# ---- ret_addr_stack_flat ----
==> ret_addr_stack_flat/congestion_map.png <==
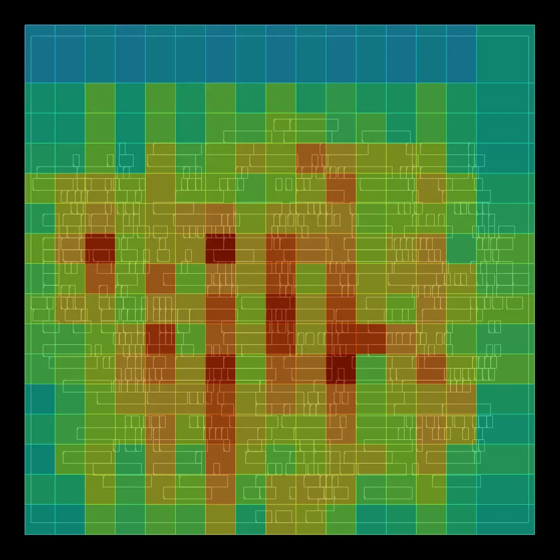

**config.mk**
```make
export PLATFORM = sky130hd
export DESIGN_NAME = ret_addr_stack_flat
export DESIGN_NICKNAME = d
export VERILOG_FILES = /design/src/rtl/rat_pkg.sv /design/src/rtl/ret_addr_stack_if.sv /design/src/rtl/ras_regfile.sv /design/src/rtl/ret_addr_stack.sv /design/src/flat_wrapper.sv
export SDC_FILE = /design/constraint.sdc
export NUM_CORES = 1
export LEC_CHECK = 0
export ABC_AREA = 1
export CAP_MARGIN = 15
export CORE_UTILIZATION = 33
export DETAILED_ROUTE_END_ITERATION = 12
export PLACE_DENSITY = 0.57
export SYNTH_ARGS = -nofsm -noshare
export SYNTH_HDL_FRONTEND = slang
export SYNTH_HIERARCHICAL = 1
export SYNTH_SLANG_ARGS = --single-unit
```
**constraint.sdc**
```tcl
create_clock -name CLK -period 4.9 [get_ports CLK]
set_clock_uncertainty 0.05 [all_clocks]
set_input_delay 1.47 -clock CLK [delete_from_list [all_inputs] [get_ports CLK]]
set_output_delay 1.47 -clock CLK [all_outputs]
set_load 0.02 [all_outputs]
```
**src/rtl/rat_pkg.sv**
```systemverilog
// Shared RAT MCU constants for the return-address stack.
// Sizes and the COUNT-width helper used by the stack and its interface.
package rat_pkg;

  localparam int ADDR_W    = 10;
  localparam int RAS_DEPTH = 8;

  function automatic int cnt_w(int depth);
    return $clog2(depth) + 1;
  endfunction

endpackage

```
**src/rtl/ret_addr_stack_if.sv**
```systemverilog
// Control-unit <-> return-address-stack signal bundle.
// OVF/UNF are present only when RAS_ERR_EN is defined.
interface ret_addr_stack_if
  import rat_pkg::*;
#(
  parameter int n     = ADDR_W,
  parameter int DEPTH = RAS_DEPTH
);

  logic                     PUSH;
  logic                     POP;
  logic                     FLUSH;
  logic [n-1:0]             PC_IN;
  logic [n-1:0]             TOP;
  logic                     EMPTY;
  logic                     FULL;
  logic [cnt_w(DEPTH)-1:0]  COUNT;
`ifdef RAS_ERR_EN
  logic                     OVF;
  logic                     UNF;
`endif

  modport master (
    output PUSH, POP, FLUSH, PC_IN,
    input  TOP, EMPTY, FULL, COUNT
`ifdef RAS_ERR_EN
    , input OVF, UNF
`endif
  );

  modport slave (
    input  PUSH, POP, FLUSH, PC_IN,
    output TOP, EMPTY, FULL, COUNT
`ifdef RAS_ERR_EN
    , output OVF, UNF
`endif
  );

endinterface

```
**src/rtl/ras_regfile.sv**
```systemverilog
// Return-address storage: one sync write port, one async read port.
// Contents are intentionally not reset.
module ras_regfile #(
  parameter int n     = 10,
  parameter int DEPTH = 8
) (
  input  logic                     clk,
  input  logic                     we,
  input  logic [$clog2(DEPTH)-1:0] waddr,
  input  logic [n-1:0]             wdata,
  input  logic [$clog2(DEPTH)-1:0] raddr,
  output logic [n-1:0]             rdata
);

  logic [n-1:0] mem_q [DEPTH];

  always_ff @(posedge clk) begin
    if (we) mem_q[waddr] <= wdata;
  end

  assign rdata = mem_q[raddr];

endmodule

```
**src/rtl/ret_addr_stack.sv**
```systemverilog
// Return-address stack (LIFO) feeding the PC mux FROM_STACK input.
// Define RAS_ERR_EN to add sticky OVF/UNF flags.
module ret_addr_stack
  import rat_pkg::*;
#(
  parameter int n     = ADDR_W,
  parameter int DEPTH = RAS_DEPTH
) (
  input  logic            CLK,
  input  logic            RST_N,
  ret_addr_stack_if.slave bus
);

  localparam int CW = cnt_w(DEPTH);
  localparam int PW = $clog2(DEPTH);

  logic [CW-1:0] cnt_q, cnt_d;
  logic [PW-1:0] wr_ptr, top_idx, waddr;
  logic [n-1:0]  nxt_pc, rdata;
  logic          we, empty, full;
  logic          push_pop, push_only, pop_only;

  assign empty     = (cnt_q == '0);
  assign full      = (cnt_q == CW'(DEPTH));
  assign wr_ptr    = cnt_q[PW-1:0];
  assign top_idx   = wr_ptr - PW'(1);
  assign nxt_pc    = bus.PC_IN + n'(1);
  assign push_pop  = bus.PUSH & bus.POP;
  assign push_only = bus.PUSH & ~bus.POP;
  assign pop_only  = bus.POP & ~bus.PUSH;

  always_comb begin
    cnt_d = cnt_q;
    we    = 1'b0;
    waddr = wr_ptr;
    if (bus.FLUSH) begin
      cnt_d = '0;
    end else begin
      unique case (1'b1)
        push_pop && !empty: begin
          we    = 1'b1;
          waddr = top_idx;
        end
        push_pop && empty: begin
          we    = 1'b1;
          cnt_d = CW'(1);
        end
        push_only && !full: begin
          we    = 1'b1;
          cnt_d = cnt_q + CW'(1);
        end
        pop_only && !empty: begin
          cnt_d = cnt_q - CW'(1);
        end
        default: ;
      endcase
    end
  end

  always_ff @(posedge CLK or negedge RST_N) begin
    if (!RST_N) cnt_q <= '0;
    else        cnt_q <= cnt_d;
  end

  ras_regfile #(
    .n     (n),
    .DEPTH (DEPTH)
  ) u_rf (
    .clk   (CLK),
    .we    (we),
    .waddr (waddr),
    .wdata (nxt_pc),
    .raddr (top_idx),
    .rdata (rdata)
  );

  assign bus.TOP   = empty ? '0 : rdata;
  assign bus.EMPTY = empty;
  assign bus.FULL  = full;
  assign bus.COUNT = cnt_q;

`ifdef RAS_ERR_EN
  logic ovf_q, ovf_d, unf_q, unf_d;

  // A pop on an empty stack underflows whether or not a push rides along.
  always_comb begin
    ovf_d = ovf_q;
    unf_d = unf_q;
    if (bus.FLUSH) begin
      ovf_d = 1'b0;
      unf_d = 1'b0;
    end else begin
      if (push_only && full) ovf_d = 1'b1;
      if (bus.POP && empty)  unf_d = 1'b1;
    end
  end

  always_ff @(posedge CLK or negedge RST_N) begin
    if (!RST_N) begin
      ovf_q <= 1'b0;
      unf_q <= 1'b0;
    end else begin
      ovf_q <= ovf_d;
      unf_q <= unf_d;
    end
  end

  assign bus.OVF = ovf_q;
  assign bus.UNF = unf_q;
`endif

endmodule

```
**src/flat_wrapper.sv**
```systemverilog
// flat-port wrapper written by rule: the top's interface ports become plain ports
module ret_addr_stack_flat import rat_pkg::*;
#(
  parameter int n     = ADDR_W,
  parameter int DEPTH = RAS_DEPTH
)
  (CLK, RST_N, bus_PUSH, bus_POP, bus_FLUSH, bus_PC_IN, bus_TOP, bus_EMPTY, bus_FULL, bus_COUNT);
  ret_addr_stack_if #(.n(n), .DEPTH(DEPTH)) bus_i ();
  input  logic CLK;
  input  logic RST_N;
  input wire logic [$bits(bus_i.PUSH)-1:0] bus_PUSH;
  input wire logic [$bits(bus_i.POP)-1:0] bus_POP;
  input wire logic [$bits(bus_i.FLUSH)-1:0] bus_FLUSH;
  input wire logic [$bits(bus_i.PC_IN)-1:0] bus_PC_IN;
  output wire logic [$bits(bus_i.TOP)-1:0] bus_TOP;
  output wire logic [$bits(bus_i.EMPTY)-1:0] bus_EMPTY;
  output wire logic [$bits(bus_i.FULL)-1:0] bus_FULL;
  output wire logic [$bits(bus_i.COUNT)-1:0] bus_COUNT;
  assign bus_i.PUSH = bus_PUSH;
  assign bus_i.POP = bus_POP;
  assign bus_i.FLUSH = bus_FLUSH;
  assign bus_i.PC_IN = bus_PC_IN;
  assign bus_TOP = bus_i.TOP;
  assign bus_EMPTY = bus_i.EMPTY;
  assign bus_FULL = bus_i.FULL;
  assign bus_COUNT = bus_i.COUNT;
  ret_addr_stack #(.n(n), .DEPTH(DEPTH)) u_core (.CLK(CLK), .RST_N(RST_N), .bus(bus_i));
endmodule
```
# ---- forwarding_control ----
<file path="config.mk">
export PLATFORM = sky130hd
export DESIGN_NAME = forwarding_control
export DESIGN_NICKNAME = d
export VERILOG_FILES = /design/src/rtl/forwarding_control.sv
export SDC_FILE = /design/constraint.sdc
export NUM_CORES = 1
export LEC_CHECK = 0
export ABC_CLOCK_PERIOD_IN_PS = 1600
export CAP_MARGIN = 20
export CORE_MARGIN = 2
export CORE_UTILIZATION = 42
export DETAILED_ROUTE_END_ITERATION = 16
export GPL_TIMING_DRIVEN = 0
export PLACE_DENSITY = 0.83
export SLEW_MARGIN = 30
export SYNTH_ARGS = -nofsm -noshare
export SYNTH_HDL_FRONTEND = slang
export SYNTH_SLANG_ARGS = --single-unit
export TNS_END_PERCENT = 20
</file>
<file path="constraint.sdc">
create_clock -name clk -period 1.6 [get_ports clk]
set_input_delay 0.24 -clock clk [delete_from_list [all_inputs] [get_ports clk]]
set_output_delay 0.24 -clock clk [all_outputs]
set_load 0.01 [all_outputs]
</file>
<file path="src/rtl/forwarding_control.sv">
// forwarding_control: decode-stage operand bypass producer.
// Tracks destinations of the instruction in EXE plus EW_LAYER+1 write layers,
// matches them against the decode-queue head sources and drives one-hot
// forward selects (youngest producer wins) and a load-use stall request.
module forwarding_control #(
  parameter int EW_LAYER   = 1,
  parameter int LOAD_LAYER = 0,
  parameter int REG_ADDR_W = 5
) (
  input  logic                  clk,
  input  logic                  rstn,
  input  logic                  flush,
  input  logic                  deq_valid_head,
  input  logic [REG_ADDR_W-1:0] deq_reg_addr_d_head,
  input  logic [REG_ADDR_W-1:0] deq_reg_addr_s_head,
  input  logic [REG_ADDR_W-1:0] deq_reg_addr_t_head,
  input  logic                  deq_use_d_head,
  input  logic                  deq_use_s_head,
  input  logic                  deq_use_t_head,
  input  logic                  de_wr_en,
  input  logic                  de_is_load,
  input  logic [REG_ADDR_W-1:0] de_reg_addr_d,
  output logic                  forward_to_d_from_exe,
  output logic                  forward_to_s_from_exe,
  output logic                  forward_to_t_from_exe,
  output logic [EW_LAYER:0]     forward_to_d_from_wri,
  output logic [EW_LAYER:0]     forward_to_s_from_wri,
  output logic [EW_LAYER:0]     forward_to_t_from_wri,
  output logic                  hazard_stall
);

  localparam int NW = EW_LAYER + 1;

  // Write-layer slots; index 0 is the youngest.
  logic [NW-1:0]         r_valid;
  logic [NW-1:0]         r_load;
  logic [REG_ADDR_W-1:0] r_addr [NW];

  // flush needs no action here: older instructions still commit and the
  // decode phase zeroes de_* itself, so the EXE slot goes invalid on its own.
  logic w_flush_unused;
  assign w_flush_unused = flush;

  // Operand views indexed 0=d, 1=s, 2=t.
  logic [REG_ADDR_W-1:0] w_addr [3];
  logic [2:0]            w_use;
  assign w_addr[0] = deq_reg_addr_d_head;
  assign w_addr[1] = deq_reg_addr_s_head;
  assign w_addr[2] = deq_reg_addr_t_head;
  assign w_use     = {deq_use_t_head, deq_use_s_head, deq_use_d_head};

  // Slots always advance; stall only holds the decode head, not later stages.
  always_ff @(posedge clk or negedge rstn) begin
    if (!rstn) begin
      r_valid <= '0;
      r_load  <= '0;
      for (int k = 0; k < NW; k++) r_addr[k] <= '0;
    end else begin
      r_valid[0] <= de_wr_en;
      r_load[0]  <= de_is_load;
      r_addr[0]  <= de_reg_addr_d;
      for (int k = 1; k < NW; k++) begin
        r_valid[k] <= r_valid[k-1];
        r_load[k]  <= r_load[k-1];
        r_addr[k]  <= r_addr[k-1];
      end
    end
  end

  logic [2:0]    w_sel_exe;
  logic [2:0]    w_stall_op;
  logic [NW-1:0] w_sel_wri [3];
  logic          w_blocked;

  // Per-operand priority match: exe, then wri[0] .. wri[EW_LAYER]; the first
  // hit blocks all older ones. A winning load whose data is not yet on a
  // bypass point marks that operand as stalled.
  always_comb begin
    w_sel_exe  = '0;
    w_stall_op = '0;
    w_blocked  = 1'b0;
    for (int op = 0; op < 3; op++) w_sel_wri[op] = '0;
    for (int op = 0; op < 3; op++) begin
      w_blocked = deq_valid_head & w_use[op] & de_wr_en &
                  (de_reg_addr_d == w_addr[op]);
      w_sel_exe[op]  = w_blocked;
      w_stall_op[op] = w_blocked & de_is_load;
      for (int k = 0; k < NW; k++) begin
        if (!w_blocked && deq_valid_head && w_use[op] && r_valid[k] &&
            (r_addr[k] == w_addr[op])) begin
          w_sel_wri[op][k] = 1'b1;
          w_blocked        = 1'b1;
          if (r_load[k] && (k < LOAD_LAYER)) w_stall_op[op] = 1'b1;
        end
      end
    end
  end

  // Selects of a stalled operand are suppressed; everything is held low
  // while reset is asserted, since the EXE slot is not reset-qualified.
  assign forward_to_d_from_exe = rstn & ~w_stall_op[0] & w_sel_exe[0];
  assign forward_to_s_from_exe = rstn & ~w_stall_op[1] & w_sel_exe[1];
  assign forward_to_t_from_exe = rstn & ~w_stall_op[2] & w_sel_exe[2];
  assign forward_to_d_from_wri = (rstn & ~w_stall_op[0]) ? w_sel_wri[0] : '0;
  assign forward_to_s_from_wri = (rstn & ~w_stall_op[1]) ? w_sel_wri[1] : '0;
  assign forward_to_t_from_wri = (rstn & ~w_stall_op[2]) ? w_sel_wri[2] : '0;
  assign hazard_stall          = rstn & (|w_stall_op);

endmodule

</file>
# ---- result_select_stage ----
===== src/rtl/result_select_stage.sv =====
// Result classifier with rounding-mode-aware overflow handling, feeding a
// 2-entry valid/ready skid buffer and sticky exception flags.
package sign;
    typedef enum logic [1:0] {ZERO = 2'd0, ONE = 2'd1, RESULT = 2'd2} select_t;
endpackage

package exponent;
    typedef enum logic [1:0] {ZEROS = 2'd0, ONES = 2'd1, RESULT = 2'd2, MAX_NORMAL = 2'd3} select_t;
endpackage

package fraction_msb;
    typedef enum logic [1:0] {ZERO = 2'd0, ONES = 2'd1, RESULT = 2'd2} select_t;
endpackage

package fraction_lsbs;
    typedef enum logic [1:0] {ZEROS = 2'd0, ONES = 2'd1, RESULT = 2'd2} select_t;
endpackage

module result_select_stage #(
    parameter int unsigned EXP_WIDTH  = 8,
    parameter int unsigned FRAC_WIDTH = 23
) (
    input  logic                       clk,
    input  logic                       reset_n,
    input  logic                       in_valid,
    output logic                       in_ready,
    input  sign::select_t              sign_select_in,
    input  exponent::select_t          exponent_select_in,
    input  fraction_msb::select_t      fraction_msb_select_in,
    input  fraction_lsbs::select_t     fraction_lsbs_select_in,
    input  logic [1:0]                 round_mode,
    input  logic                       result_sign,
    input  logic [EXP_WIDTH+1:0]       result_exponent,
    input  logic [FRAC_WIDTH+1:0]      result_fraction,
    output logic                       out_valid,
    input  logic                       out_ready,
    output sign::select_t              sign_select_out,
    output exponent::select_t          exponent_select_out,
    output fraction_msb::select_t      fraction_msb_select_out,
    output fraction_lsbs::select_t     fraction_lsbs_select_out,
    output logic                       result_sign_out,
    output logic [EXP_WIDTH-1:0]       result_exponent_out,
    output logic [FRAC_WIDTH-1:0]      result_fraction_out,
    output logic                       flag_overflow,
    output logic                       flag_underflow,
    output logic                       flag_zero,
    input  logic                       flag_clear
);

    typedef struct packed {
        sign::select_t          sgn_sel;
        exponent::select_t      exp_sel;
        fraction_msb::select_t  msb_sel;
        fraction_lsbs::select_t lsb_sel;
        logic                   sgn;
        logic [EXP_WIDTH-1:0]   exp;
        logic [FRAC_WIDTH-1:0]  frac;
    } entry_t;

    typedef enum logic [1:0] {ST_EMPTY = 2'd0, ST_ONE = 2'd1, ST_FULL = 2'd2} state_t;

    state_t state_q, state_d;
    entry_t head_q, head_d;
    entry_t skid_q, skid_d;
    logic   in_ready_q, in_ready_d;
    logic   out_valid_q, out_valid_d;
    logic   flag_overflow_q, flag_overflow_d;
    logic   flag_underflow_q, flag_underflow_d;
    logic   flag_zero_q, flag_zero_d;

    entry_t entry_in;
    logic   all_result, is_zero, is_ovf, is_unf, use_max_finite;
    logic   set_zero, set_ovf, set_unf;
    logic   push, pop;

    // Exponent is two's complement: overflow needs a non-negative value whose
    // low EXP_WIDTH+1 bits reach the all-ones packed exponent.
    always_comb begin
        all_result = (sign_select_in == sign::RESULT)
                   && (exponent_select_in == exponent::RESULT)
                   && (fraction_msb_select_in == fraction_msb::RESULT)
                   && (fraction_lsbs_select_in == fraction_lsbs::RESULT);
        is_zero = ~|result_fraction;
        is_ovf  = ~result_exponent[EXP_WIDTH+1]
                  && (result_exponent[EXP_WIDTH:0] >= {1'b0, {EXP_WIDTH{1'b1}}});
        is_unf  = result_exponent[EXP_WIDTH+1] || (result_exponent == '0);
        use_max_finite = (round_mode == 2'd1)
                       || ((round_mode == 2'd2) && !result_sign)
                       || ((round_mode == 2'd3) && result_sign);

        entry_in.sgn_sel = sign_select_in;
        entry_in.exp_sel = exponent_select_in;
        entry_in.msb_sel = fraction_msb_select_in;
        entry_in.lsb_sel = fraction_lsbs_select_in;
        entry_in.sgn     = result_sign;
        entry_in.exp     = result_exponent[EXP_WIDTH-1:0];
        entry_in.frac    = result_fraction[FRAC_WIDTH-1:0];
        set_zero = 1'b0;
        set_ovf  = 1'b0;
        set_unf  = 1'b0;

        if (all_result) begin
            if (is_zero) begin
                set_zero         = 1'b1;
                entry_in.sgn_sel = sign::ZERO;
                entry_in.exp_sel = exponent::ZEROS;
                entry_in.msb_sel = fraction_msb::ZERO;
                entry_in.lsb_sel = fraction_lsbs::ZEROS;
            end else if (is_ovf && !is_unf) begin
                set_ovf = 1'b1;
                if (use_max_finite) begin
                    entry_in.exp_sel = exponent::MAX_NORMAL;
                    entry_in.msb_sel = fraction_msb::ONES;
                    entry_in.lsb_sel = fraction_lsbs::ONES;
                end else begin
                    entry_in.exp_sel = exponent::ONES;
                    entry_in.msb_sel = fraction_msb::ZERO;
                    entry_in.lsb_sel = fraction_lsbs::ZEROS;
                end
            end else if (is_unf && !is_ovf) begin
                set_unf          = 1'b1;
                entry_in.exp_sel = exponent::ZEROS;
                entry_in.msb_sel = fraction_msb::ZERO;
                entry_in.lsb_sel = fraction_lsbs::ZEROS;
            end
        end
    end

    always_comb begin
        push    = in_valid && in_ready_q;
        pop     = out_valid_q && out_ready;
        state_d = state_q;
        head_d  = head_q;
        skid_d  = skid_q;

        case (state_q)
            ST_EMPTY: begin
                if (push) begin
                    head_d  = entry_in;
                    state_d = ST_ONE;
                end
            end
            ST_ONE: begin
                if (push && pop) begin
                    head_d = entry_in;
                end else if (push) begin
                    skid_d  = entry_in;
                    state_d = ST_FULL;
                end else if (pop) begin
                    state_d = ST_EMPTY;
                end
            end
            ST_FULL: begin
                if (pop) begin
                    head_d  = skid_q;
                    state_d = ST_ONE;
                end
            end
            default: state_d = ST_EMPTY;
        endcase

        in_ready_d  = (state_d != ST_FULL);
        out_valid_d = (state_d != ST_EMPTY);

        // A set on push outranks a same-cycle clear.
        flag_overflow_d  = (push && set_ovf)  || (flag_overflow_q  && !flag_clear);
        flag_underflow_d = (push && set_unf)  || (flag_underflow_q && !flag_clear);
        flag_zero_d      = (push && set_zero) || (flag_zero_q      && !flag_clear);
    end

    always_ff @(posedge clk or negedge reset_n) begin
        if (!reset_n) begin
            state_q          <= ST_EMPTY;
            head_q           <= '0;
            skid_q           <= '0;
            in_ready_q       <= 1'b1;
            out_valid_q      <= 1'b0;
            flag_overflow_q  <= 1'b0;
            flag_underflow_q <= 1'b0;
            flag_zero_q      <= 1'b0;
        end else begin
            state_q          <= state_d;
            head_q           <= head_d;
            skid_q           <= skid_d;
            in_ready_q       <= in_ready_d;
            out_valid_q      <= out_valid_d;
            flag_overflow_q  <= flag_overflow_d;
            flag_underflow_q <= flag_underflow_d;
            flag_zero_q      <= flag_zero_d;
        end
    end

    assign in_ready                 = in_ready_q;
    assign out_valid                = out_valid_q;
    assign sign_select_out          = head_q.sgn_sel;
    assign exponent_select_out      = head_q.exp_sel;
    assign fraction_msb_select_out  = head_q.msb_sel;
    assign fraction_lsbs_select_out = head_q.lsb_sel;
    assign result_sign_out          = head_q.sgn;
    assign result_exponent_out      = head_q.exp;
    assign result_fraction_out      = head_q.frac;
    assign flag_overflow            = flag_overflow_q;
    assign flag_underflow           = flag_underflow_q;
    assign flag_zero                = flag_zero_q;

endmodule


===== config.mk =====
export PLATFORM = sky130hd
export DESIGN_NAME = result_select_stage
export DESIGN_NICKNAME = d
export VERILOG_FILES = /design/src/rtl/result_select_stage.sv
export SDC_FILE = /design/constraint.sdc
export NUM_CORES = 1
export LEC_CHECK = 0
export CORE_MARGIN = 1.5
export CORE_UTILIZATION = 44
export CTS_CLUSTER_DIAMETER = 40
export DETAILED_ROUTE_END_ITERATION = 10
export PLACE_DENSITY_LB_ADDON = 0.05
export SETUP_SLACK_MARGIN = 0.05
export SYNTH_ARGS = -nofsm -noshare
export SYNTH_HDL_FRONTEND = slang
export SYNTH_SLANG_ARGS = --single-unit

===== constraint.sdc =====
create_clock -name clk -period 1.8 [get_ports clk]
set_input_delay 0.36 -clock clk [delete_from_list [all_inputs] [get_ports clk]]
set_output_delay 0.36 -clock clk [all_outputs]
set_load 0.02 [all_outputs]

# ---- gen_clk_param ----
===== src/rtl/gen_clk_param.sv =====
// gen_clk_param: base divider feeding a binary phase chain of gated, frame-aligned divided clocks.
module gen_clk_param #(
  parameter int N_OUT   = 3,
  parameter int CNT_W   = 8,
  parameter int DEF_DIV = 2
) (
  input  logic             clk,
  input  logic             rst,
  input  logic             enb,
  input  logic             div_ld,
  input  logic [CNT_W-1:0] div_val,
  input  logic [N_OUT-1:0] ch_en,
  output logic [N_OUT-1:0] clk_out,
  output logic [N_OUT-1:0] stb_out,
  output logic             locked,
  output logic [CNT_W-1:0] div_cur
);
  logic [CNT_W-1:0] cnt, pend_v;
  logic             pend, term, fb;
  logic [N_OUT-1:0] ph, g, ph_n, g_n, clk_n;
  // ph counts down, so each bit toggles exactly when all lower bits are 0
  always_comb begin
    term  = enb && (cnt == div_cur - 1'b1);
    fb    = term && (ph == '0);
    ph_n  = term ? ph - 1'b1 : ph;
    g_n   = (g & ph) | (ch_en & ~ph);
    clk_n = ph_n & g_n;
  end
  always_ff @(posedge clk) begin
    if (rst) begin
      cnt     <= '0;
      ph      <= '0;
      g       <= '0;
      clk_out <= '0;
      stb_out <= '0;
      locked  <= 1'b0;
      div_cur <= CNT_W'(DEF_DIV);
      pend    <= 1'b0;
      pend_v  <= CNT_W'(DEF_DIV);
    end else begin
      g       <= g_n;
      ph      <= ph_n;
      clk_out <= clk_n;
      stb_out <= clk_n & ~clk_out;
      cnt     <= term ? '0 : (enb ? cnt + 1'b1 : cnt);
      if (fb && pend) div_cur <= pend_v;
      if (div_ld) begin
        pend   <= 1'b1;
        pend_v <= (div_val == '0) ? CNT_W'(1) : div_val;
      end else if (fb) pend <= 1'b0;
      locked <= div_ld ? 1'b0 : (fb ? 1'b1 : locked);
    end
  end
endmodule


===== config.mk =====
export PLATFORM = sky130hd
export DESIGN_NAME = gen_clk_param
export DESIGN_NICKNAME = d
export VERILOG_FILES = /design/src/rtl/gen_clk_param.sv
export SDC_FILE = /design/constraint.sdc
export NUM_CORES = 1
export LEC_CHECK = 0
export ABC_CLOCK_PERIOD_IN_PS = 2800
export CAP_MARGIN = 30
export CORE_MARGIN = 3
export CORE_UTILIZATION = 50
export DETAILED_ROUTE_END_ITERATION = 7
export PLACE_DENSITY = 0.75
export SYNTH_ARGS = -nofsm -noshare
export SYNTH_HDL_FRONTEND = slang
export SYNTH_SLANG_ARGS = --single-unit
export TNS_END_PERCENT = 5

===== constraint.sdc =====
create_clock -name clk -period 2.8 [get_ports clk]
set_clock_uncertainty 0.2 [all_clocks]
set_input_delay 0.56 -clock clk [delete_from_list [all_inputs] [get_ports clk]]
set_output_delay 0.56 -clock clk [all_outputs]
set_load 0.01 [all_outputs]

==> ret_addr_stack_flat/layers.png <==
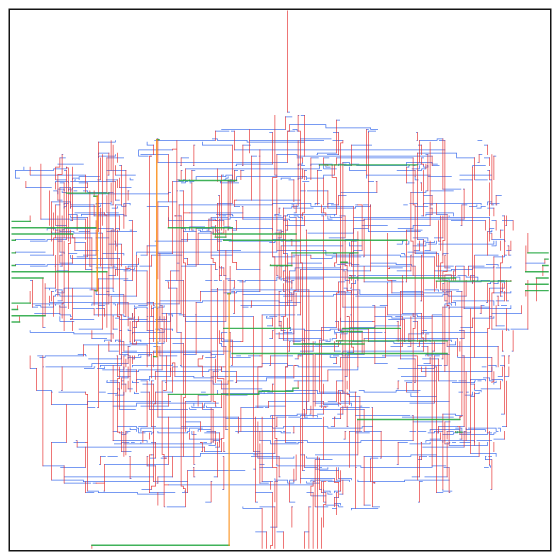
Orange shows M4, wire length 122 microns. Blue shows M1, wire length 4320 microns. Red shows M2, wire length 4600 microns. Green shows M3, wire length 479 microns.

==> ret_addr_stack_flat/class_map.png <==
The bar under the picture is 20 microns long.
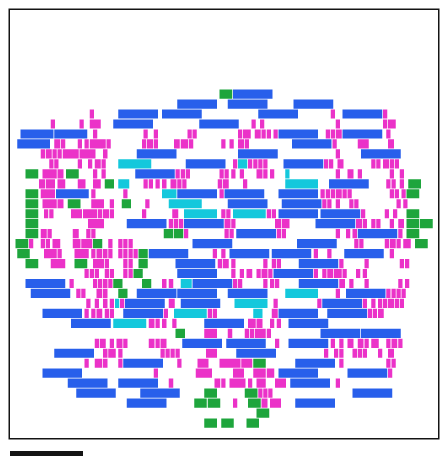
Green shows remaining buffers and delay cells, cells 42. Cyan shows clock drivers and dummy loads, cells 16. Blue shows sequential cells, cells 84. Magenta shows remaining logic cells, cells 377.

About ret_addr_stack_flat/congestion_map.png:
GR Layer Usage met1: 20.4%
wire per inst: 13.8 microns
final cell utilization of the core: 40.1%

==> summary.txt, ret_addr_stack_flat <==
Summary of the current implementation state.

- Non-clock inverters in the final layout number about 120.
- In this run the standard cell core region covers between 10000 and 15000 sq um.
- The largest register by flop count is u_core/u_rf/mem_q.
- The category of the critical setup timing path is reg2out, for reference.
- The total power is about 2 mW, for reference.
- The flow ran to the end, and the final reports show no timing, DRC or antenna violations.
- Detailed placement reports a standard cell area of about 4800 sq um.
- The power share of the sequential group is 41.8%, for reference.
- The biggest area contributor in the post-synthesis netlist is edfxtp_1.
- The least setup slack across all paths after layout is roughly 450 ps, for reference.
- The global route stage reports its total congestion overflow as 0.
- The standby leakage power is 2.35 nW, for reference.
- The logs give a warning total of 26.
- Once synthesis finished, the tally of register bits stood at 84.
- The number of cells on the worst reg-to-reg path is 10, for reference.
- The final timing report derives a shortest allowable period of 4450 ps.
- Per report_power, the top consumer among the power groups is sequential cells.
- The sequential cell count is 84, for reference.
- Global routing used 26.5% of the available met2 tracks.
ret_addr_stack_flat: placed cells by master, fill, tap and decap left out, types with 4 or more instances in the layout:
cell type,netlist,layout
inv_1,113,113
buf_4,5,12
nand2_2,12,12
nor2_1,20,20
nand2_1,142,142
dfrtp_1,4,4
nand3_2,4,4
ha_1,4,4
edfxtp_1,80,80
clkdlybuf4s50_1,0,30
nand3_1,47,47
xor2_1,8,8
clkbuf_16,0,9
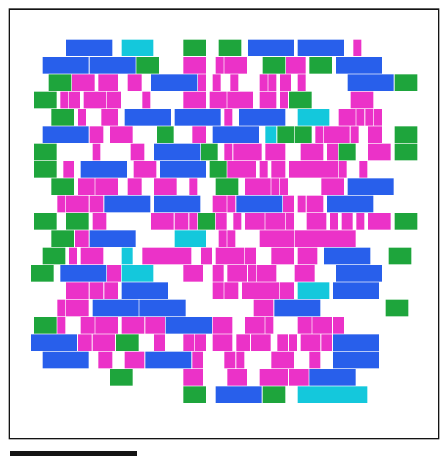
(gen_clk_param/class_map.png)
The bar under the picture is 20 microns long.
Green shows remaining buffers and delay cells, cells 36. Magenta shows remaining logic cells, cells 151. Cyan shows clock drivers and dummy loads, cells 8. Blue shows sequential cells, cells 38.

==> gen_clk_param/congestion_map.png <==
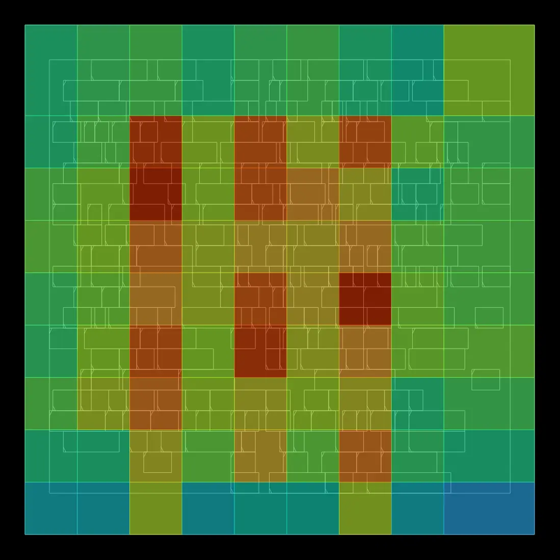
aggregate global-route resource usage: 19.6%
fraction of met3 tracks used by global routing: 5.49%
layer with the highest usage after global routing: met2

==> summary.txt, gen_clk_param <==
Summary of the current implementation state.

- The area enclosed by the die boundary is about 4500 sq um, for reference.
- The number of vias after detailed routing is between 1000 and 1500, for reference.
- The post-synthesis average cell area is 9.49 sq um, for reference.
- The number of antenna violations at the first check in global routing was 0.
- The post-route worst hold slack is 254 ps, for reference.
- The top logic cell by instance count in the layout is dfxtp_1, for reference.
- Per report_power, the sequential group accounts for roughly 48% of the total.
- For the worst min-delay path, the startpoint reported by OpenROAD is clk_out[0].
- The power dissipated in the clock network is approximately 0.46 mW, for reference.
- The area overhead of the layout relative to synthesis is 25.5%, for reference.
- After synthesis, flip-flops and latches occupy 40.7% of the total area.
- The share of flip-flops with an asynchronous set or reset after synthesis is 0%, for reference.
- The area taken by sequential standard cells is reported as 761 sq um.
- Counting cells, the worst reg-to-reg path comes to 7.
- For the worst reg-to-reg path, the endpoint reported by OpenROAD is ph[1].
- Yosys reported a register bit count of 38.
- The net switching power in the latest report is 0.299 mW.
- During placement, the flow inserted port buffers numbering 29.
- The run finished with clean final reports.
- The worst-case hold path end point is stb_out[0], for reference.
- Post-CTS repair ended up resizing 0 cells.
- The final sum of negative setup slack is 0 ps, for reference.
- The number of cells in Yosys stat is 197, for reference.
==> gen_clk_param: final cells by class <==
type                    count  area share (%)
multi-input cells         145            44.9
well taps                  46            2.45
clock inverters             3            1.71
repair buffers             36            14.6
inverters                   6           0.960
clock buffers               5            2.93
flip-flops and latches     38            32.4
==> gen_clk_param: worst max-delay path, delay by kind of cell (launching register included) <==
family                   cells  cell delay [ps]
AND-OR/OR-AND                3              730
adder cells (fa/ha/maj)      1              240
buffers and inverters        1               70
flip-flops                   1              430
multiplexers                 1              360
AND/OR/NAND/NOR              1              350
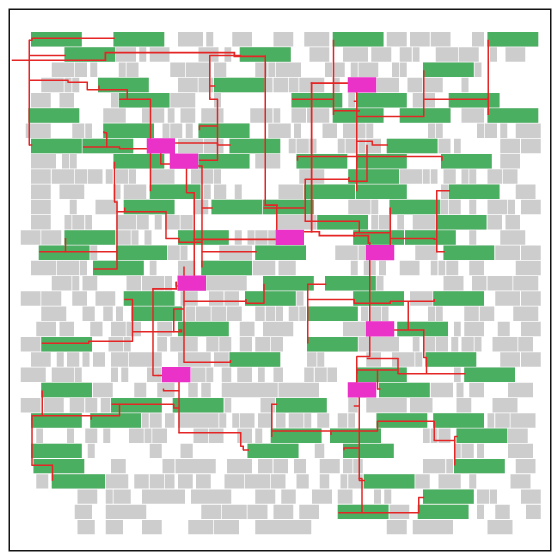
(result_select_stage/clock_wires.png)
Green shows flip-flops, count 87. Magenta shows clock-net drivers, count 9. Red shows clock wires, length 1050 microns.
There are 10 routed clock nets. Position of the flops: all over the die.

==> summary.txt, result_select_stage <==
Summary of the current implementation state.

- The mapped netlist covers 3830 sq um.
- The quantity of hold-fixing buffers added after cts is 1, for reference.
- The post-route netlist has 25.6% of its cells at a drive strength greater than 1.
- The top cell type by total area after synthesis is dfrtp_1, for reference.
- In the synthesized netlist the dominant register cell turns out to be dfrtp_1.
- The number of cells on the worst hold path is listed as 3.
- The worst setup path is launched from an input port.
- The number of filler instances in the final layout is 661, for reference.
- The post-synthesis adder-cell area fraction is 0%, for reference.
- The areal power density over the cells is 1560 nW/um^2, for reference.
- In this run the worst setup path begins at fraction_msb_select_in[0].
- Per the Yosys statistics, synthesis produced 377 cells.
- Counting along the longest clock path gives a buffer depth of 2.
- The HPWL reported at the end of detailed placement is 6870 microns, for reference.
- Once placement completed, the tool counted placed cells totaling 619.
- After synthesis the netlist holds a flip-flop and latch count of 87.
- The global route stage reports its total congestion overflow as 0.
- Summing over the stages, the warning tally comes to 27.
- More flip-flops sit in one register than any other, and that register is skid_q.
- After detailed routing, the number of vias per cell comes to 5.22.
- The number of post-CTS setup repair buffers is 0, for reference.
- Per the placement log, port buffering inserted 95 buffers.
- Of the synthesized area, sequential elements account for 56.8%.
- The final critical delay including setup and external delays is approximately 1700 ps, for reference.
- The register area is between 2000 and 2500 sq um, for reference.
- The run finished with clean final reports.
- The level count of the clock H-tree is 3, for reference.
-- result_select_stage: per-layer routing --
metal | vias to the layer above | routed length, microns | global-route usage (%)
li1 | 1616 | - | -
met1 | 1612 | 4430 | 29.9
met2 | 86 | 4810 | 36.4
met3 | 8 | 530 | 4.50
met4 | 0 | 104 | 8.09
met5 | - | 0 | 0
-- result_select_stage: worst max-delay path, stage by stage --
cell and delay, ps:
clkdlybuf4s50_1 430, nand4bb_4 250, or2_1 250, or4b_4 550
a41oi_2 180
==> forwarding_control/clock_wires.png <==
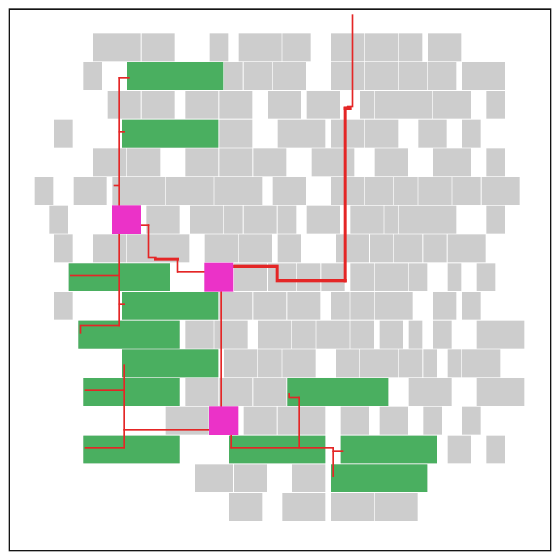
Magenta shows clock-net drivers, count 3. Green shows flip-flops, count 12. Red shows clock wires, length 151 microns.
There are 4 routed clock nets.

==> summary.txt, forwarding_control <==
Summary of the current implementation state.

- The number of setup violations in the final report is 9, for reference.
- The sequential cell count is 12, for reference.
- Hold-check failures listed in the final report amount to 0.
- Summed over all nets, the switching power comes to 0.233 mW.
- By area the synthesized netlist is led by xor2_1 34%, dfrtp_1 32%, xnor2_1 8.4%, nor4_1 6.0%, and3_1 5.4%.
- Counting the warning lines in the Yosys log gives 0.
- The reg2reg setup slack is a little over 900 ps, for reference.
- Once routing completed, OpenROAD measured the worst setup slack at -380 ps.
- The fraction of met1 tracks used by global routing is 27.3%, for reference.
- The origin of the critical flop-to-flop path is r_addr[6], for reference.
- The total CTS buffers is 3, for reference.
- The run finished, with violations left.
- In this run the most used layer during global routing was met2.
- The number of core rows is 17, for reference.
- The final reports fail on setup timing.
- met2 track demand over resource after global routing is between 40% and 50%.
- In the synthesized netlist, the number of instances is roughly 94.
-- forwarding_control: cells in the final DEF, fill, tap and decap left out, types with 2 or more instances in the layout --
cell / count
clkbuf_4: 3
nor4_1: 4
dfrtp_1: 9
buf_2: 19
xor2_1: 35
inv_1: 2
nand3_1: 3
clkdlybuf4s15_2: 5
nand4_1: 2
dfrtp_2: 3
buf_6: 3
nor4b_2: 2
nor2_1: 3
nor4_2: 5
buf_4: 12
and4_1: 2
and3_1: 8
dlygate4sd2_1: 5
clkdlybuf4s50_1: 5
xnor2_1: 9
dlymetal6s2s_1: 2

==> layout pictures side by side <==
Floorplan with the power grid.
The bar under the picture is 20 microns long. Pins as bars on the die edge. Tap cells in gray.
panel A
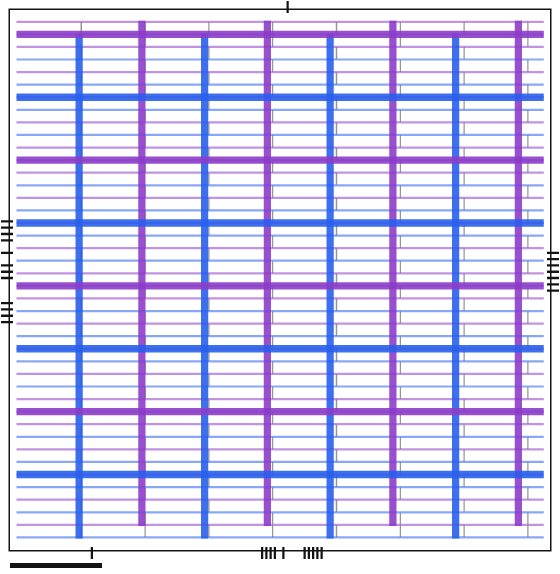
panel B
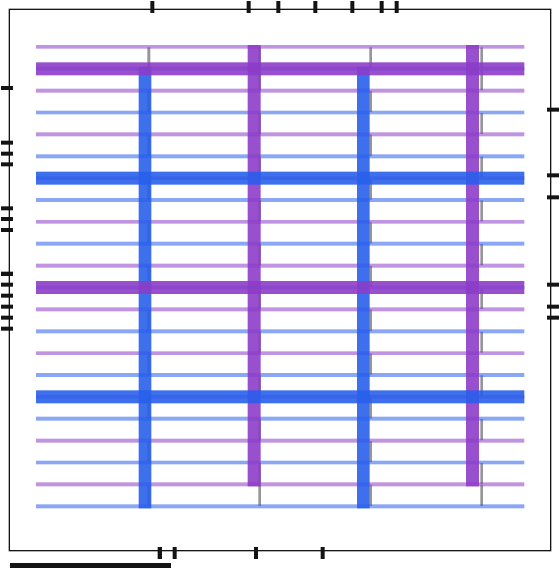
panel C
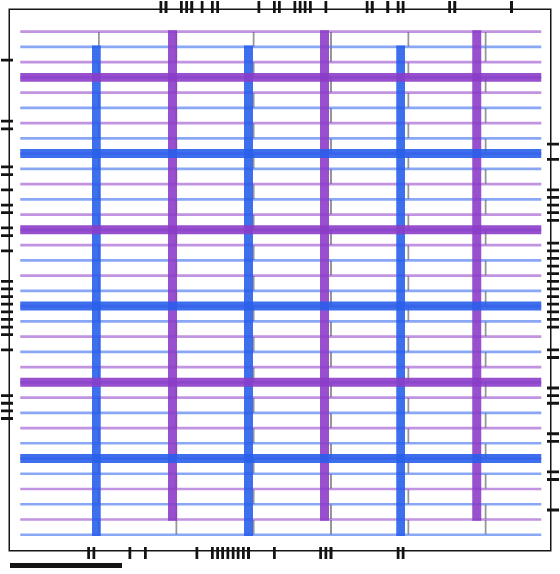
panel D
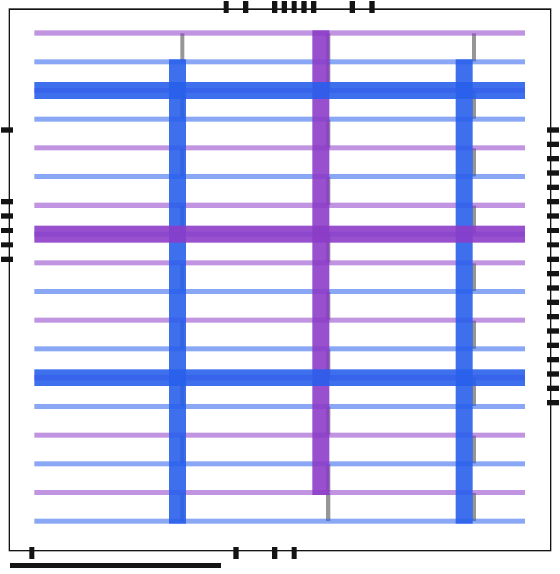
The one with the most pins is panel C.
The one with the largest die is panel A.
- panel A = ret_addr_stack_flat
- panel B = gen_clk_param
- panel C = result_select_stage
- panel D = forwarding_control


# ---- fetch_unit ----
==> fetch_unit/clock_wires.png <==
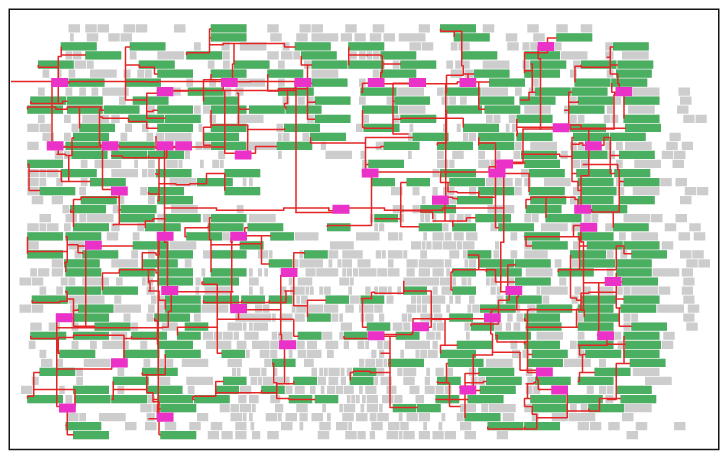

## config.mk

```make
export PLATFORM = sky130hd
export DESIGN_NAME = fetch_unit
export DESIGN_NICKNAME = d
export VERILOG_FILES = /design/src/rtl/fetch_pkg.sv /design/src/rtl/fetch_fifo.sv /design/src/rtl/fetch_unit.sv
export SDC_FILE = /design/constraint.sdc
export NUM_CORES = 1
export LEC_CHECK = 0
export CAP_MARGIN = 40
export CORE_AREA = 2 2 211 130
export CTS_BUF_LIST = sky130_fd_sc_hd__clkbuf_2 sky130_fd_sc_hd__clkbuf_4 sky130_fd_sc_hd__clkbuf_8
export DETAILED_ROUTE_END_ITERATION = 6
export DIE_AREA = 0 0 213 132
export GPL_TIMING_DRIVEN = 0
export PLACE_DENSITY = 0.73
export SLEW_MARGIN = 20
export SYNTH_ARGS = -nofsm -noshare
export SYNTH_HDL_FRONTEND = slang
export SYNTH_SLANG_ARGS = --single-unit
export TNS_END_PERCENT = 20
```

## constraint.sdc

```tcl
create_clock -name clk -period 6.8 [get_ports clk]
set_input_delay 1.36 -clock clk [delete_from_list [all_inputs] [get_ports clk]]
set_output_delay 1.36 -clock clk [all_outputs]
set_load 0.03 [all_outputs]
```

## src/rtl/fetch_pkg.sv

```systemverilog
// Shared types for the instruction fetch stage.
//   fetch_state_e : fetch FSM states (IDLE, REQ, WAIT, DROP)
//   fetch_entry_t : one buffered fetch result, the word plus the PC it came from
package fetch_pkg;

   localparam int unsigned FETCH_AW = 32;   // PC / cache address width
   localparam int unsigned FETCH_DW = 32;   // instruction word width

   typedef enum logic [1:0] {
      IDLE = 2'd0,   // nothing outstanding, waiting for FIFO room
      REQ  = 2'd1,   // presenting a read to the cache
      WAIT = 2'd2,   // read accepted, response still wanted
      DROP = 2'd3    // read accepted, response no longer wanted
   } fetch_state_e;

   typedef struct packed {
      logic [FETCH_AW-1:0] pc;
      logic [FETCH_DW-1:0] instr;
   } fetch_entry_t;

endpackage

```

## src/rtl/fetch_fifo.sv

```systemverilog
// Synchronous FIFO holding fetched words for the decode stage.
// The head entry is read straight from the storage registers, so a pushed
// entry is visible the cycle after the push edge (no fall-through).
// Ports:
//   clk_i, rst_i      clock, synchronous active-high reset
//   flush_i           empty the FIFO; beats push and pop in the same cycle
//   push_i, data_i    write an entry (ignored when full)
//   pop_i             drop the head entry (ignored when empty)
//   data_o            head entry
//   count_o           entries held, 0..Depth
//   full_o, empty_o   occupancy flags
module fetch_fifo #(
   parameter int unsigned Depth = 4,
   parameter type         entry_t = logic [63:0],
   parameter int unsigned PtrW  = $clog2(Depth),
   parameter int unsigned CntW  = $clog2(Depth) + 1
) (
   input  logic            clk_i,
   input  logic            rst_i,
   input  logic            flush_i,
   input  logic            push_i,
   input  logic            pop_i,
   input  entry_t          data_i,
   output entry_t          data_o,
   output logic [CntW-1:0] count_o,
   output logic            full_o,
   output logic            empty_o
);

   entry_t          mem_q [Depth];
   logic [PtrW-1:0] wr_q, wr_d;
   logic [PtrW-1:0] rd_q, rd_d;
   logic [CntW-1:0] cnt_q, cnt_d;
   logic            do_push;
   logic            do_pop;

   assign full_o  = (cnt_q == CntW'(Depth));
   assign empty_o = (cnt_q == '0);
   assign count_o = cnt_q;
   assign data_o  = mem_q[rd_q];

   assign do_push = push_i && !full_o;
   assign do_pop  = pop_i && !empty_o;

   // Depth is a power of two, so pointers wrap by plain overflow.
   always_comb begin
      wr_d  = wr_q;
      rd_d  = rd_q;
      cnt_d = cnt_q;
      if (flush_i) begin
         wr_d  = '0;
         rd_d  = '0;
         cnt_d = '0;
      end else begin
         if (do_push) wr_d = wr_q + PtrW'(1);
         if (do_pop)  rd_d = rd_q + PtrW'(1);
         cnt_d = cnt_q + CntW'(do_push) - CntW'(do_pop);
      end
   end

   // Storage is cleared on reset so the head reads as zero out of reset.
   always_ff @(posedge clk_i) begin
      if (rst_i) begin
         wr_q  <= '0;
         rd_q  <= '0;
         cnt_q <= '0;
         for (int unsigned i = 0; i < Depth; i++) mem_q[i] <= '0;
      end else begin
         wr_q  <= wr_d;
         rd_q  <= rd_d;
         cnt_q <= cnt_d;
         if (do_push && !flush_i) mem_q[wr_q] <= data_i;
      end
   end

endmodule

```

## src/rtl/fetch_unit.sv

```systemverilog
// Instruction fetch stage sitting in front of the instruction cache.
// Holds the PC, issues one word read at a time, and buffers returned words
// tagged with their PC for decode. A redirect flushes the buffer and marks
// any in-flight read as unwanted.
// Handshakes:
//   cache side : a read is accepted on an edge where cache_re=1 and
//                cache_busy=0; cache_done pulses once with the data.
//   decode side: the head is consumed on an edge where out_valid=1 and
//                out_ready=1; out_valid never depends on out_ready.
// Ports:
//   clk, rst                 clock, synchronous active-high reset
//   redirect, redirect_pc    load a new PC (low two bits forced to zero)
//   cache_addr, cache_re     read request to the cache (registered only)
//   cache_busy, cache_done   cache acceptance stall / response strobe
//   cache_data               returned word
//   out_valid/out_pc/out_instr, out_ready   decode-side buffer head
//   dbg_state                current FSM state (fetch_state_e encoding)
// AddrWidth/DataWidth must match FETCH_AW/FETCH_DW of fetch_pkg.
module fetch_unit
   import fetch_pkg::*;
#(
   parameter int unsigned          AddrWidth = FETCH_AW,
   parameter int unsigned          DataWidth = FETCH_DW,
   parameter logic [AddrWidth-1:0] ResetPc   = '0,
   parameter int unsigned          Depth     = 4
) (
   input  logic                 clk,
   input  logic                 rst,
   input  logic                 redirect,
   input  logic [AddrWidth-1:0] redirect_pc,
   output logic [AddrWidth-1:0] cache_addr,
   output logic                 cache_re,
   input  logic                 cache_busy,
   input  logic                 cache_done,
   input  logic [DataWidth-1:0] cache_data,
   output logic                 out_valid,
   output logic [AddrWidth-1:0] out_pc,
   output logic [DataWidth-1:0] out_instr,
   input  logic                 out_ready,
   output logic [1:0]           dbg_state
);

   localparam int unsigned   CntW     = $clog2(Depth) + 1;
   localparam logic [CntW:0] DepthExt = (CntW+1)'(Depth);

   fetch_state_e         state_q, state_d;
   logic [AddrWidth-1:0] pc_q, pc_d;
   logic                 push;
   logic                 pop;
   logic                 flush;
   logic [CntW-1:0]      fifo_count;
   logic                 fifo_full;
   logic                 fifo_empty;
   logic [CntW:0]        cnt_after_pop;
   fetch_entry_t         push_entry;
   fetch_entry_t         head_entry;

   assign pop           = out_ready && !fifo_empty;
   assign cnt_after_pop = {1'b0, fifo_count} - (CntW+1)'(pop);
   assign push_entry    = '{pc: pc_q, instr: cache_data};

   always_comb begin
      state_d = state_q;
      pc_d    = pc_q;
      push    = 1'b0;
      flush   = 1'b0;
      unique case (state_q)
         // Room exists if not full now, or if decode frees a slot this cycle.
         IDLE: if (!fifo_full || pop) state_d = REQ;
         REQ:  if (!cache_busy) state_d = WAIT;
         WAIT: begin
            if (cache_done) begin
               push    = 1'b1;
               pc_d    = pc_q + AddrWidth'(4);
               state_d = ((cnt_after_pop + (CntW+1)'(1)) < DepthExt) ? REQ : IDLE;
            end
         end
         DROP: if (cache_done) state_d = IDLE;
         default: state_d = IDLE;
      endcase

      if (redirect) begin
         flush = 1'b1;
         push  = 1'b0;
         pc_d  = {redirect_pc[AddrWidth-1:2], 2'b00};
         // An outstanding read must still be absorbed unless its response
         // is arriving right now; an unaccepted REQ is simply abandoned.
         if ((state_q == WAIT || state_q == DROP) && !cache_done) state_d = DROP;
         else                                                    state_d = IDLE;
      end
   end

   always_ff @(posedge clk) begin
      if (rst) begin
         state_q <= IDLE;
         pc_q    <= ResetPc;
      end else begin
         state_q <= state_d;
         pc_q    <= pc_d;
      end
   end

   assign cache_re   = (state_q == REQ);
   assign cache_addr = pc_q;
   assign dbg_state  = state_q;

   fetch_fifo #(
      .Depth   (Depth),
      .entry_t (fetch_entry_t)
   ) u_fifo (
      .clk_i   (clk),
      .rst_i   (rst),
      .flush_i (flush),
      .push_i  (push),
      .pop_i   (pop),
      .data_i  (push_entry),
      .data_o  (head_entry),
      .count_o (fifo_count),
      .full_o  (fifo_full),
      .empty_o (fifo_empty)
   );

   assign out_valid = !fifo_empty;
   assign out_pc    = head_entry.pc;
   assign out_instr = head_entry.instr;

   // A response with nothing outstanding means the cache and this stage disagree.
   assert property (@(posedge clk) disable iff (rst)
                    cache_done |-> (state_q == WAIT || state_q == DROP));

endmodule

```

# ---- tl_timed_ctrl_flat ----
File: src/rtl/tl_timed_ctrl_if.sv
// rtl/tl_timed_ctrl_if.sv - traffic light controller signal bundle (ped signals only with PED_REQ_EN)
interface tl_timed_ctrl_if;
  logic       Ta;
  logic       Tb;
  logic [1:0] La;
  logic [1:0] Lb;
  logic [2:0] state;
`ifdef PED_REQ_EN
  logic       ped_req;
  logic       ped_walk;

  // master drives the sensors, slave is the controller
  modport master (output Ta, Tb, ped_req, input La, Lb, state, ped_walk);
  modport slave  (input Ta, Tb, ped_req, output La, Lb, state, ped_walk);
`else
  // master drives the sensors, slave is the controller
  modport master (output Ta, Tb, input La, Lb, state);
  modport slave  (input Ta, Tb, output La, Lb, state);
`endif
endinterface

File: src/rtl/tl_timed_ctrl.sv
// rtl/tl_timed_ctrl.sv - two-street Moore traffic light controller with dwell timer (walk phase: PED_REQ_EN)
module tl_timed_ctrl #(
  parameter int MIN_GRN  = 8,
  parameter int YEL_CYC  = 4,
  parameter int WALK_CYC = 6
) (
  input  logic           clk,
  input  logic           reset_n,
  tl_timed_ctrl_if.slave bus
);

  typedef enum logic [2:0] {
    S0 = 3'd0,
    S1 = 3'd1,
    S2 = 3'd2,
    S3 = 3'd3
`ifdef PED_REQ_EN
    , SW = 3'd4
`endif
  } state_t;

  localparam logic [1:0] GRN = 2'b00;
  localparam logic [1:0] YEL = 2'b01;
  localparam logic [1:0] RED = 2'b10;

  localparam logic [7:0] GRN_LAST = 8'(MIN_GRN - 1);
  localparam logic [7:0] YEL_LAST = 8'(YEL_CYC - 1);
`ifdef PED_REQ_EN
  localparam logic [7:0] WALK_LAST = 8'(WALK_CYC - 1);
`endif

  // Dwell counts live in an 8-bit timer, so every dwell must fit 1..255.
  if (MIN_GRN < 1 || MIN_GRN > 255 || YEL_CYC < 1 || YEL_CYC > 255 ||
      WALK_CYC < 1 || WALK_CYC > 255) begin : g_bad_param
    $error("tl_timed_ctrl: dwell parameters must lie in 1..255");
  end

  // State is a plain vector so that illegal codes can exist and be recovered from.
  logic [2:0] state_q;
  logic [2:0] nxt;
  logic [7:0] timer_q;
  logic [1:0] la_q;
  logic [1:0] lb_q;
`ifdef PED_REQ_EN
  logic       pend_q;
  logic       walk_q;
`endif

  // Light pair {La, Lb} for a state; anything unknown shows the S0 lights.
  function automatic logic [3:0] lights(input logic [2:0] s);
    case (s)
      S1:      lights = {YEL, RED};
      S2:      lights = {RED, GRN};
      S3:      lights = {RED, YEL};
`ifdef PED_REQ_EN
      SW:      lights = {RED, RED};
`endif
      default: lights = {GRN, RED};
    endcase
  endfunction

  // Next-state decision from the current state, dwell timer and sensors.
  always_comb begin
    nxt = S0;
    case (state_q)
      S0: nxt = (timer_q >= GRN_LAST && !bus.Ta) ? S1 : S0;
      S1: nxt = (timer_q == YEL_LAST) ? S2 : S1;
      S2: nxt = (timer_q >= GRN_LAST && !bus.Tb) ? S3 : S2;
      S3: begin
        if (timer_q == YEL_LAST) begin
`ifdef PED_REQ_EN
          nxt = (pend_q || bus.ped_req) ? SW : S0;
`else
          nxt = S0;
`endif
        end else begin
          nxt = S3;
        end
      end
`ifdef PED_REQ_EN
      SW: nxt = (timer_q == WALK_LAST) ? S0 : SW;
`endif
      default: nxt = S0;
    endcase
  end

  // State, dwell timer, registered lights and walk request bookkeeping.
  always_ff @(posedge clk or negedge reset_n) begin
    if (!reset_n) begin
      state_q <= S0;
      timer_q <= 8'd0;
      la_q    <= GRN;
      lb_q    <= RED;
`ifdef PED_REQ_EN
      pend_q  <= 1'b0;
      walk_q  <= 1'b0;
`endif
    end else begin
      state_q <= nxt;
      if (nxt != state_q) begin
        timer_q <= 8'd0;
      end else if (timer_q != 8'hFF) begin
        timer_q <= timer_q + 8'd1;
      end
      {la_q, lb_q} <= lights(nxt);
`ifdef PED_REQ_EN
      // Entering the walk consumes the request; requests during the walk are dropped.
      if (nxt == SW) begin
        pend_q <= 1'b0;
      end else if (bus.ped_req && state_q != SW) begin
        pend_q <= 1'b1;
      end
      walk_q <= (nxt == SW);
`endif
    end
  end

  assign bus.La    = la_q;
  assign bus.Lb    = lb_q;
  assign bus.state = state_q;
`ifdef PED_REQ_EN
  assign bus.ped_walk = walk_q;
`endif

endmodule
File: src/flat_wrapper.sv
// flat-port wrapper written by rule: the top's interface ports become plain ports
module tl_timed_ctrl_flat 
#(
  parameter int MIN_GRN  = 8,
  parameter int YEL_CYC  = 4,
  parameter int WALK_CYC = 6
)
  (clk, reset_n, bus_Ta, bus_Tb, bus_La, bus_Lb, bus_state);
  tl_timed_ctrl_if bus_i ();
  input  logic clk;
  input  logic reset_n;
  input wire logic [$bits(bus_i.Ta)-1:0] bus_Ta;
  input wire logic [$bits(bus_i.Tb)-1:0] bus_Tb;
  output wire logic [$bits(bus_i.La)-1:0] bus_La;
  output wire logic [$bits(bus_i.Lb)-1:0] bus_Lb;
  output wire logic [$bits(bus_i.state)-1:0] bus_state;
  assign bus_i.Ta = bus_Ta;
  assign bus_i.Tb = bus_Tb;
  assign bus_La = bus_i.La;
  assign bus_Lb = bus_i.Lb;
  assign bus_state = bus_i.state;
  tl_timed_ctrl #(.MIN_GRN(MIN_GRN), .YEL_CYC(YEL_CYC), .WALK_CYC(WALK_CYC)) u_core (.clk(clk), .reset_n(reset_n), .bus(bus_i));
endmodule
File: config.mk
export PLATFORM = sky130hd
export DESIGN_NAME = tl_timed_ctrl_flat
export DESIGN_NICKNAME = d
export VERILOG_FILES = /design/src/rtl/tl_timed_ctrl_if.sv /design/src/rtl/tl_timed_ctrl.sv /design/src/flat_wrapper.sv
export SDC_FILE = /design/constraint.sdc
export NUM_CORES = 1
export LEC_CHECK = 0
export CAP_MARGIN = 20
export CELL_PAD_IN_SITES_DETAIL_PLACEMENT = 1
export CELL_PAD_IN_SITES_GLOBAL_PLACEMENT = 2
export CORE_MARGIN = 2
export CORE_UTILIZATION = 31
export DETAILED_ROUTE_END_ITERATION = 10
export PLACE_DENSITY_LB_ADDON = 0.05
export SKIP_CTS_REPAIR_TIMING = 1
export SLEW_MARGIN = 20
export SYNTH_ARGS = -nofsm -noshare
export SYNTH_HDL_FRONTEND = slang
export SYNTH_SLANG_ARGS = --single-unit
File: constraint.sdc
create_clock -name clk -period 2.3 [get_ports clk]
set_clock_uncertainty 0.1 [all_clocks]
set_input_delay 0.575 -clock clk [delete_from_list [all_inputs] [get_ports clk]]
set_output_delay 0.575 -clock clk [all_outputs]
set_load 0.05 [all_outputs]
# ---- ctrl_pipe_flat ----
<file path="src/rtl/ctrl_pkg.sv">
// Shared widths, field positions, bundle structs and opcodes for the control pipeline.
package ctrl_pkg;

    localparam int EX_W  = 4;
    localparam int M_W   = 3;
    localparam int WB_W  = 2;
    localparam int REG_W = 5;

    // Field bit positions inside the raw ID-stage bundles.
    localparam int EX_REGDST    = 3;
    localparam int EX_ALUOP_MSB = 2;
    localparam int EX_ALUOP_LSB = 1;
    localparam int EX_ALUSRC    = 0;
    localparam int M_BRANCH     = 2;
    localparam int M_MEMREAD    = 1;
    localparam int M_MEMWRITE   = 0;
    localparam int WB_REGWRITE  = 1;
    localparam int WB_MEMTOREG  = 0;

    // Primary opcodes of the instructions this control path serves.
    localparam logic [5:0] RTYPE = 6'h00;
    localparam logic [5:0] LW    = 6'h23;
    localparam logic [5:0] SW    = 6'h2B;
    localparam logic [5:0] BEQ   = 6'h04;
    localparam logic [5:0] NOP   = 6'h00;

    typedef struct packed {
        logic       regdst;
        logic [1:0] aluop;
        logic       alusrc;
    } ex_t;

    typedef struct packed {
        logic branch;
        logic memread;
        logic memwrite;
    } m_t;

    typedef struct packed {
        logic regwrite;
        logic memtoreg;
    } wb_t;

    typedef struct packed {
        ex_t              ex;
        m_t               m;
        wb_t              wb;
        logic [REG_W-1:0] rt;
    } idex_t;

    typedef struct packed {
        m_t  m;
        wb_t wb;
    } exmem_t;

    // Unpack the raw ID bundles; RegDst/MemtoReg are meaningless without RegWrite.
    function automatic idex_t capture_idex(input logic [EX_W-1:0]  ex,
                                           input logic [M_W-1:0]   m,
                                           input logic [WB_W-1:0]  wb,
                                           input logic [REG_W-1:0] rt);
        idex_t r;
        r.ex.regdst   = ex[EX_REGDST] & wb[WB_REGWRITE];
        r.ex.aluop    = ex[EX_ALUOP_MSB:EX_ALUOP_LSB];
        r.ex.alusrc   = ex[EX_ALUSRC];
        r.m.branch    = m[M_BRANCH];
        r.m.memread   = m[M_MEMREAD];
        r.m.memwrite  = m[M_MEMWRITE];
        r.wb.regwrite = wb[WB_REGWRITE];
        r.wb.memtoreg = wb[WB_MEMTOREG] & wb[WB_REGWRITE];
        r.rt          = rt;
        return r;
    endfunction

endpackage

</file>
<file path="src/rtl/ctrl_pipe_if.sv">
// Control-pipeline bus: ID-stage bundles in, staged control and hazard outputs out.
// The bubble_cnt signal exists only when CTRL_PIPE_STATS_EN is defined.
interface ctrl_pipe_if;
    import ctrl_pkg::*;

    logic [EX_W-1:0]  ex_in;
    logic [M_W-1:0]   m_in;
    logic [WB_W-1:0]  wb_in;
    logic [REG_W-1:0] id_rs;
    logic [REG_W-1:0] id_rt;
    logic             branch_taken;

    logic             ex_regdst;
    logic [1:0]       ex_aluop;
    logic             ex_alusrc;
    logic [REG_W-1:0] ex_rt;
    logic             mem_branch;
    logic             mem_memread;
    logic             mem_memwrite;
    logic             wb_regwrite;
    logic             wb_memtoreg;
    logic             pc_write;
    logic             ifid_write;
    logic             ifid_flush;
`ifdef CTRL_PIPE_STATS_EN
    logic [15:0]      bubble_cnt;
`endif

    modport master (
        output ex_in, m_in, wb_in, id_rs, id_rt, branch_taken,
        input  ex_regdst, ex_aluop, ex_alusrc, ex_rt,
        input  mem_branch, mem_memread, mem_memwrite,
        input  wb_regwrite, wb_memtoreg,
        input  pc_write, ifid_write, ifid_flush
`ifdef CTRL_PIPE_STATS_EN
        , input bubble_cnt
`endif
    );

    modport slave (
        input  ex_in, m_in, wb_in, id_rs, id_rt, branch_taken,
        output ex_regdst, ex_aluop, ex_alusrc, ex_rt,
        output mem_branch, mem_memread, mem_memwrite,
        output wb_regwrite, wb_memtoreg,
        output pc_write, ifid_write, ifid_flush
`ifdef CTRL_PIPE_STATS_EN
        , output bubble_cnt
`endif
    );

endinterface

</file>
<file path="src/rtl/ctrl_hazard.sv">
// Combinational load-use stall and branch-flush decision for the control pipeline.
module ctrl_hazard
    import ctrl_pkg::*;
(
    input  logic             idex_memread_i,
    input  logic [REG_W-1:0] idex_rt_i,
    input  logic [REG_W-1:0] id_rs_i,
    input  logic [REG_W-1:0] id_rt_i,
    input  logic             branch_taken_i,
    output logic             stall_o,
    output logic             flush_o,
    output logic             pc_write_o,
    output logic             ifid_write_o,
    output logic             ifid_flush_o
);

    logic load_use;

    // r0 is hard-wired zero, so a load into it never creates a dependency.
    assign load_use = idex_memread_i && (idex_rt_i != '0) &&
                      ((idex_rt_i == id_rs_i) || (idex_rt_i == id_rt_i));

    // A taken branch squashes the dependent instruction, so it overrides the stall.
    assign flush_o      = branch_taken_i;
    assign stall_o      = load_use && !branch_taken_i;
    assign pc_write_o   = !stall_o;
    assign ifid_write_o = !stall_o;
    assign ifid_flush_o = flush_o;

endmodule

</file>
<file path="src/rtl/ctrl_pipe.sv">
// ID/EX, EX/MEM and MEM/WB control registers with hazard-driven bubble insertion.
// Define CTRL_PIPE_STATS_EN to add the saturating bubble_cnt statistic.
module ctrl_pipe
    import ctrl_pkg::*;
(
    input  logic         clk,
    input  logic         rst_n,
    ctrl_pipe_if.slave   bus
);

    idex_t  idex_q,  idex_d;
    exmem_t exmem_q, exmem_d;
    wb_t    memwb_q, memwb_d;
    logic   stall;
    logic   flush;

    ctrl_hazard u_hazard (
        .idex_memread_i (idex_q.m.memread),
        .idex_rt_i      (idex_q.rt),
        .id_rs_i        (bus.id_rs),
        .id_rt_i        (bus.id_rt),
        .branch_taken_i (bus.branch_taken),
        .stall_o        (stall),
        .flush_o        (flush),
        .pc_write_o     (bus.pc_write),
        .ifid_write_o   (bus.ifid_write),
        .ifid_flush_o   (bus.ifid_flush)
    );

    // NOTE: every next-state value is assigned up front so no path leaves a latch.
    always_comb begin
        idex_d  = capture_idex(bus.ex_in, bus.m_in, bus.wb_in, bus.id_rt);
        exmem_d = '{m: idex_q.m, wb: idex_q.wb};
        memwb_d = exmem_q.wb;
        if (flush) begin
            idex_d  = '0;
            exmem_d = '0;
        end else if (stall) begin
            idex_d  = '0;
        end
    end

    // NOTE: non-blocking updates let all three stages shift on the same edge.
    always_ff @(posedge clk or negedge rst_n) begin
        if (!rst_n) begin
            idex_q  <= '0;
            exmem_q <= '0;
            memwb_q <= '0;
        end else begin
            idex_q  <= idex_d;
            exmem_q <= exmem_d;
            memwb_q <= memwb_d;
        end
    end

    assign bus.ex_regdst    = idex_q.ex.regdst;
    assign bus.ex_aluop     = idex_q.ex.aluop;
    assign bus.ex_alusrc    = idex_q.ex.alusrc;
    assign bus.ex_rt        = idex_q.rt;
    assign bus.mem_branch   = exmem_q.m.branch;
    assign bus.mem_memread  = exmem_q.m.memread;
    assign bus.mem_memwrite = exmem_q.m.memwrite;
    assign bus.wb_regwrite  = memwb_q.regwrite;
    assign bus.wb_memtoreg  = memwb_q.memtoreg;

`ifdef CTRL_PIPE_STATS_EN
    logic [15:0] bubble_cnt_q, bubble_cnt_d;

    always_comb begin
        bubble_cnt_d = bubble_cnt_q;
        if ((stall || flush) && (bubble_cnt_q != 16'hFFFF)) begin
            bubble_cnt_d = bubble_cnt_q + 16'd1;
        end
    end

    always_ff @(posedge clk or negedge rst_n) begin
        if (!rst_n) begin
            bubble_cnt_q <= '0;
        end else begin
            bubble_cnt_q <= bubble_cnt_d;
        end
    end

    assign bus.bubble_cnt = bubble_cnt_q;
`endif

endmodule

</file>
<file path="src/flat_wrapper.sv">
// flat-port wrapper written by rule: the top's interface ports become plain ports
module ctrl_pipe_flat import ctrl_pkg::*;
  (clk, rst_n, bus_ex_in, bus_m_in, bus_wb_in, bus_id_rs, bus_id_rt, bus_branch_taken, bus_ex_regdst, bus_ex_aluop, bus_ex_alusrc, bus_ex_rt, bus_mem_branch, bus_mem_memread, bus_mem_memwrite, bus_wb_regwrite, bus_wb_memtoreg, bus_pc_write, bus_ifid_write, bus_ifid_flush);
  ctrl_pipe_if bus_i ();
  input  logic clk;
  input  logic rst_n;
  input wire logic [$bits(bus_i.ex_in)-1:0] bus_ex_in;
  input wire logic [$bits(bus_i.m_in)-1:0] bus_m_in;
  input wire logic [$bits(bus_i.wb_in)-1:0] bus_wb_in;
  input wire logic [$bits(bus_i.id_rs)-1:0] bus_id_rs;
  input wire logic [$bits(bus_i.id_rt)-1:0] bus_id_rt;
  input wire logic [$bits(bus_i.branch_taken)-1:0] bus_branch_taken;
  output wire logic [$bits(bus_i.ex_regdst)-1:0] bus_ex_regdst;
  output wire logic [$bits(bus_i.ex_aluop)-1:0] bus_ex_aluop;
  output wire logic [$bits(bus_i.ex_alusrc)-1:0] bus_ex_alusrc;
  output wire logic [$bits(bus_i.ex_rt)-1:0] bus_ex_rt;
  output wire logic [$bits(bus_i.mem_branch)-1:0] bus_mem_branch;
  output wire logic [$bits(bus_i.mem_memread)-1:0] bus_mem_memread;
  output wire logic [$bits(bus_i.mem_memwrite)-1:0] bus_mem_memwrite;
  output wire logic [$bits(bus_i.wb_regwrite)-1:0] bus_wb_regwrite;
  output wire logic [$bits(bus_i.wb_memtoreg)-1:0] bus_wb_memtoreg;
  output wire logic [$bits(bus_i.pc_write)-1:0] bus_pc_write;
  output wire logic [$bits(bus_i.ifid_write)-1:0] bus_ifid_write;
  output wire logic [$bits(bus_i.ifid_flush)-1:0] bus_ifid_flush;
  assign bus_i.ex_in = bus_ex_in;
  assign bus_i.m_in = bus_m_in;
  assign bus_i.wb_in = bus_wb_in;
  assign bus_i.id_rs = bus_id_rs;
  assign bus_i.id_rt = bus_id_rt;
  assign bus_i.branch_taken = bus_branch_taken;
  assign bus_ex_regdst = bus_i.ex_regdst;
  assign bus_ex_aluop = bus_i.ex_aluop;
  assign bus_ex_alusrc = bus_i.ex_alusrc;
  assign bus_ex_rt = bus_i.ex_rt;
  assign bus_mem_branch = bus_i.mem_branch;
  assign bus_mem_memread = bus_i.mem_memread;
  assign bus_mem_memwrite = bus_i.mem_memwrite;
  assign bus_wb_regwrite = bus_i.wb_regwrite;
  assign bus_wb_memtoreg = bus_i.wb_memtoreg;
  assign bus_pc_write = bus_i.pc_write;
  assign bus_ifid_write = bus_i.ifid_write;
  assign bus_ifid_flush = bus_i.ifid_flush;
  ctrl_pipe u_core (.clk(clk), .rst_n(rst_n), .bus(bus_i));
endmodule
</file>
<file path="config.mk">
export PLATFORM = sky130hd
export DESIGN_NAME = ctrl_pipe_flat
export DESIGN_NICKNAME = d
export VERILOG_FILES = /design/src/rtl/ctrl_pkg.sv /design/src/rtl/ctrl_pipe_if.sv /design/src/rtl/ctrl_hazard.sv /design/src/rtl/ctrl_pipe.sv /design/src/flat_wrapper.sv
export SDC_FILE = /design/constraint.sdc
export NUM_CORES = 1
export LEC_CHECK = 0
export CORE_ASPECT_RATIO = 1.25
export CORE_MARGIN = 3
export CORE_UTILIZATION = 50
export DETAILED_ROUTE_END_ITERATION = 12
export DONT_BUFFER_PORTS = 1
export HOLD_SLACK_MARGIN = 0.03
export MAX_ROUTING_LAYER = met4
export PLACE_DENSITY_LB_ADDON = 0.15
export SKIP_LAST_GASP = 1
export SLEW_MARGIN = 30
export SYNTH_ARGS = -nofsm -noshare
export SYNTH_HDL_FRONTEND = slang
export SYNTH_SLANG_ARGS = --single-unit
export TNS_END_PERCENT = 1
</file>
<file path="constraint.sdc">
create_clock -name clk -period 1.66 [get_ports clk]
set_clock_uncertainty 0.05 [all_clocks]
set_input_delay 0.166 -clock clk [delete_from_list [all_inputs] [get_ports clk]]
set_output_delay 0.166 -clock clk [all_outputs]
set_load 0.05 [all_outputs]
</file>
# ---- hard_mem_1rw_client ----
===== src/rtl/hard_mem_1rw_client.sv =====
`default_nettype none
// ============================================================================
// Module   : hard_mem_1rw_client
// Brief    : Request-side master for a byte-masked 1rw hard SRAM. Accepts
//            read/write requests (valid/ready), drives the SRAM from
//            registers, and returns read data through a credit-managed
//            response FIFO (valid/yumi) so no read data is ever dropped.
// Revision : 1.0 - initial release
// ============================================================================
module hard_mem_1rw_client #(
    parameter int DATA_WIDTH = 32,
    parameter int ADDR_WIDTH = 10,
    parameter int MASK_WIDTH = DATA_WIDTH / 8,
    parameter int FIFO_ELS   = 4
) (
    input  logic                  clk_i,
    input  logic                  reset_i,

    input  logic                  v_i,
    output logic                  ready_o,
    input  logic                  w_i,
    input  logic [ADDR_WIDTH-1:0] addr_i,
    input  logic [DATA_WIDTH-1:0] data_i,
    input  logic [MASK_WIDTH-1:0] mask_i,

    output logic                  v_o,
    output logic [DATA_WIDTH-1:0] data_o,
    input  logic                  yumi_i,

    output logic                  mem_csb_o,
    output logic                  mem_web_o,
    output logic [ADDR_WIDTH-1:0] mem_addr_o,
    output logic [DATA_WIDTH-1:0] mem_data_o,
    output logic [MASK_WIDTH-1:0] mem_wmask_o,
    input  logic [DATA_WIDTH-1:0] mem_data_i
);

    localparam int c_cnt_w = $clog2(FIFO_ELS + 1);
    localparam int c_ptr_w = $clog2(FIFO_ELS);
    localparam logic [c_cnt_w-1:0] c_credit_max = c_cnt_w'(FIFO_ELS);
    localparam logic [c_ptr_w-1:0] c_ptr_last   = c_ptr_w'(FIFO_ELS - 1);

    // Credit / FIFO bookkeeping
    logic [c_cnt_w-1:0]    r_credit;
    logic [c_cnt_w-1:0]    r_count;
    logic [c_ptr_w-1:0]    r_head;
    logic [c_ptr_w-1:0]    r_tail;
    logic                  r_rd_pend;
    logic [DATA_WIDTH-1:0] r_fifo [FIFO_ELS];

    // Issue-stage registers driving the SRAM port
    logic                  r_csb;
    logic                  r_web;
    logic [ADDR_WIDTH-1:0] r_addr;
    logic [DATA_WIDTH-1:0] r_data;
    logic [MASK_WIDTH-1:0] r_wmask;

    logic w_accept;
    logic w_rd_accept;
    logic w_deq;
    logic w_enq;

    // Pointer advance that wraps at FIFO_ELS, so non power-of-two depths work
    function automatic logic [c_ptr_w-1:0] f_ptr_inc(input logic [c_ptr_w-1:0] p);
        return (p == c_ptr_last) ? '0 : p + 1'b1;
    endfunction

    // Readiness depends only on the credit register, never on v_i/w_i
    assign ready_o     = (r_credit != '0);
    assign w_accept    = v_i & ready_o;
    assign w_rd_accept = w_accept & ~w_i;
    // A stray yumi with nothing buffered must not corrupt pointers or credits
    assign w_deq       = yumi_i & v_o;
    assign w_enq       = r_rd_pend;

    assign v_o         = (r_count != '0);
    assign data_o      = r_fifo[r_head];

    assign mem_csb_o   = r_csb;
    assign mem_web_o   = r_web;
    assign mem_addr_o  = r_addr;
    assign mem_data_o  = r_data;
    assign mem_wmask_o = r_wmask;

    // Issue stage: load SRAM strobes and payload on accept, idle otherwise
    always_ff @(posedge clk_i or negedge reset_i) begin
        if (!reset_i) begin
            r_csb   <= 1'b1;
            r_web   <= 1'b1;
            r_addr  <= '0;
            r_data  <= '0;
            r_wmask <= '0;
        end else if (w_accept) begin
            r_csb   <= 1'b0;
            r_web   <= ~w_i;
            r_addr  <= addr_i;
            r_data  <= data_i;
            r_wmask <= w_i ? mask_i : '0;
        end else begin
            r_csb   <= 1'b1;
            r_web   <= 1'b1;
        end
    end

    // A read leaving the issue stage is sampled by the SRAM; its data lands next cycle
    always_ff @(posedge clk_i or negedge reset_i) begin
        if (!reset_i) begin
            r_rd_pend <= 1'b0;
        end else begin
            r_rd_pend <= ~r_csb & r_web;
        end
    end

    // Credits: reads take one, consumed responses return one
    always_ff @(posedge clk_i or negedge reset_i) begin
        if (!reset_i) begin
            r_credit <= c_credit_max;
        end else begin
            case ({w_rd_accept, w_deq})
                2'b10:   r_credit <= r_credit - 1'b1;
                2'b01:   r_credit <= r_credit + 1'b1;
                default: r_credit <= r_credit;
            endcase
        end
    end

    // Response FIFO pointers and occupancy
    always_ff @(posedge clk_i or negedge reset_i) begin
        if (!reset_i) begin
            r_head  <= '0;
            r_tail  <= '0;
            r_count <= '0;
        end else begin
            if (w_enq) begin
                r_tail <= f_ptr_inc(r_tail);
            end
            if (w_deq) begin
                r_head <= f_ptr_inc(r_head);
            end
            case ({w_enq, w_deq})
                2'b10:   r_count <= r_count + 1'b1;
                2'b01:   r_count <= r_count - 1'b1;
                default: r_count <= r_count;
            endcase
        end
    end

    // Response FIFO storage; contents are don't-care while empty so no reset
    always_ff @(posedge clk_i) begin
        if (w_enq) begin
            r_fifo[r_tail] <= mem_data_i;
        end
    end

`ifndef SYNTHESIS
    // Flag protocol misuse and bookkeeping that breaks the credit invariant
    always @(posedge clk_i) begin
        if (reset_i) begin
            a_no_overflow: assert (!(w_enq && (r_count == c_credit_max)));
            a_yumi_legal:  assert (!(yumi_i && !v_o));
            a_credit_low:  assert (!(w_rd_accept && !w_deq && (r_credit == '0)));
            a_credit_high: assert (!(w_deq && !w_rd_accept && (r_credit == c_credit_max)));
        end
    end
`endif

endmodule
`default_nettype wire

===== config.mk =====
export PLATFORM = sky130hd
export DESIGN_NAME = hard_mem_1rw_client
export DESIGN_NICKNAME = d
export VERILOG_FILES = /design/src/rtl/hard_mem_1rw_client.sv
export SDC_FILE = /design/constraint.sdc
export NUM_CORES = 1
export LEC_CHECK = 0
export CAP_MARGIN = 5
export CORE_MARGIN = 3
export CORE_UTILIZATION = 40
export DETAILED_ROUTE_END_ITERATION = 10
export PLACE_DENSITY = 0.66
export SLEW_MARGIN = 25
export SYNTH_ARGS = -nofsm -noshare
export SYNTH_HDL_FRONTEND = slang
export SYNTH_SLANG_ARGS = --single-unit

===== constraint.sdc =====
create_clock -name clk_i -period 3.2 [get_ports clk_i]
set_input_delay 0.64 -clock clk_i [delete_from_list [all_inputs] [get_ports clk_i]]
set_output_delay 0.64 -clock clk_i [all_outputs]
set_load 0.02 [all_outputs]

==> tl_timed_ctrl_flat/class_map.png <==
The bar under the picture is 20 microns long.
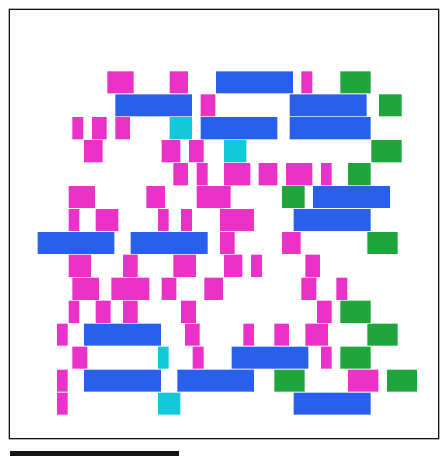
Green shows remaining buffers and delay cells, cells 11. Magenta shows remaining logic cells, cells 54. Cyan shows clock drivers and dummy loads, cells 4. Blue shows sequential cells, cells 14.

==> summary.txt, tl_timed_ctrl_flat <==
Summary of the current implementation state.

- The switching power as a share of total power is between 40% and 50%, for reference.
- The synthesized netlist occupies a cell area of 677 sq um.
- The top cell type in the final layout, fill and taps aside, is dfrtp_1.
- Per the CTS log, the root buffer master is clkbuf_4.
- The power share of the sequential group is 36.5%, for reference.
- The area fraction in mux cells is around 1.5%, for reference.
- The share of the final layout cell area in sequential cells is 42.4%, for reference.
- The utilization after layout is 41.4%, for reference.
- Dividing the synthesized area by the synthesized cell count gives 9.67 sq um.
- For this run the top cell type by instance count after synthesis was dfrtp_1.
- Per the post-synthesis report, the number of cells in the design is 70.
- After synthesis, the most frequently instantiated cells are 13 x dfrtp_1, 8 x nor2_1, 6 x a21oi_1, 5 x inv_1.
- The HPWL reported at the end of detailed placement is 1100 microns, for reference.
- The power report lists cell-internal power as 0.661 mW.
- The clock latency of the later-clocked register in the worst-skew pair is 290 ps, for reference.
- The number of buffer cells added on primary ports is 9, for reference.
- The final design was reported to hold multi-input combinational gates totalling 49.
- The number of setup violations in the final report is 0, for reference.
- The final critical delay including setup and external delays is 2210 ps, for reference.
- met1 track demand over resource after global routing is 16.5%.
- The CTS log lists the clock sinks for this run as 14.
- The startpoint identified for the worst register-to-register timing path is u_core.timer_q[7].
- The number of antenna diodes in the final layout is 0.
- Summed over the clock group, the power is 0.148 mW.
- The total wirelength of the detailed-routed design is around 1400 microns, for reference.
- The floorplan core area is ~2000 sq um, for reference.
- The multi-input logic portion of the cell area is 35.6%, for reference.
- The flow ran to the end, and the final reports show no timing, DRC or antenna violations.
[tl_timed_ctrl_flat: state kept, by name (all words and copies together), names as in the netlist]
name and cells:
u_core.timer_q 8, u_core.bus.La 2, u_core.bus.Lb 2, u_core.bus.state 2
[tl_timed_ctrl_flat: path summary, 6_finish.rpt]
path	end	cells past startpoint
max	bus_state[0]	1
min	u_core.timer_q[7]	1
max reg2reg	u_core.bus.La[1]	4
min reg2reg	u_core.timer_q[7]	1
max in group asynchronous	u_core.bus.Lb[1]	2
min in group asynchronous	u_core.bus.state[0]	1
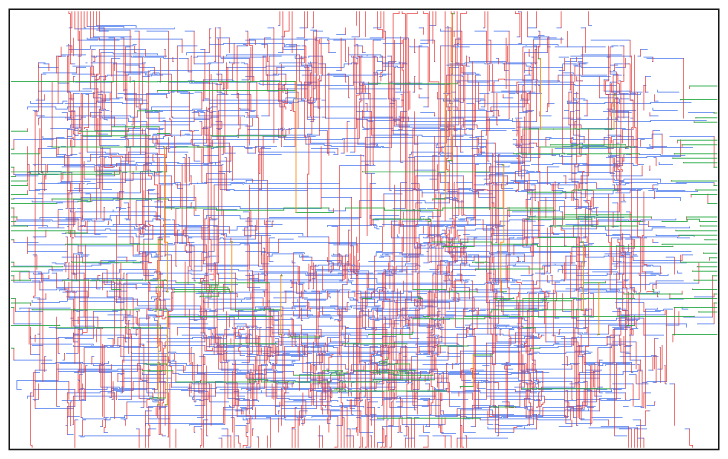
(fetch_unit/layers.png)
Orange shows M4, wire length 389 microns. Blue shows M1, wire length 14400 microns. Green shows M3, wire length 2270 microns. Red shows M2, wire length 14100 microns.

Notes on fetch_unit/clock_wires.png above:
Red shows clock wires, length 3630 microns. Green shows flip-flops, count 289. Magenta shows clock-net drivers, count 44.
Position of the flops: all over the die.

==> summary.txt, fetch_unit <==
Summary of the current implementation state.

- As logged by OpenROAD, the buffers inserted on ports number about 160.
- After filler insertion, the fill cell instance count of the layout stands at between 1500 and 2000.
- The number of well taps is ~360, for reference.
- The root buffer cell is clkbuf_8, for reference.
- As reported, the later end of the worst-skew pair has a clock insertion delay of 560 ps.
- Per the STA report, the cell with the highest stage delay on the worst path is clkdlybuf4s50_1.
- The critical path goes through clkbuf_1 > buf_2 > mux4_2 > clkdlybuf4s50_1.
- The origin of the critical flop-to-flop path is dbg_state[1], for reference.
- 170 I/O pins were placed.
- The worst ir drop on vdd is 0.171 mV, for reference.
- The total number of cells along the worst setup path is 4, for reference.
- The final critical-path share of the clock period is approximately 65%, for reference.
- The register area is 8270 sq um, for reference.
- The internal power of the cells is slightly below 3 mW, for reference.
- The required time reported for the critical path endpoint is 5440 ps, for reference.
- The flow ran to the end, and the final reports show no timing, DRC or antenna violations.
- The worst pin sits at a relative slew slack of 46.1%.
- Summing over every cut layer, the via total after detailed routing is 8007.
- Leaving out buffers and inverters, the combinational logic in the layout accounts for 4350 sq um.
- The number of diodes added for antenna fixing is 0, for reference.
- The number of antenna violations at the first check in global routing is 0, for reference.
- The detailed-routing wirelength on met1 is about 14000 microns, for reference.
- On met2, the global router reports a usage of 33.7%.
- By area the synthesized netlist is led by edfxtp_1 57%, mux4_2 11%, and2_1 8.8%, dfxtp_1 6.3%, and3_1 3.1%.
- STA classifies the critical path startpoint as a register.
- RePlAce ended its routability-driven mode at a weighted congestion of 0.829.
- Of the total synthesized cell area, the portion taken by XOR and XNOR cells is 2.03%.
-- fetch_unit: registers in the layout, indices dropped and copies added (netlist names), named ones only --
| register | cells |
|---|---|
| cache_addr | 30 |
| dbg_state | 2 |
| u_fifo.count_o | 3 |
| u_fifo.mem_q | 248 |
| u_fifo.rd_q | 2 |
| u_fifo.wr_q | 2 |
-- fetch_unit: stage by stage --
stage          utilization (%)  setup slack [ps]  instance area, sq um
6_report                  61.8              2400                 16100
5_1_grt                   61.8              2210                 16100
4_1_cts                   61.8              2300                 16100
3_5_place_dp              58.2              2260                 15200
3_3_place_gp              57.7             -1800                 15000
2_1_floorplan                -              1170                 13000
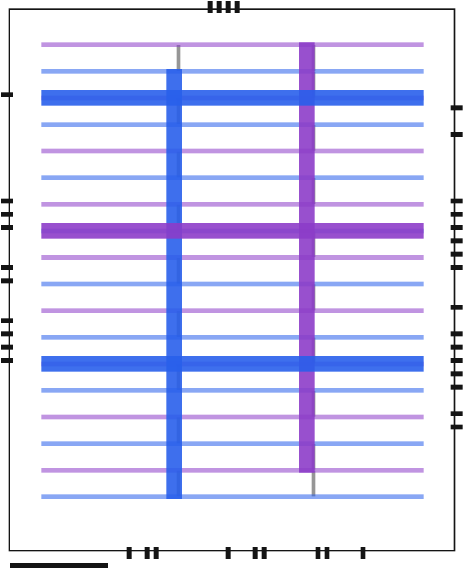
(ctrl_pipe_flat/floorplan.png)
The bar under the picture is 10 microns long. Pins as bars on the die edge. Tap cells in gray.
Purple shows VDD. Blue shows VSS.
3 straps on met5. 18 met1 rails follow the rows.

==> summary.txt, ctrl_pipe_flat <==
Summary of the current implementation state.

- Per the post-place timing report, worst setup slack is 34.5 ps.
- Traced cell by cell, the critical path runs through or4_4 > o21a_4 > nand2_8 > buf_12.
- The final timing report counts setup violations totalling 16.
- In this run, synthesis inferred 0 flip-flops with an integrated enable.
- Per the STA report, the cell with the highest stage delay on the worst path is or4_4.
- The total wirelength of the detailed-routed design is approximately 1900 microns, for reference.
- From synthesis to final layout, the design area changed by 34.6%.
- The design has 21 sequential cells.
- The top-level port count is 39, for reference.
- The highest metal layer carrying signal wires in the routed design is met4.
- The number of cells in Yosys stat is 84, for reference.
- Once layout is complete, the utilization of the core stands at 72.2%.
- The run finished, with violations left.
- The share of flip-flops with an asynchronous set or reset after synthesis is 100%, for reference.
- The final reports fail on setup timing.
- The clock tree from TritonCTS is built, for reference.
- Setup slack on the critical path of the routed design comes to -227 ps.
- The endpoint arrival time on the critical path is 1670 ps, for reference.
- The final sum of negative setup slack is -1240 ps, for reference.
- The xor and xnor area share after synthesis is 9.03%, for reference.
- The CTS log lists the clock sinks for this run as 21.
- The root buffer cell is clkbuf_4, for reference.
- The iteration tally of the first detailed-router pass is 3, for reference.
- The total placed instance area is roughly 1100 sq um, for reference.
==> ctrl_pipe_flat: worst paths after layout <==
kind,end,slack [ps],depth (start not counted)
worst max-delay path,bus_ifid_write,-230,4
worst min-delay path,u_core.bus.ex_rt[3],280,2
worst max register to register,u_core.bus.ex_regdst,-140,9
worst min register to register,u_core.bus.wb_memtoreg,310,0
max in group asynchronous,u_core.idex_q[9],970,2
min in group clk,bus_ifid_flush,280,0
==> ctrl_pipe_flat: power breakdown <==
group / internal [mW] / switching [mW] / total [mW]
combinational: 0.102 / 0.0987 / 0.201
clock: 0.0896 / 0.147 / 0.237
sequential: 0.534 / 0.0449 / 0.579
==> hard_mem_1rw_client/class_map.png <==
The bar under the picture is 50 microns long.
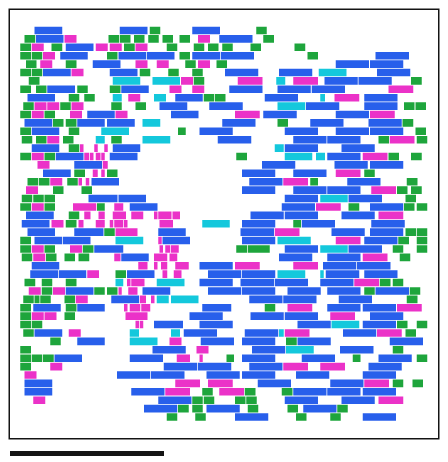
Magenta shows remaining logic cells, cells 131. Green shows remaining buffers and delay cells, cells 171. Cyan shows clock drivers and dummy loads, cells 32. Blue shows sequential cells, cells 187.

==> hard_mem_1rw_client/floorplan.png <==
The bar under the picture is 50 microns long. Pins as bars on the die edge. Tap cells in gray.
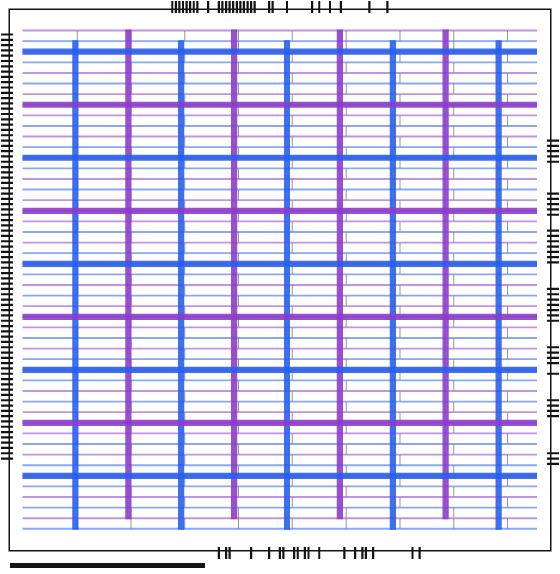
Blue shows VSS. Purple shows VDD.
9 straps on met5. The core has 47 rows.

==> summary.txt, hard_mem_1rw_client <==
Summary of the current implementation state.

- The run finished with clean final reports.
- Detailed placement ended at an HPWL of 9110 microns.
- The top-level port count is 165, for reference.
- The most common logic cells in the final layout are 163 x clkdlybuf4s50_1, 128 x edfxtp_1, 54 x dfrtp_1.
- In this run the critical path is formed by buf_12 > mux4_2 > clkdlybuf4s50_1.
- The number of non-clock buffers in the layout is 171, for reference.
- For the pin with the worst max-slew slack, the measured transition is 897 ps.
- According to the CTS report, the clock sink count is 187.
- For reference, XOR and XNOR gates occupy less than 1% of the area reported after synthesis.
- The origin of the critical flop-to-flop path is r_count[2], for reference.
- The worst pin sits at a relative slew slack of about two fifths.
- The level count of the clock H-tree is 4, for reference.
- The number of diodes added for antenna fixing is 0, for reference.
- The number of gates resized after cts is 0, for reference.
- The highest metal layer with signal wires is met4, for reference.
- After layout, the design draws a total of 8.53 mW.
- Pins over their slew limit in the final report were tallied at 0.
- The tree is rooted in a clkbuf_16.
- The synthesis warning total is 0, for reference.
- The final critical-path share of the clock period is 94.1%, for reference.
- The remaining design rule violation count is 0, for reference.
## hard_mem_1rw_client: metrics by stage
step | cell area, sq um | worst slack (ps)
2_1_floorplan | 7030 | 959
3_3_place_gp | 8920 | 593
3_5_place_dp | 8920 | 603
4_1_cts | 9490 | 135
5_1_grt | 9490 | 64.3
6_report | 9490 | 189
## hard_mem_1rw_client: power by group
group	internal, mW	switching [mW]	total (mW)	leakage [nW]
clock network	1.10	0.941	2.04	0.283
logic	1.59	1.43	3.03	1.25
registers	3.15	0.309	3.46	1.86
total	5.85	2.68	8.53	3.40

==> layout pictures side by side <==
Routing congestion.
Plate I
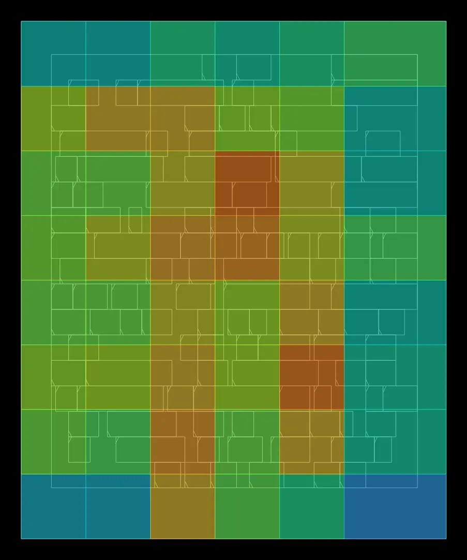
Plate II
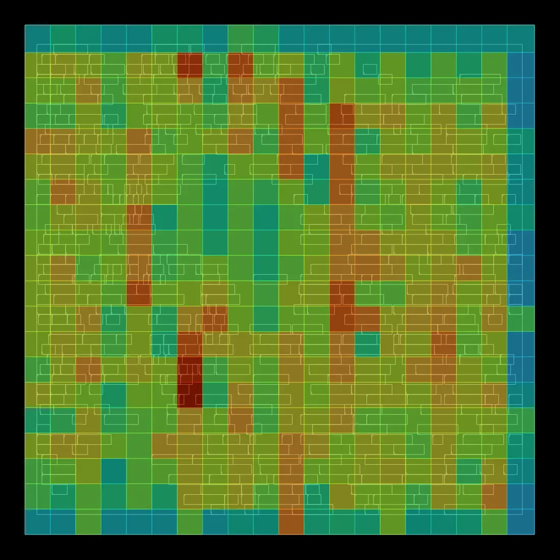
Plate III
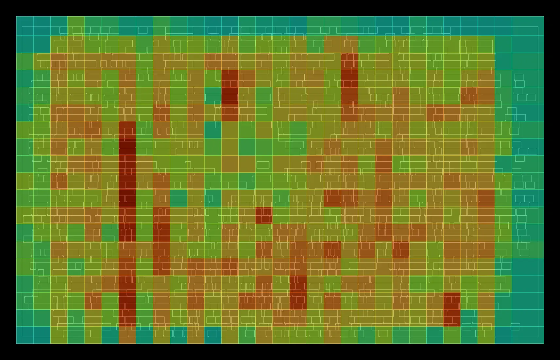
For fetch_unit, see Plate III.
For ctrl_pipe_flat, see Plate I.
For hard_mem_1rw_client, see Plate II.



==> layout pictures side by side <==
Clock wires, drivers and flops.
image #1
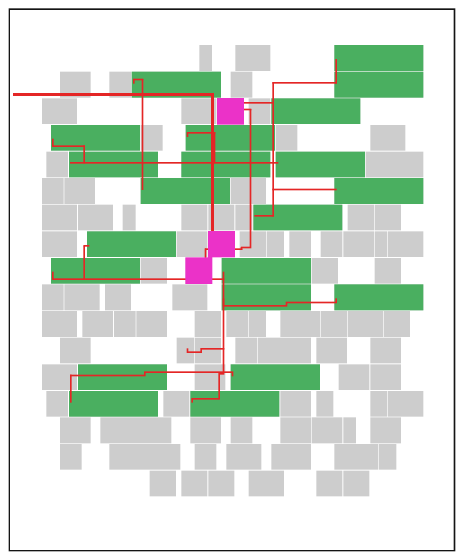
image #2
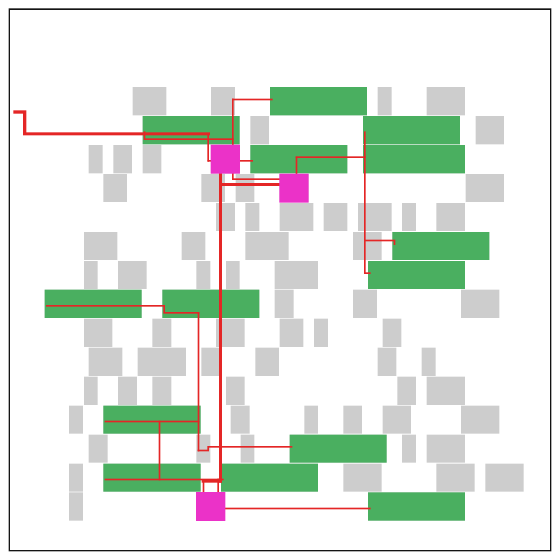
image #3
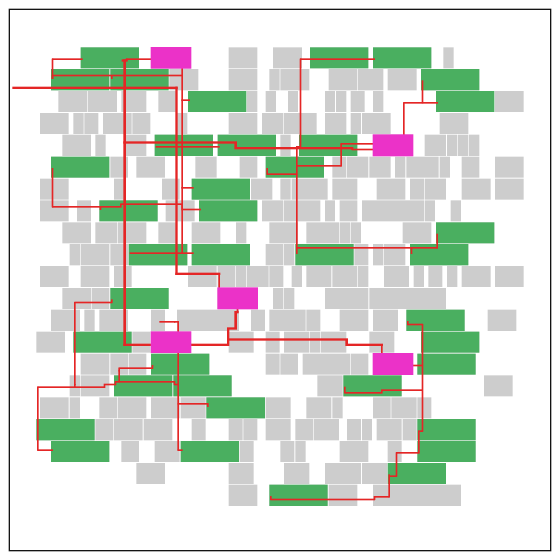
image #4
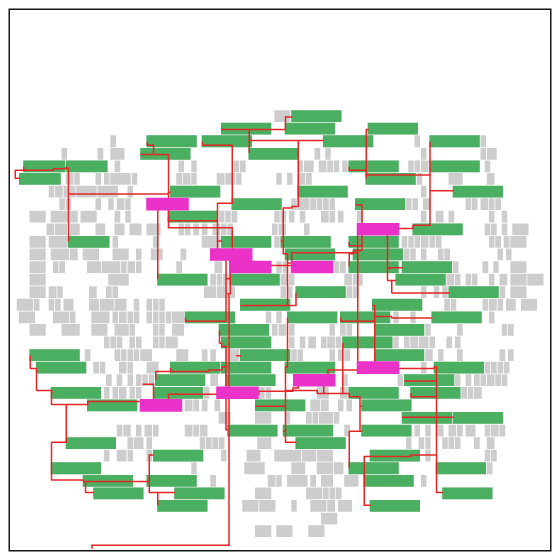
image #5
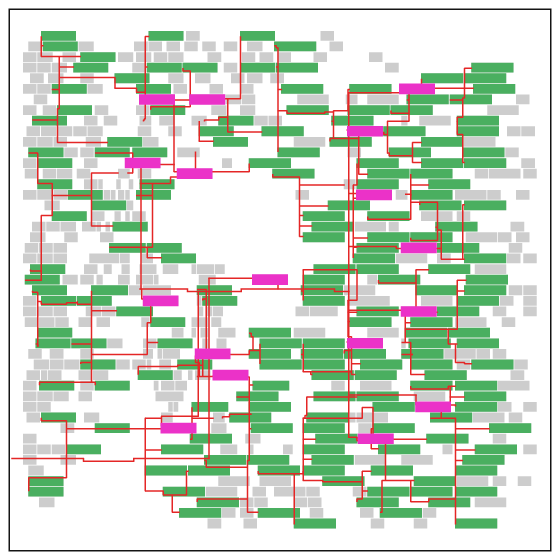
Of these, most sequential cells: image #5
image #5 -> hard_mem_1rw_client
image #3 -> gen_clk_param
image #4 -> ret_addr_stack_flat
image #2 -> tl_timed_ctrl_flat
image #1 -> ctrl_pipe_flat


## Gallery

Metal layers overlaid.
(a)
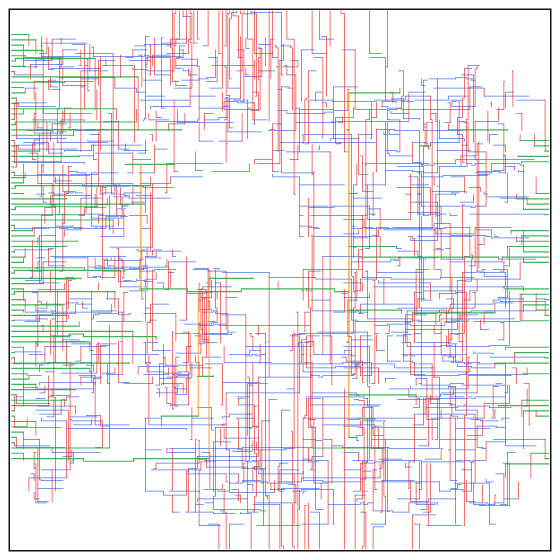
(b)
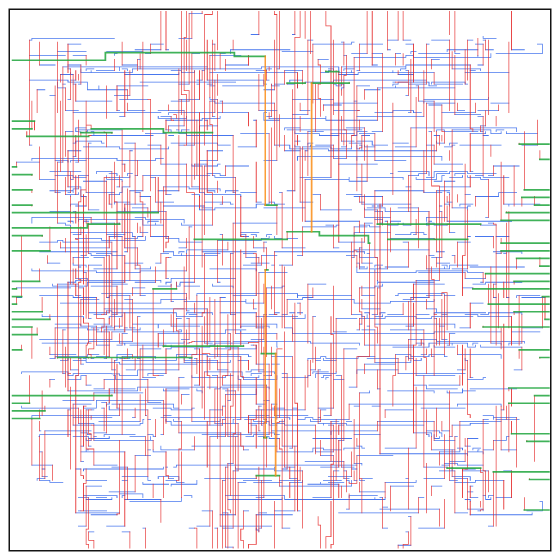
(c)
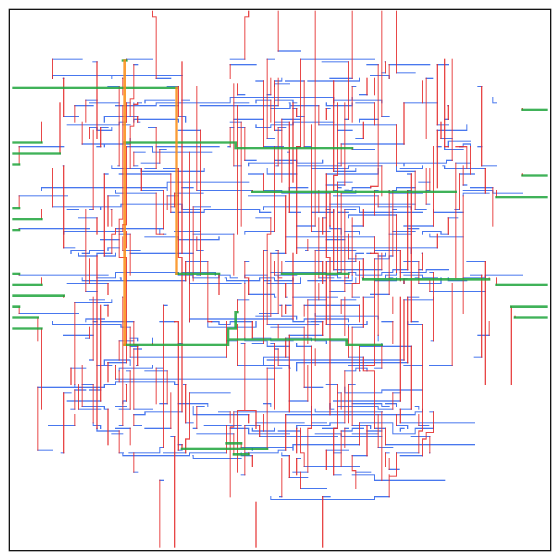
(d)
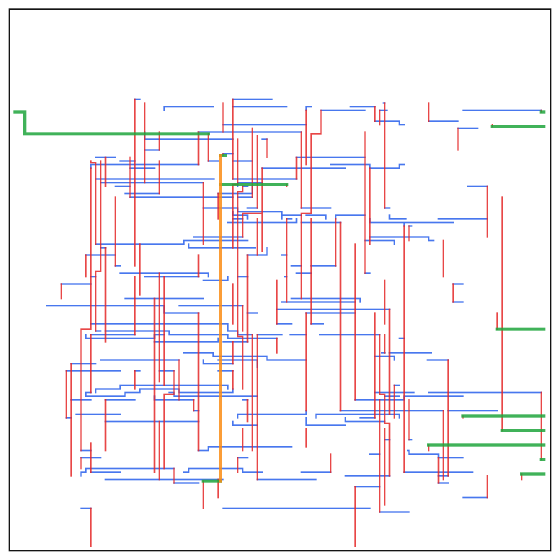
(e)
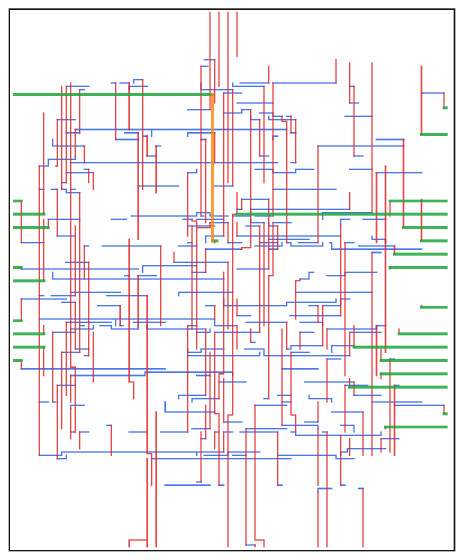
(f)
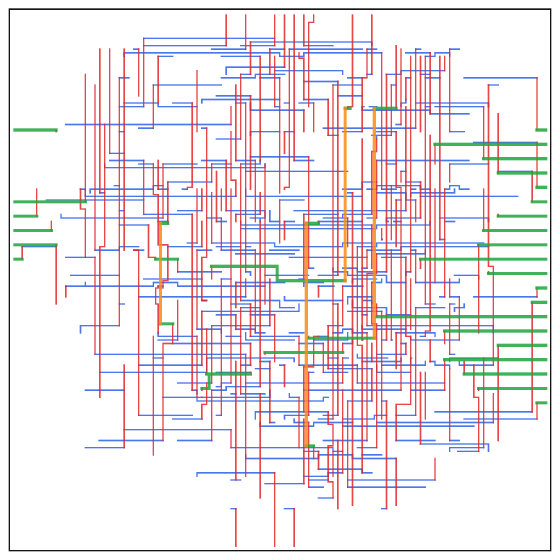
Of these, most wire: (a)
Of these, least wire: (d)
| picture | from |
|---|---|
| (b) | result_select_stage |
| (a) | hard_mem_1rw_client |
| (d) | tl_timed_ctrl_flat |
| (e) | ctrl_pipe_flat |
| (c) | gen_clk_param |
| (f) | forwarding_control |

Key to (b):
Red shows M2, wire length 4810 microns. Orange shows M4, wire length 105 microns. Green shows M3, wire length 531 microns. Blue shows M1, wire length 4430 microns.

Power figures rest on the tool's default switching activity, not on a simulated workload.
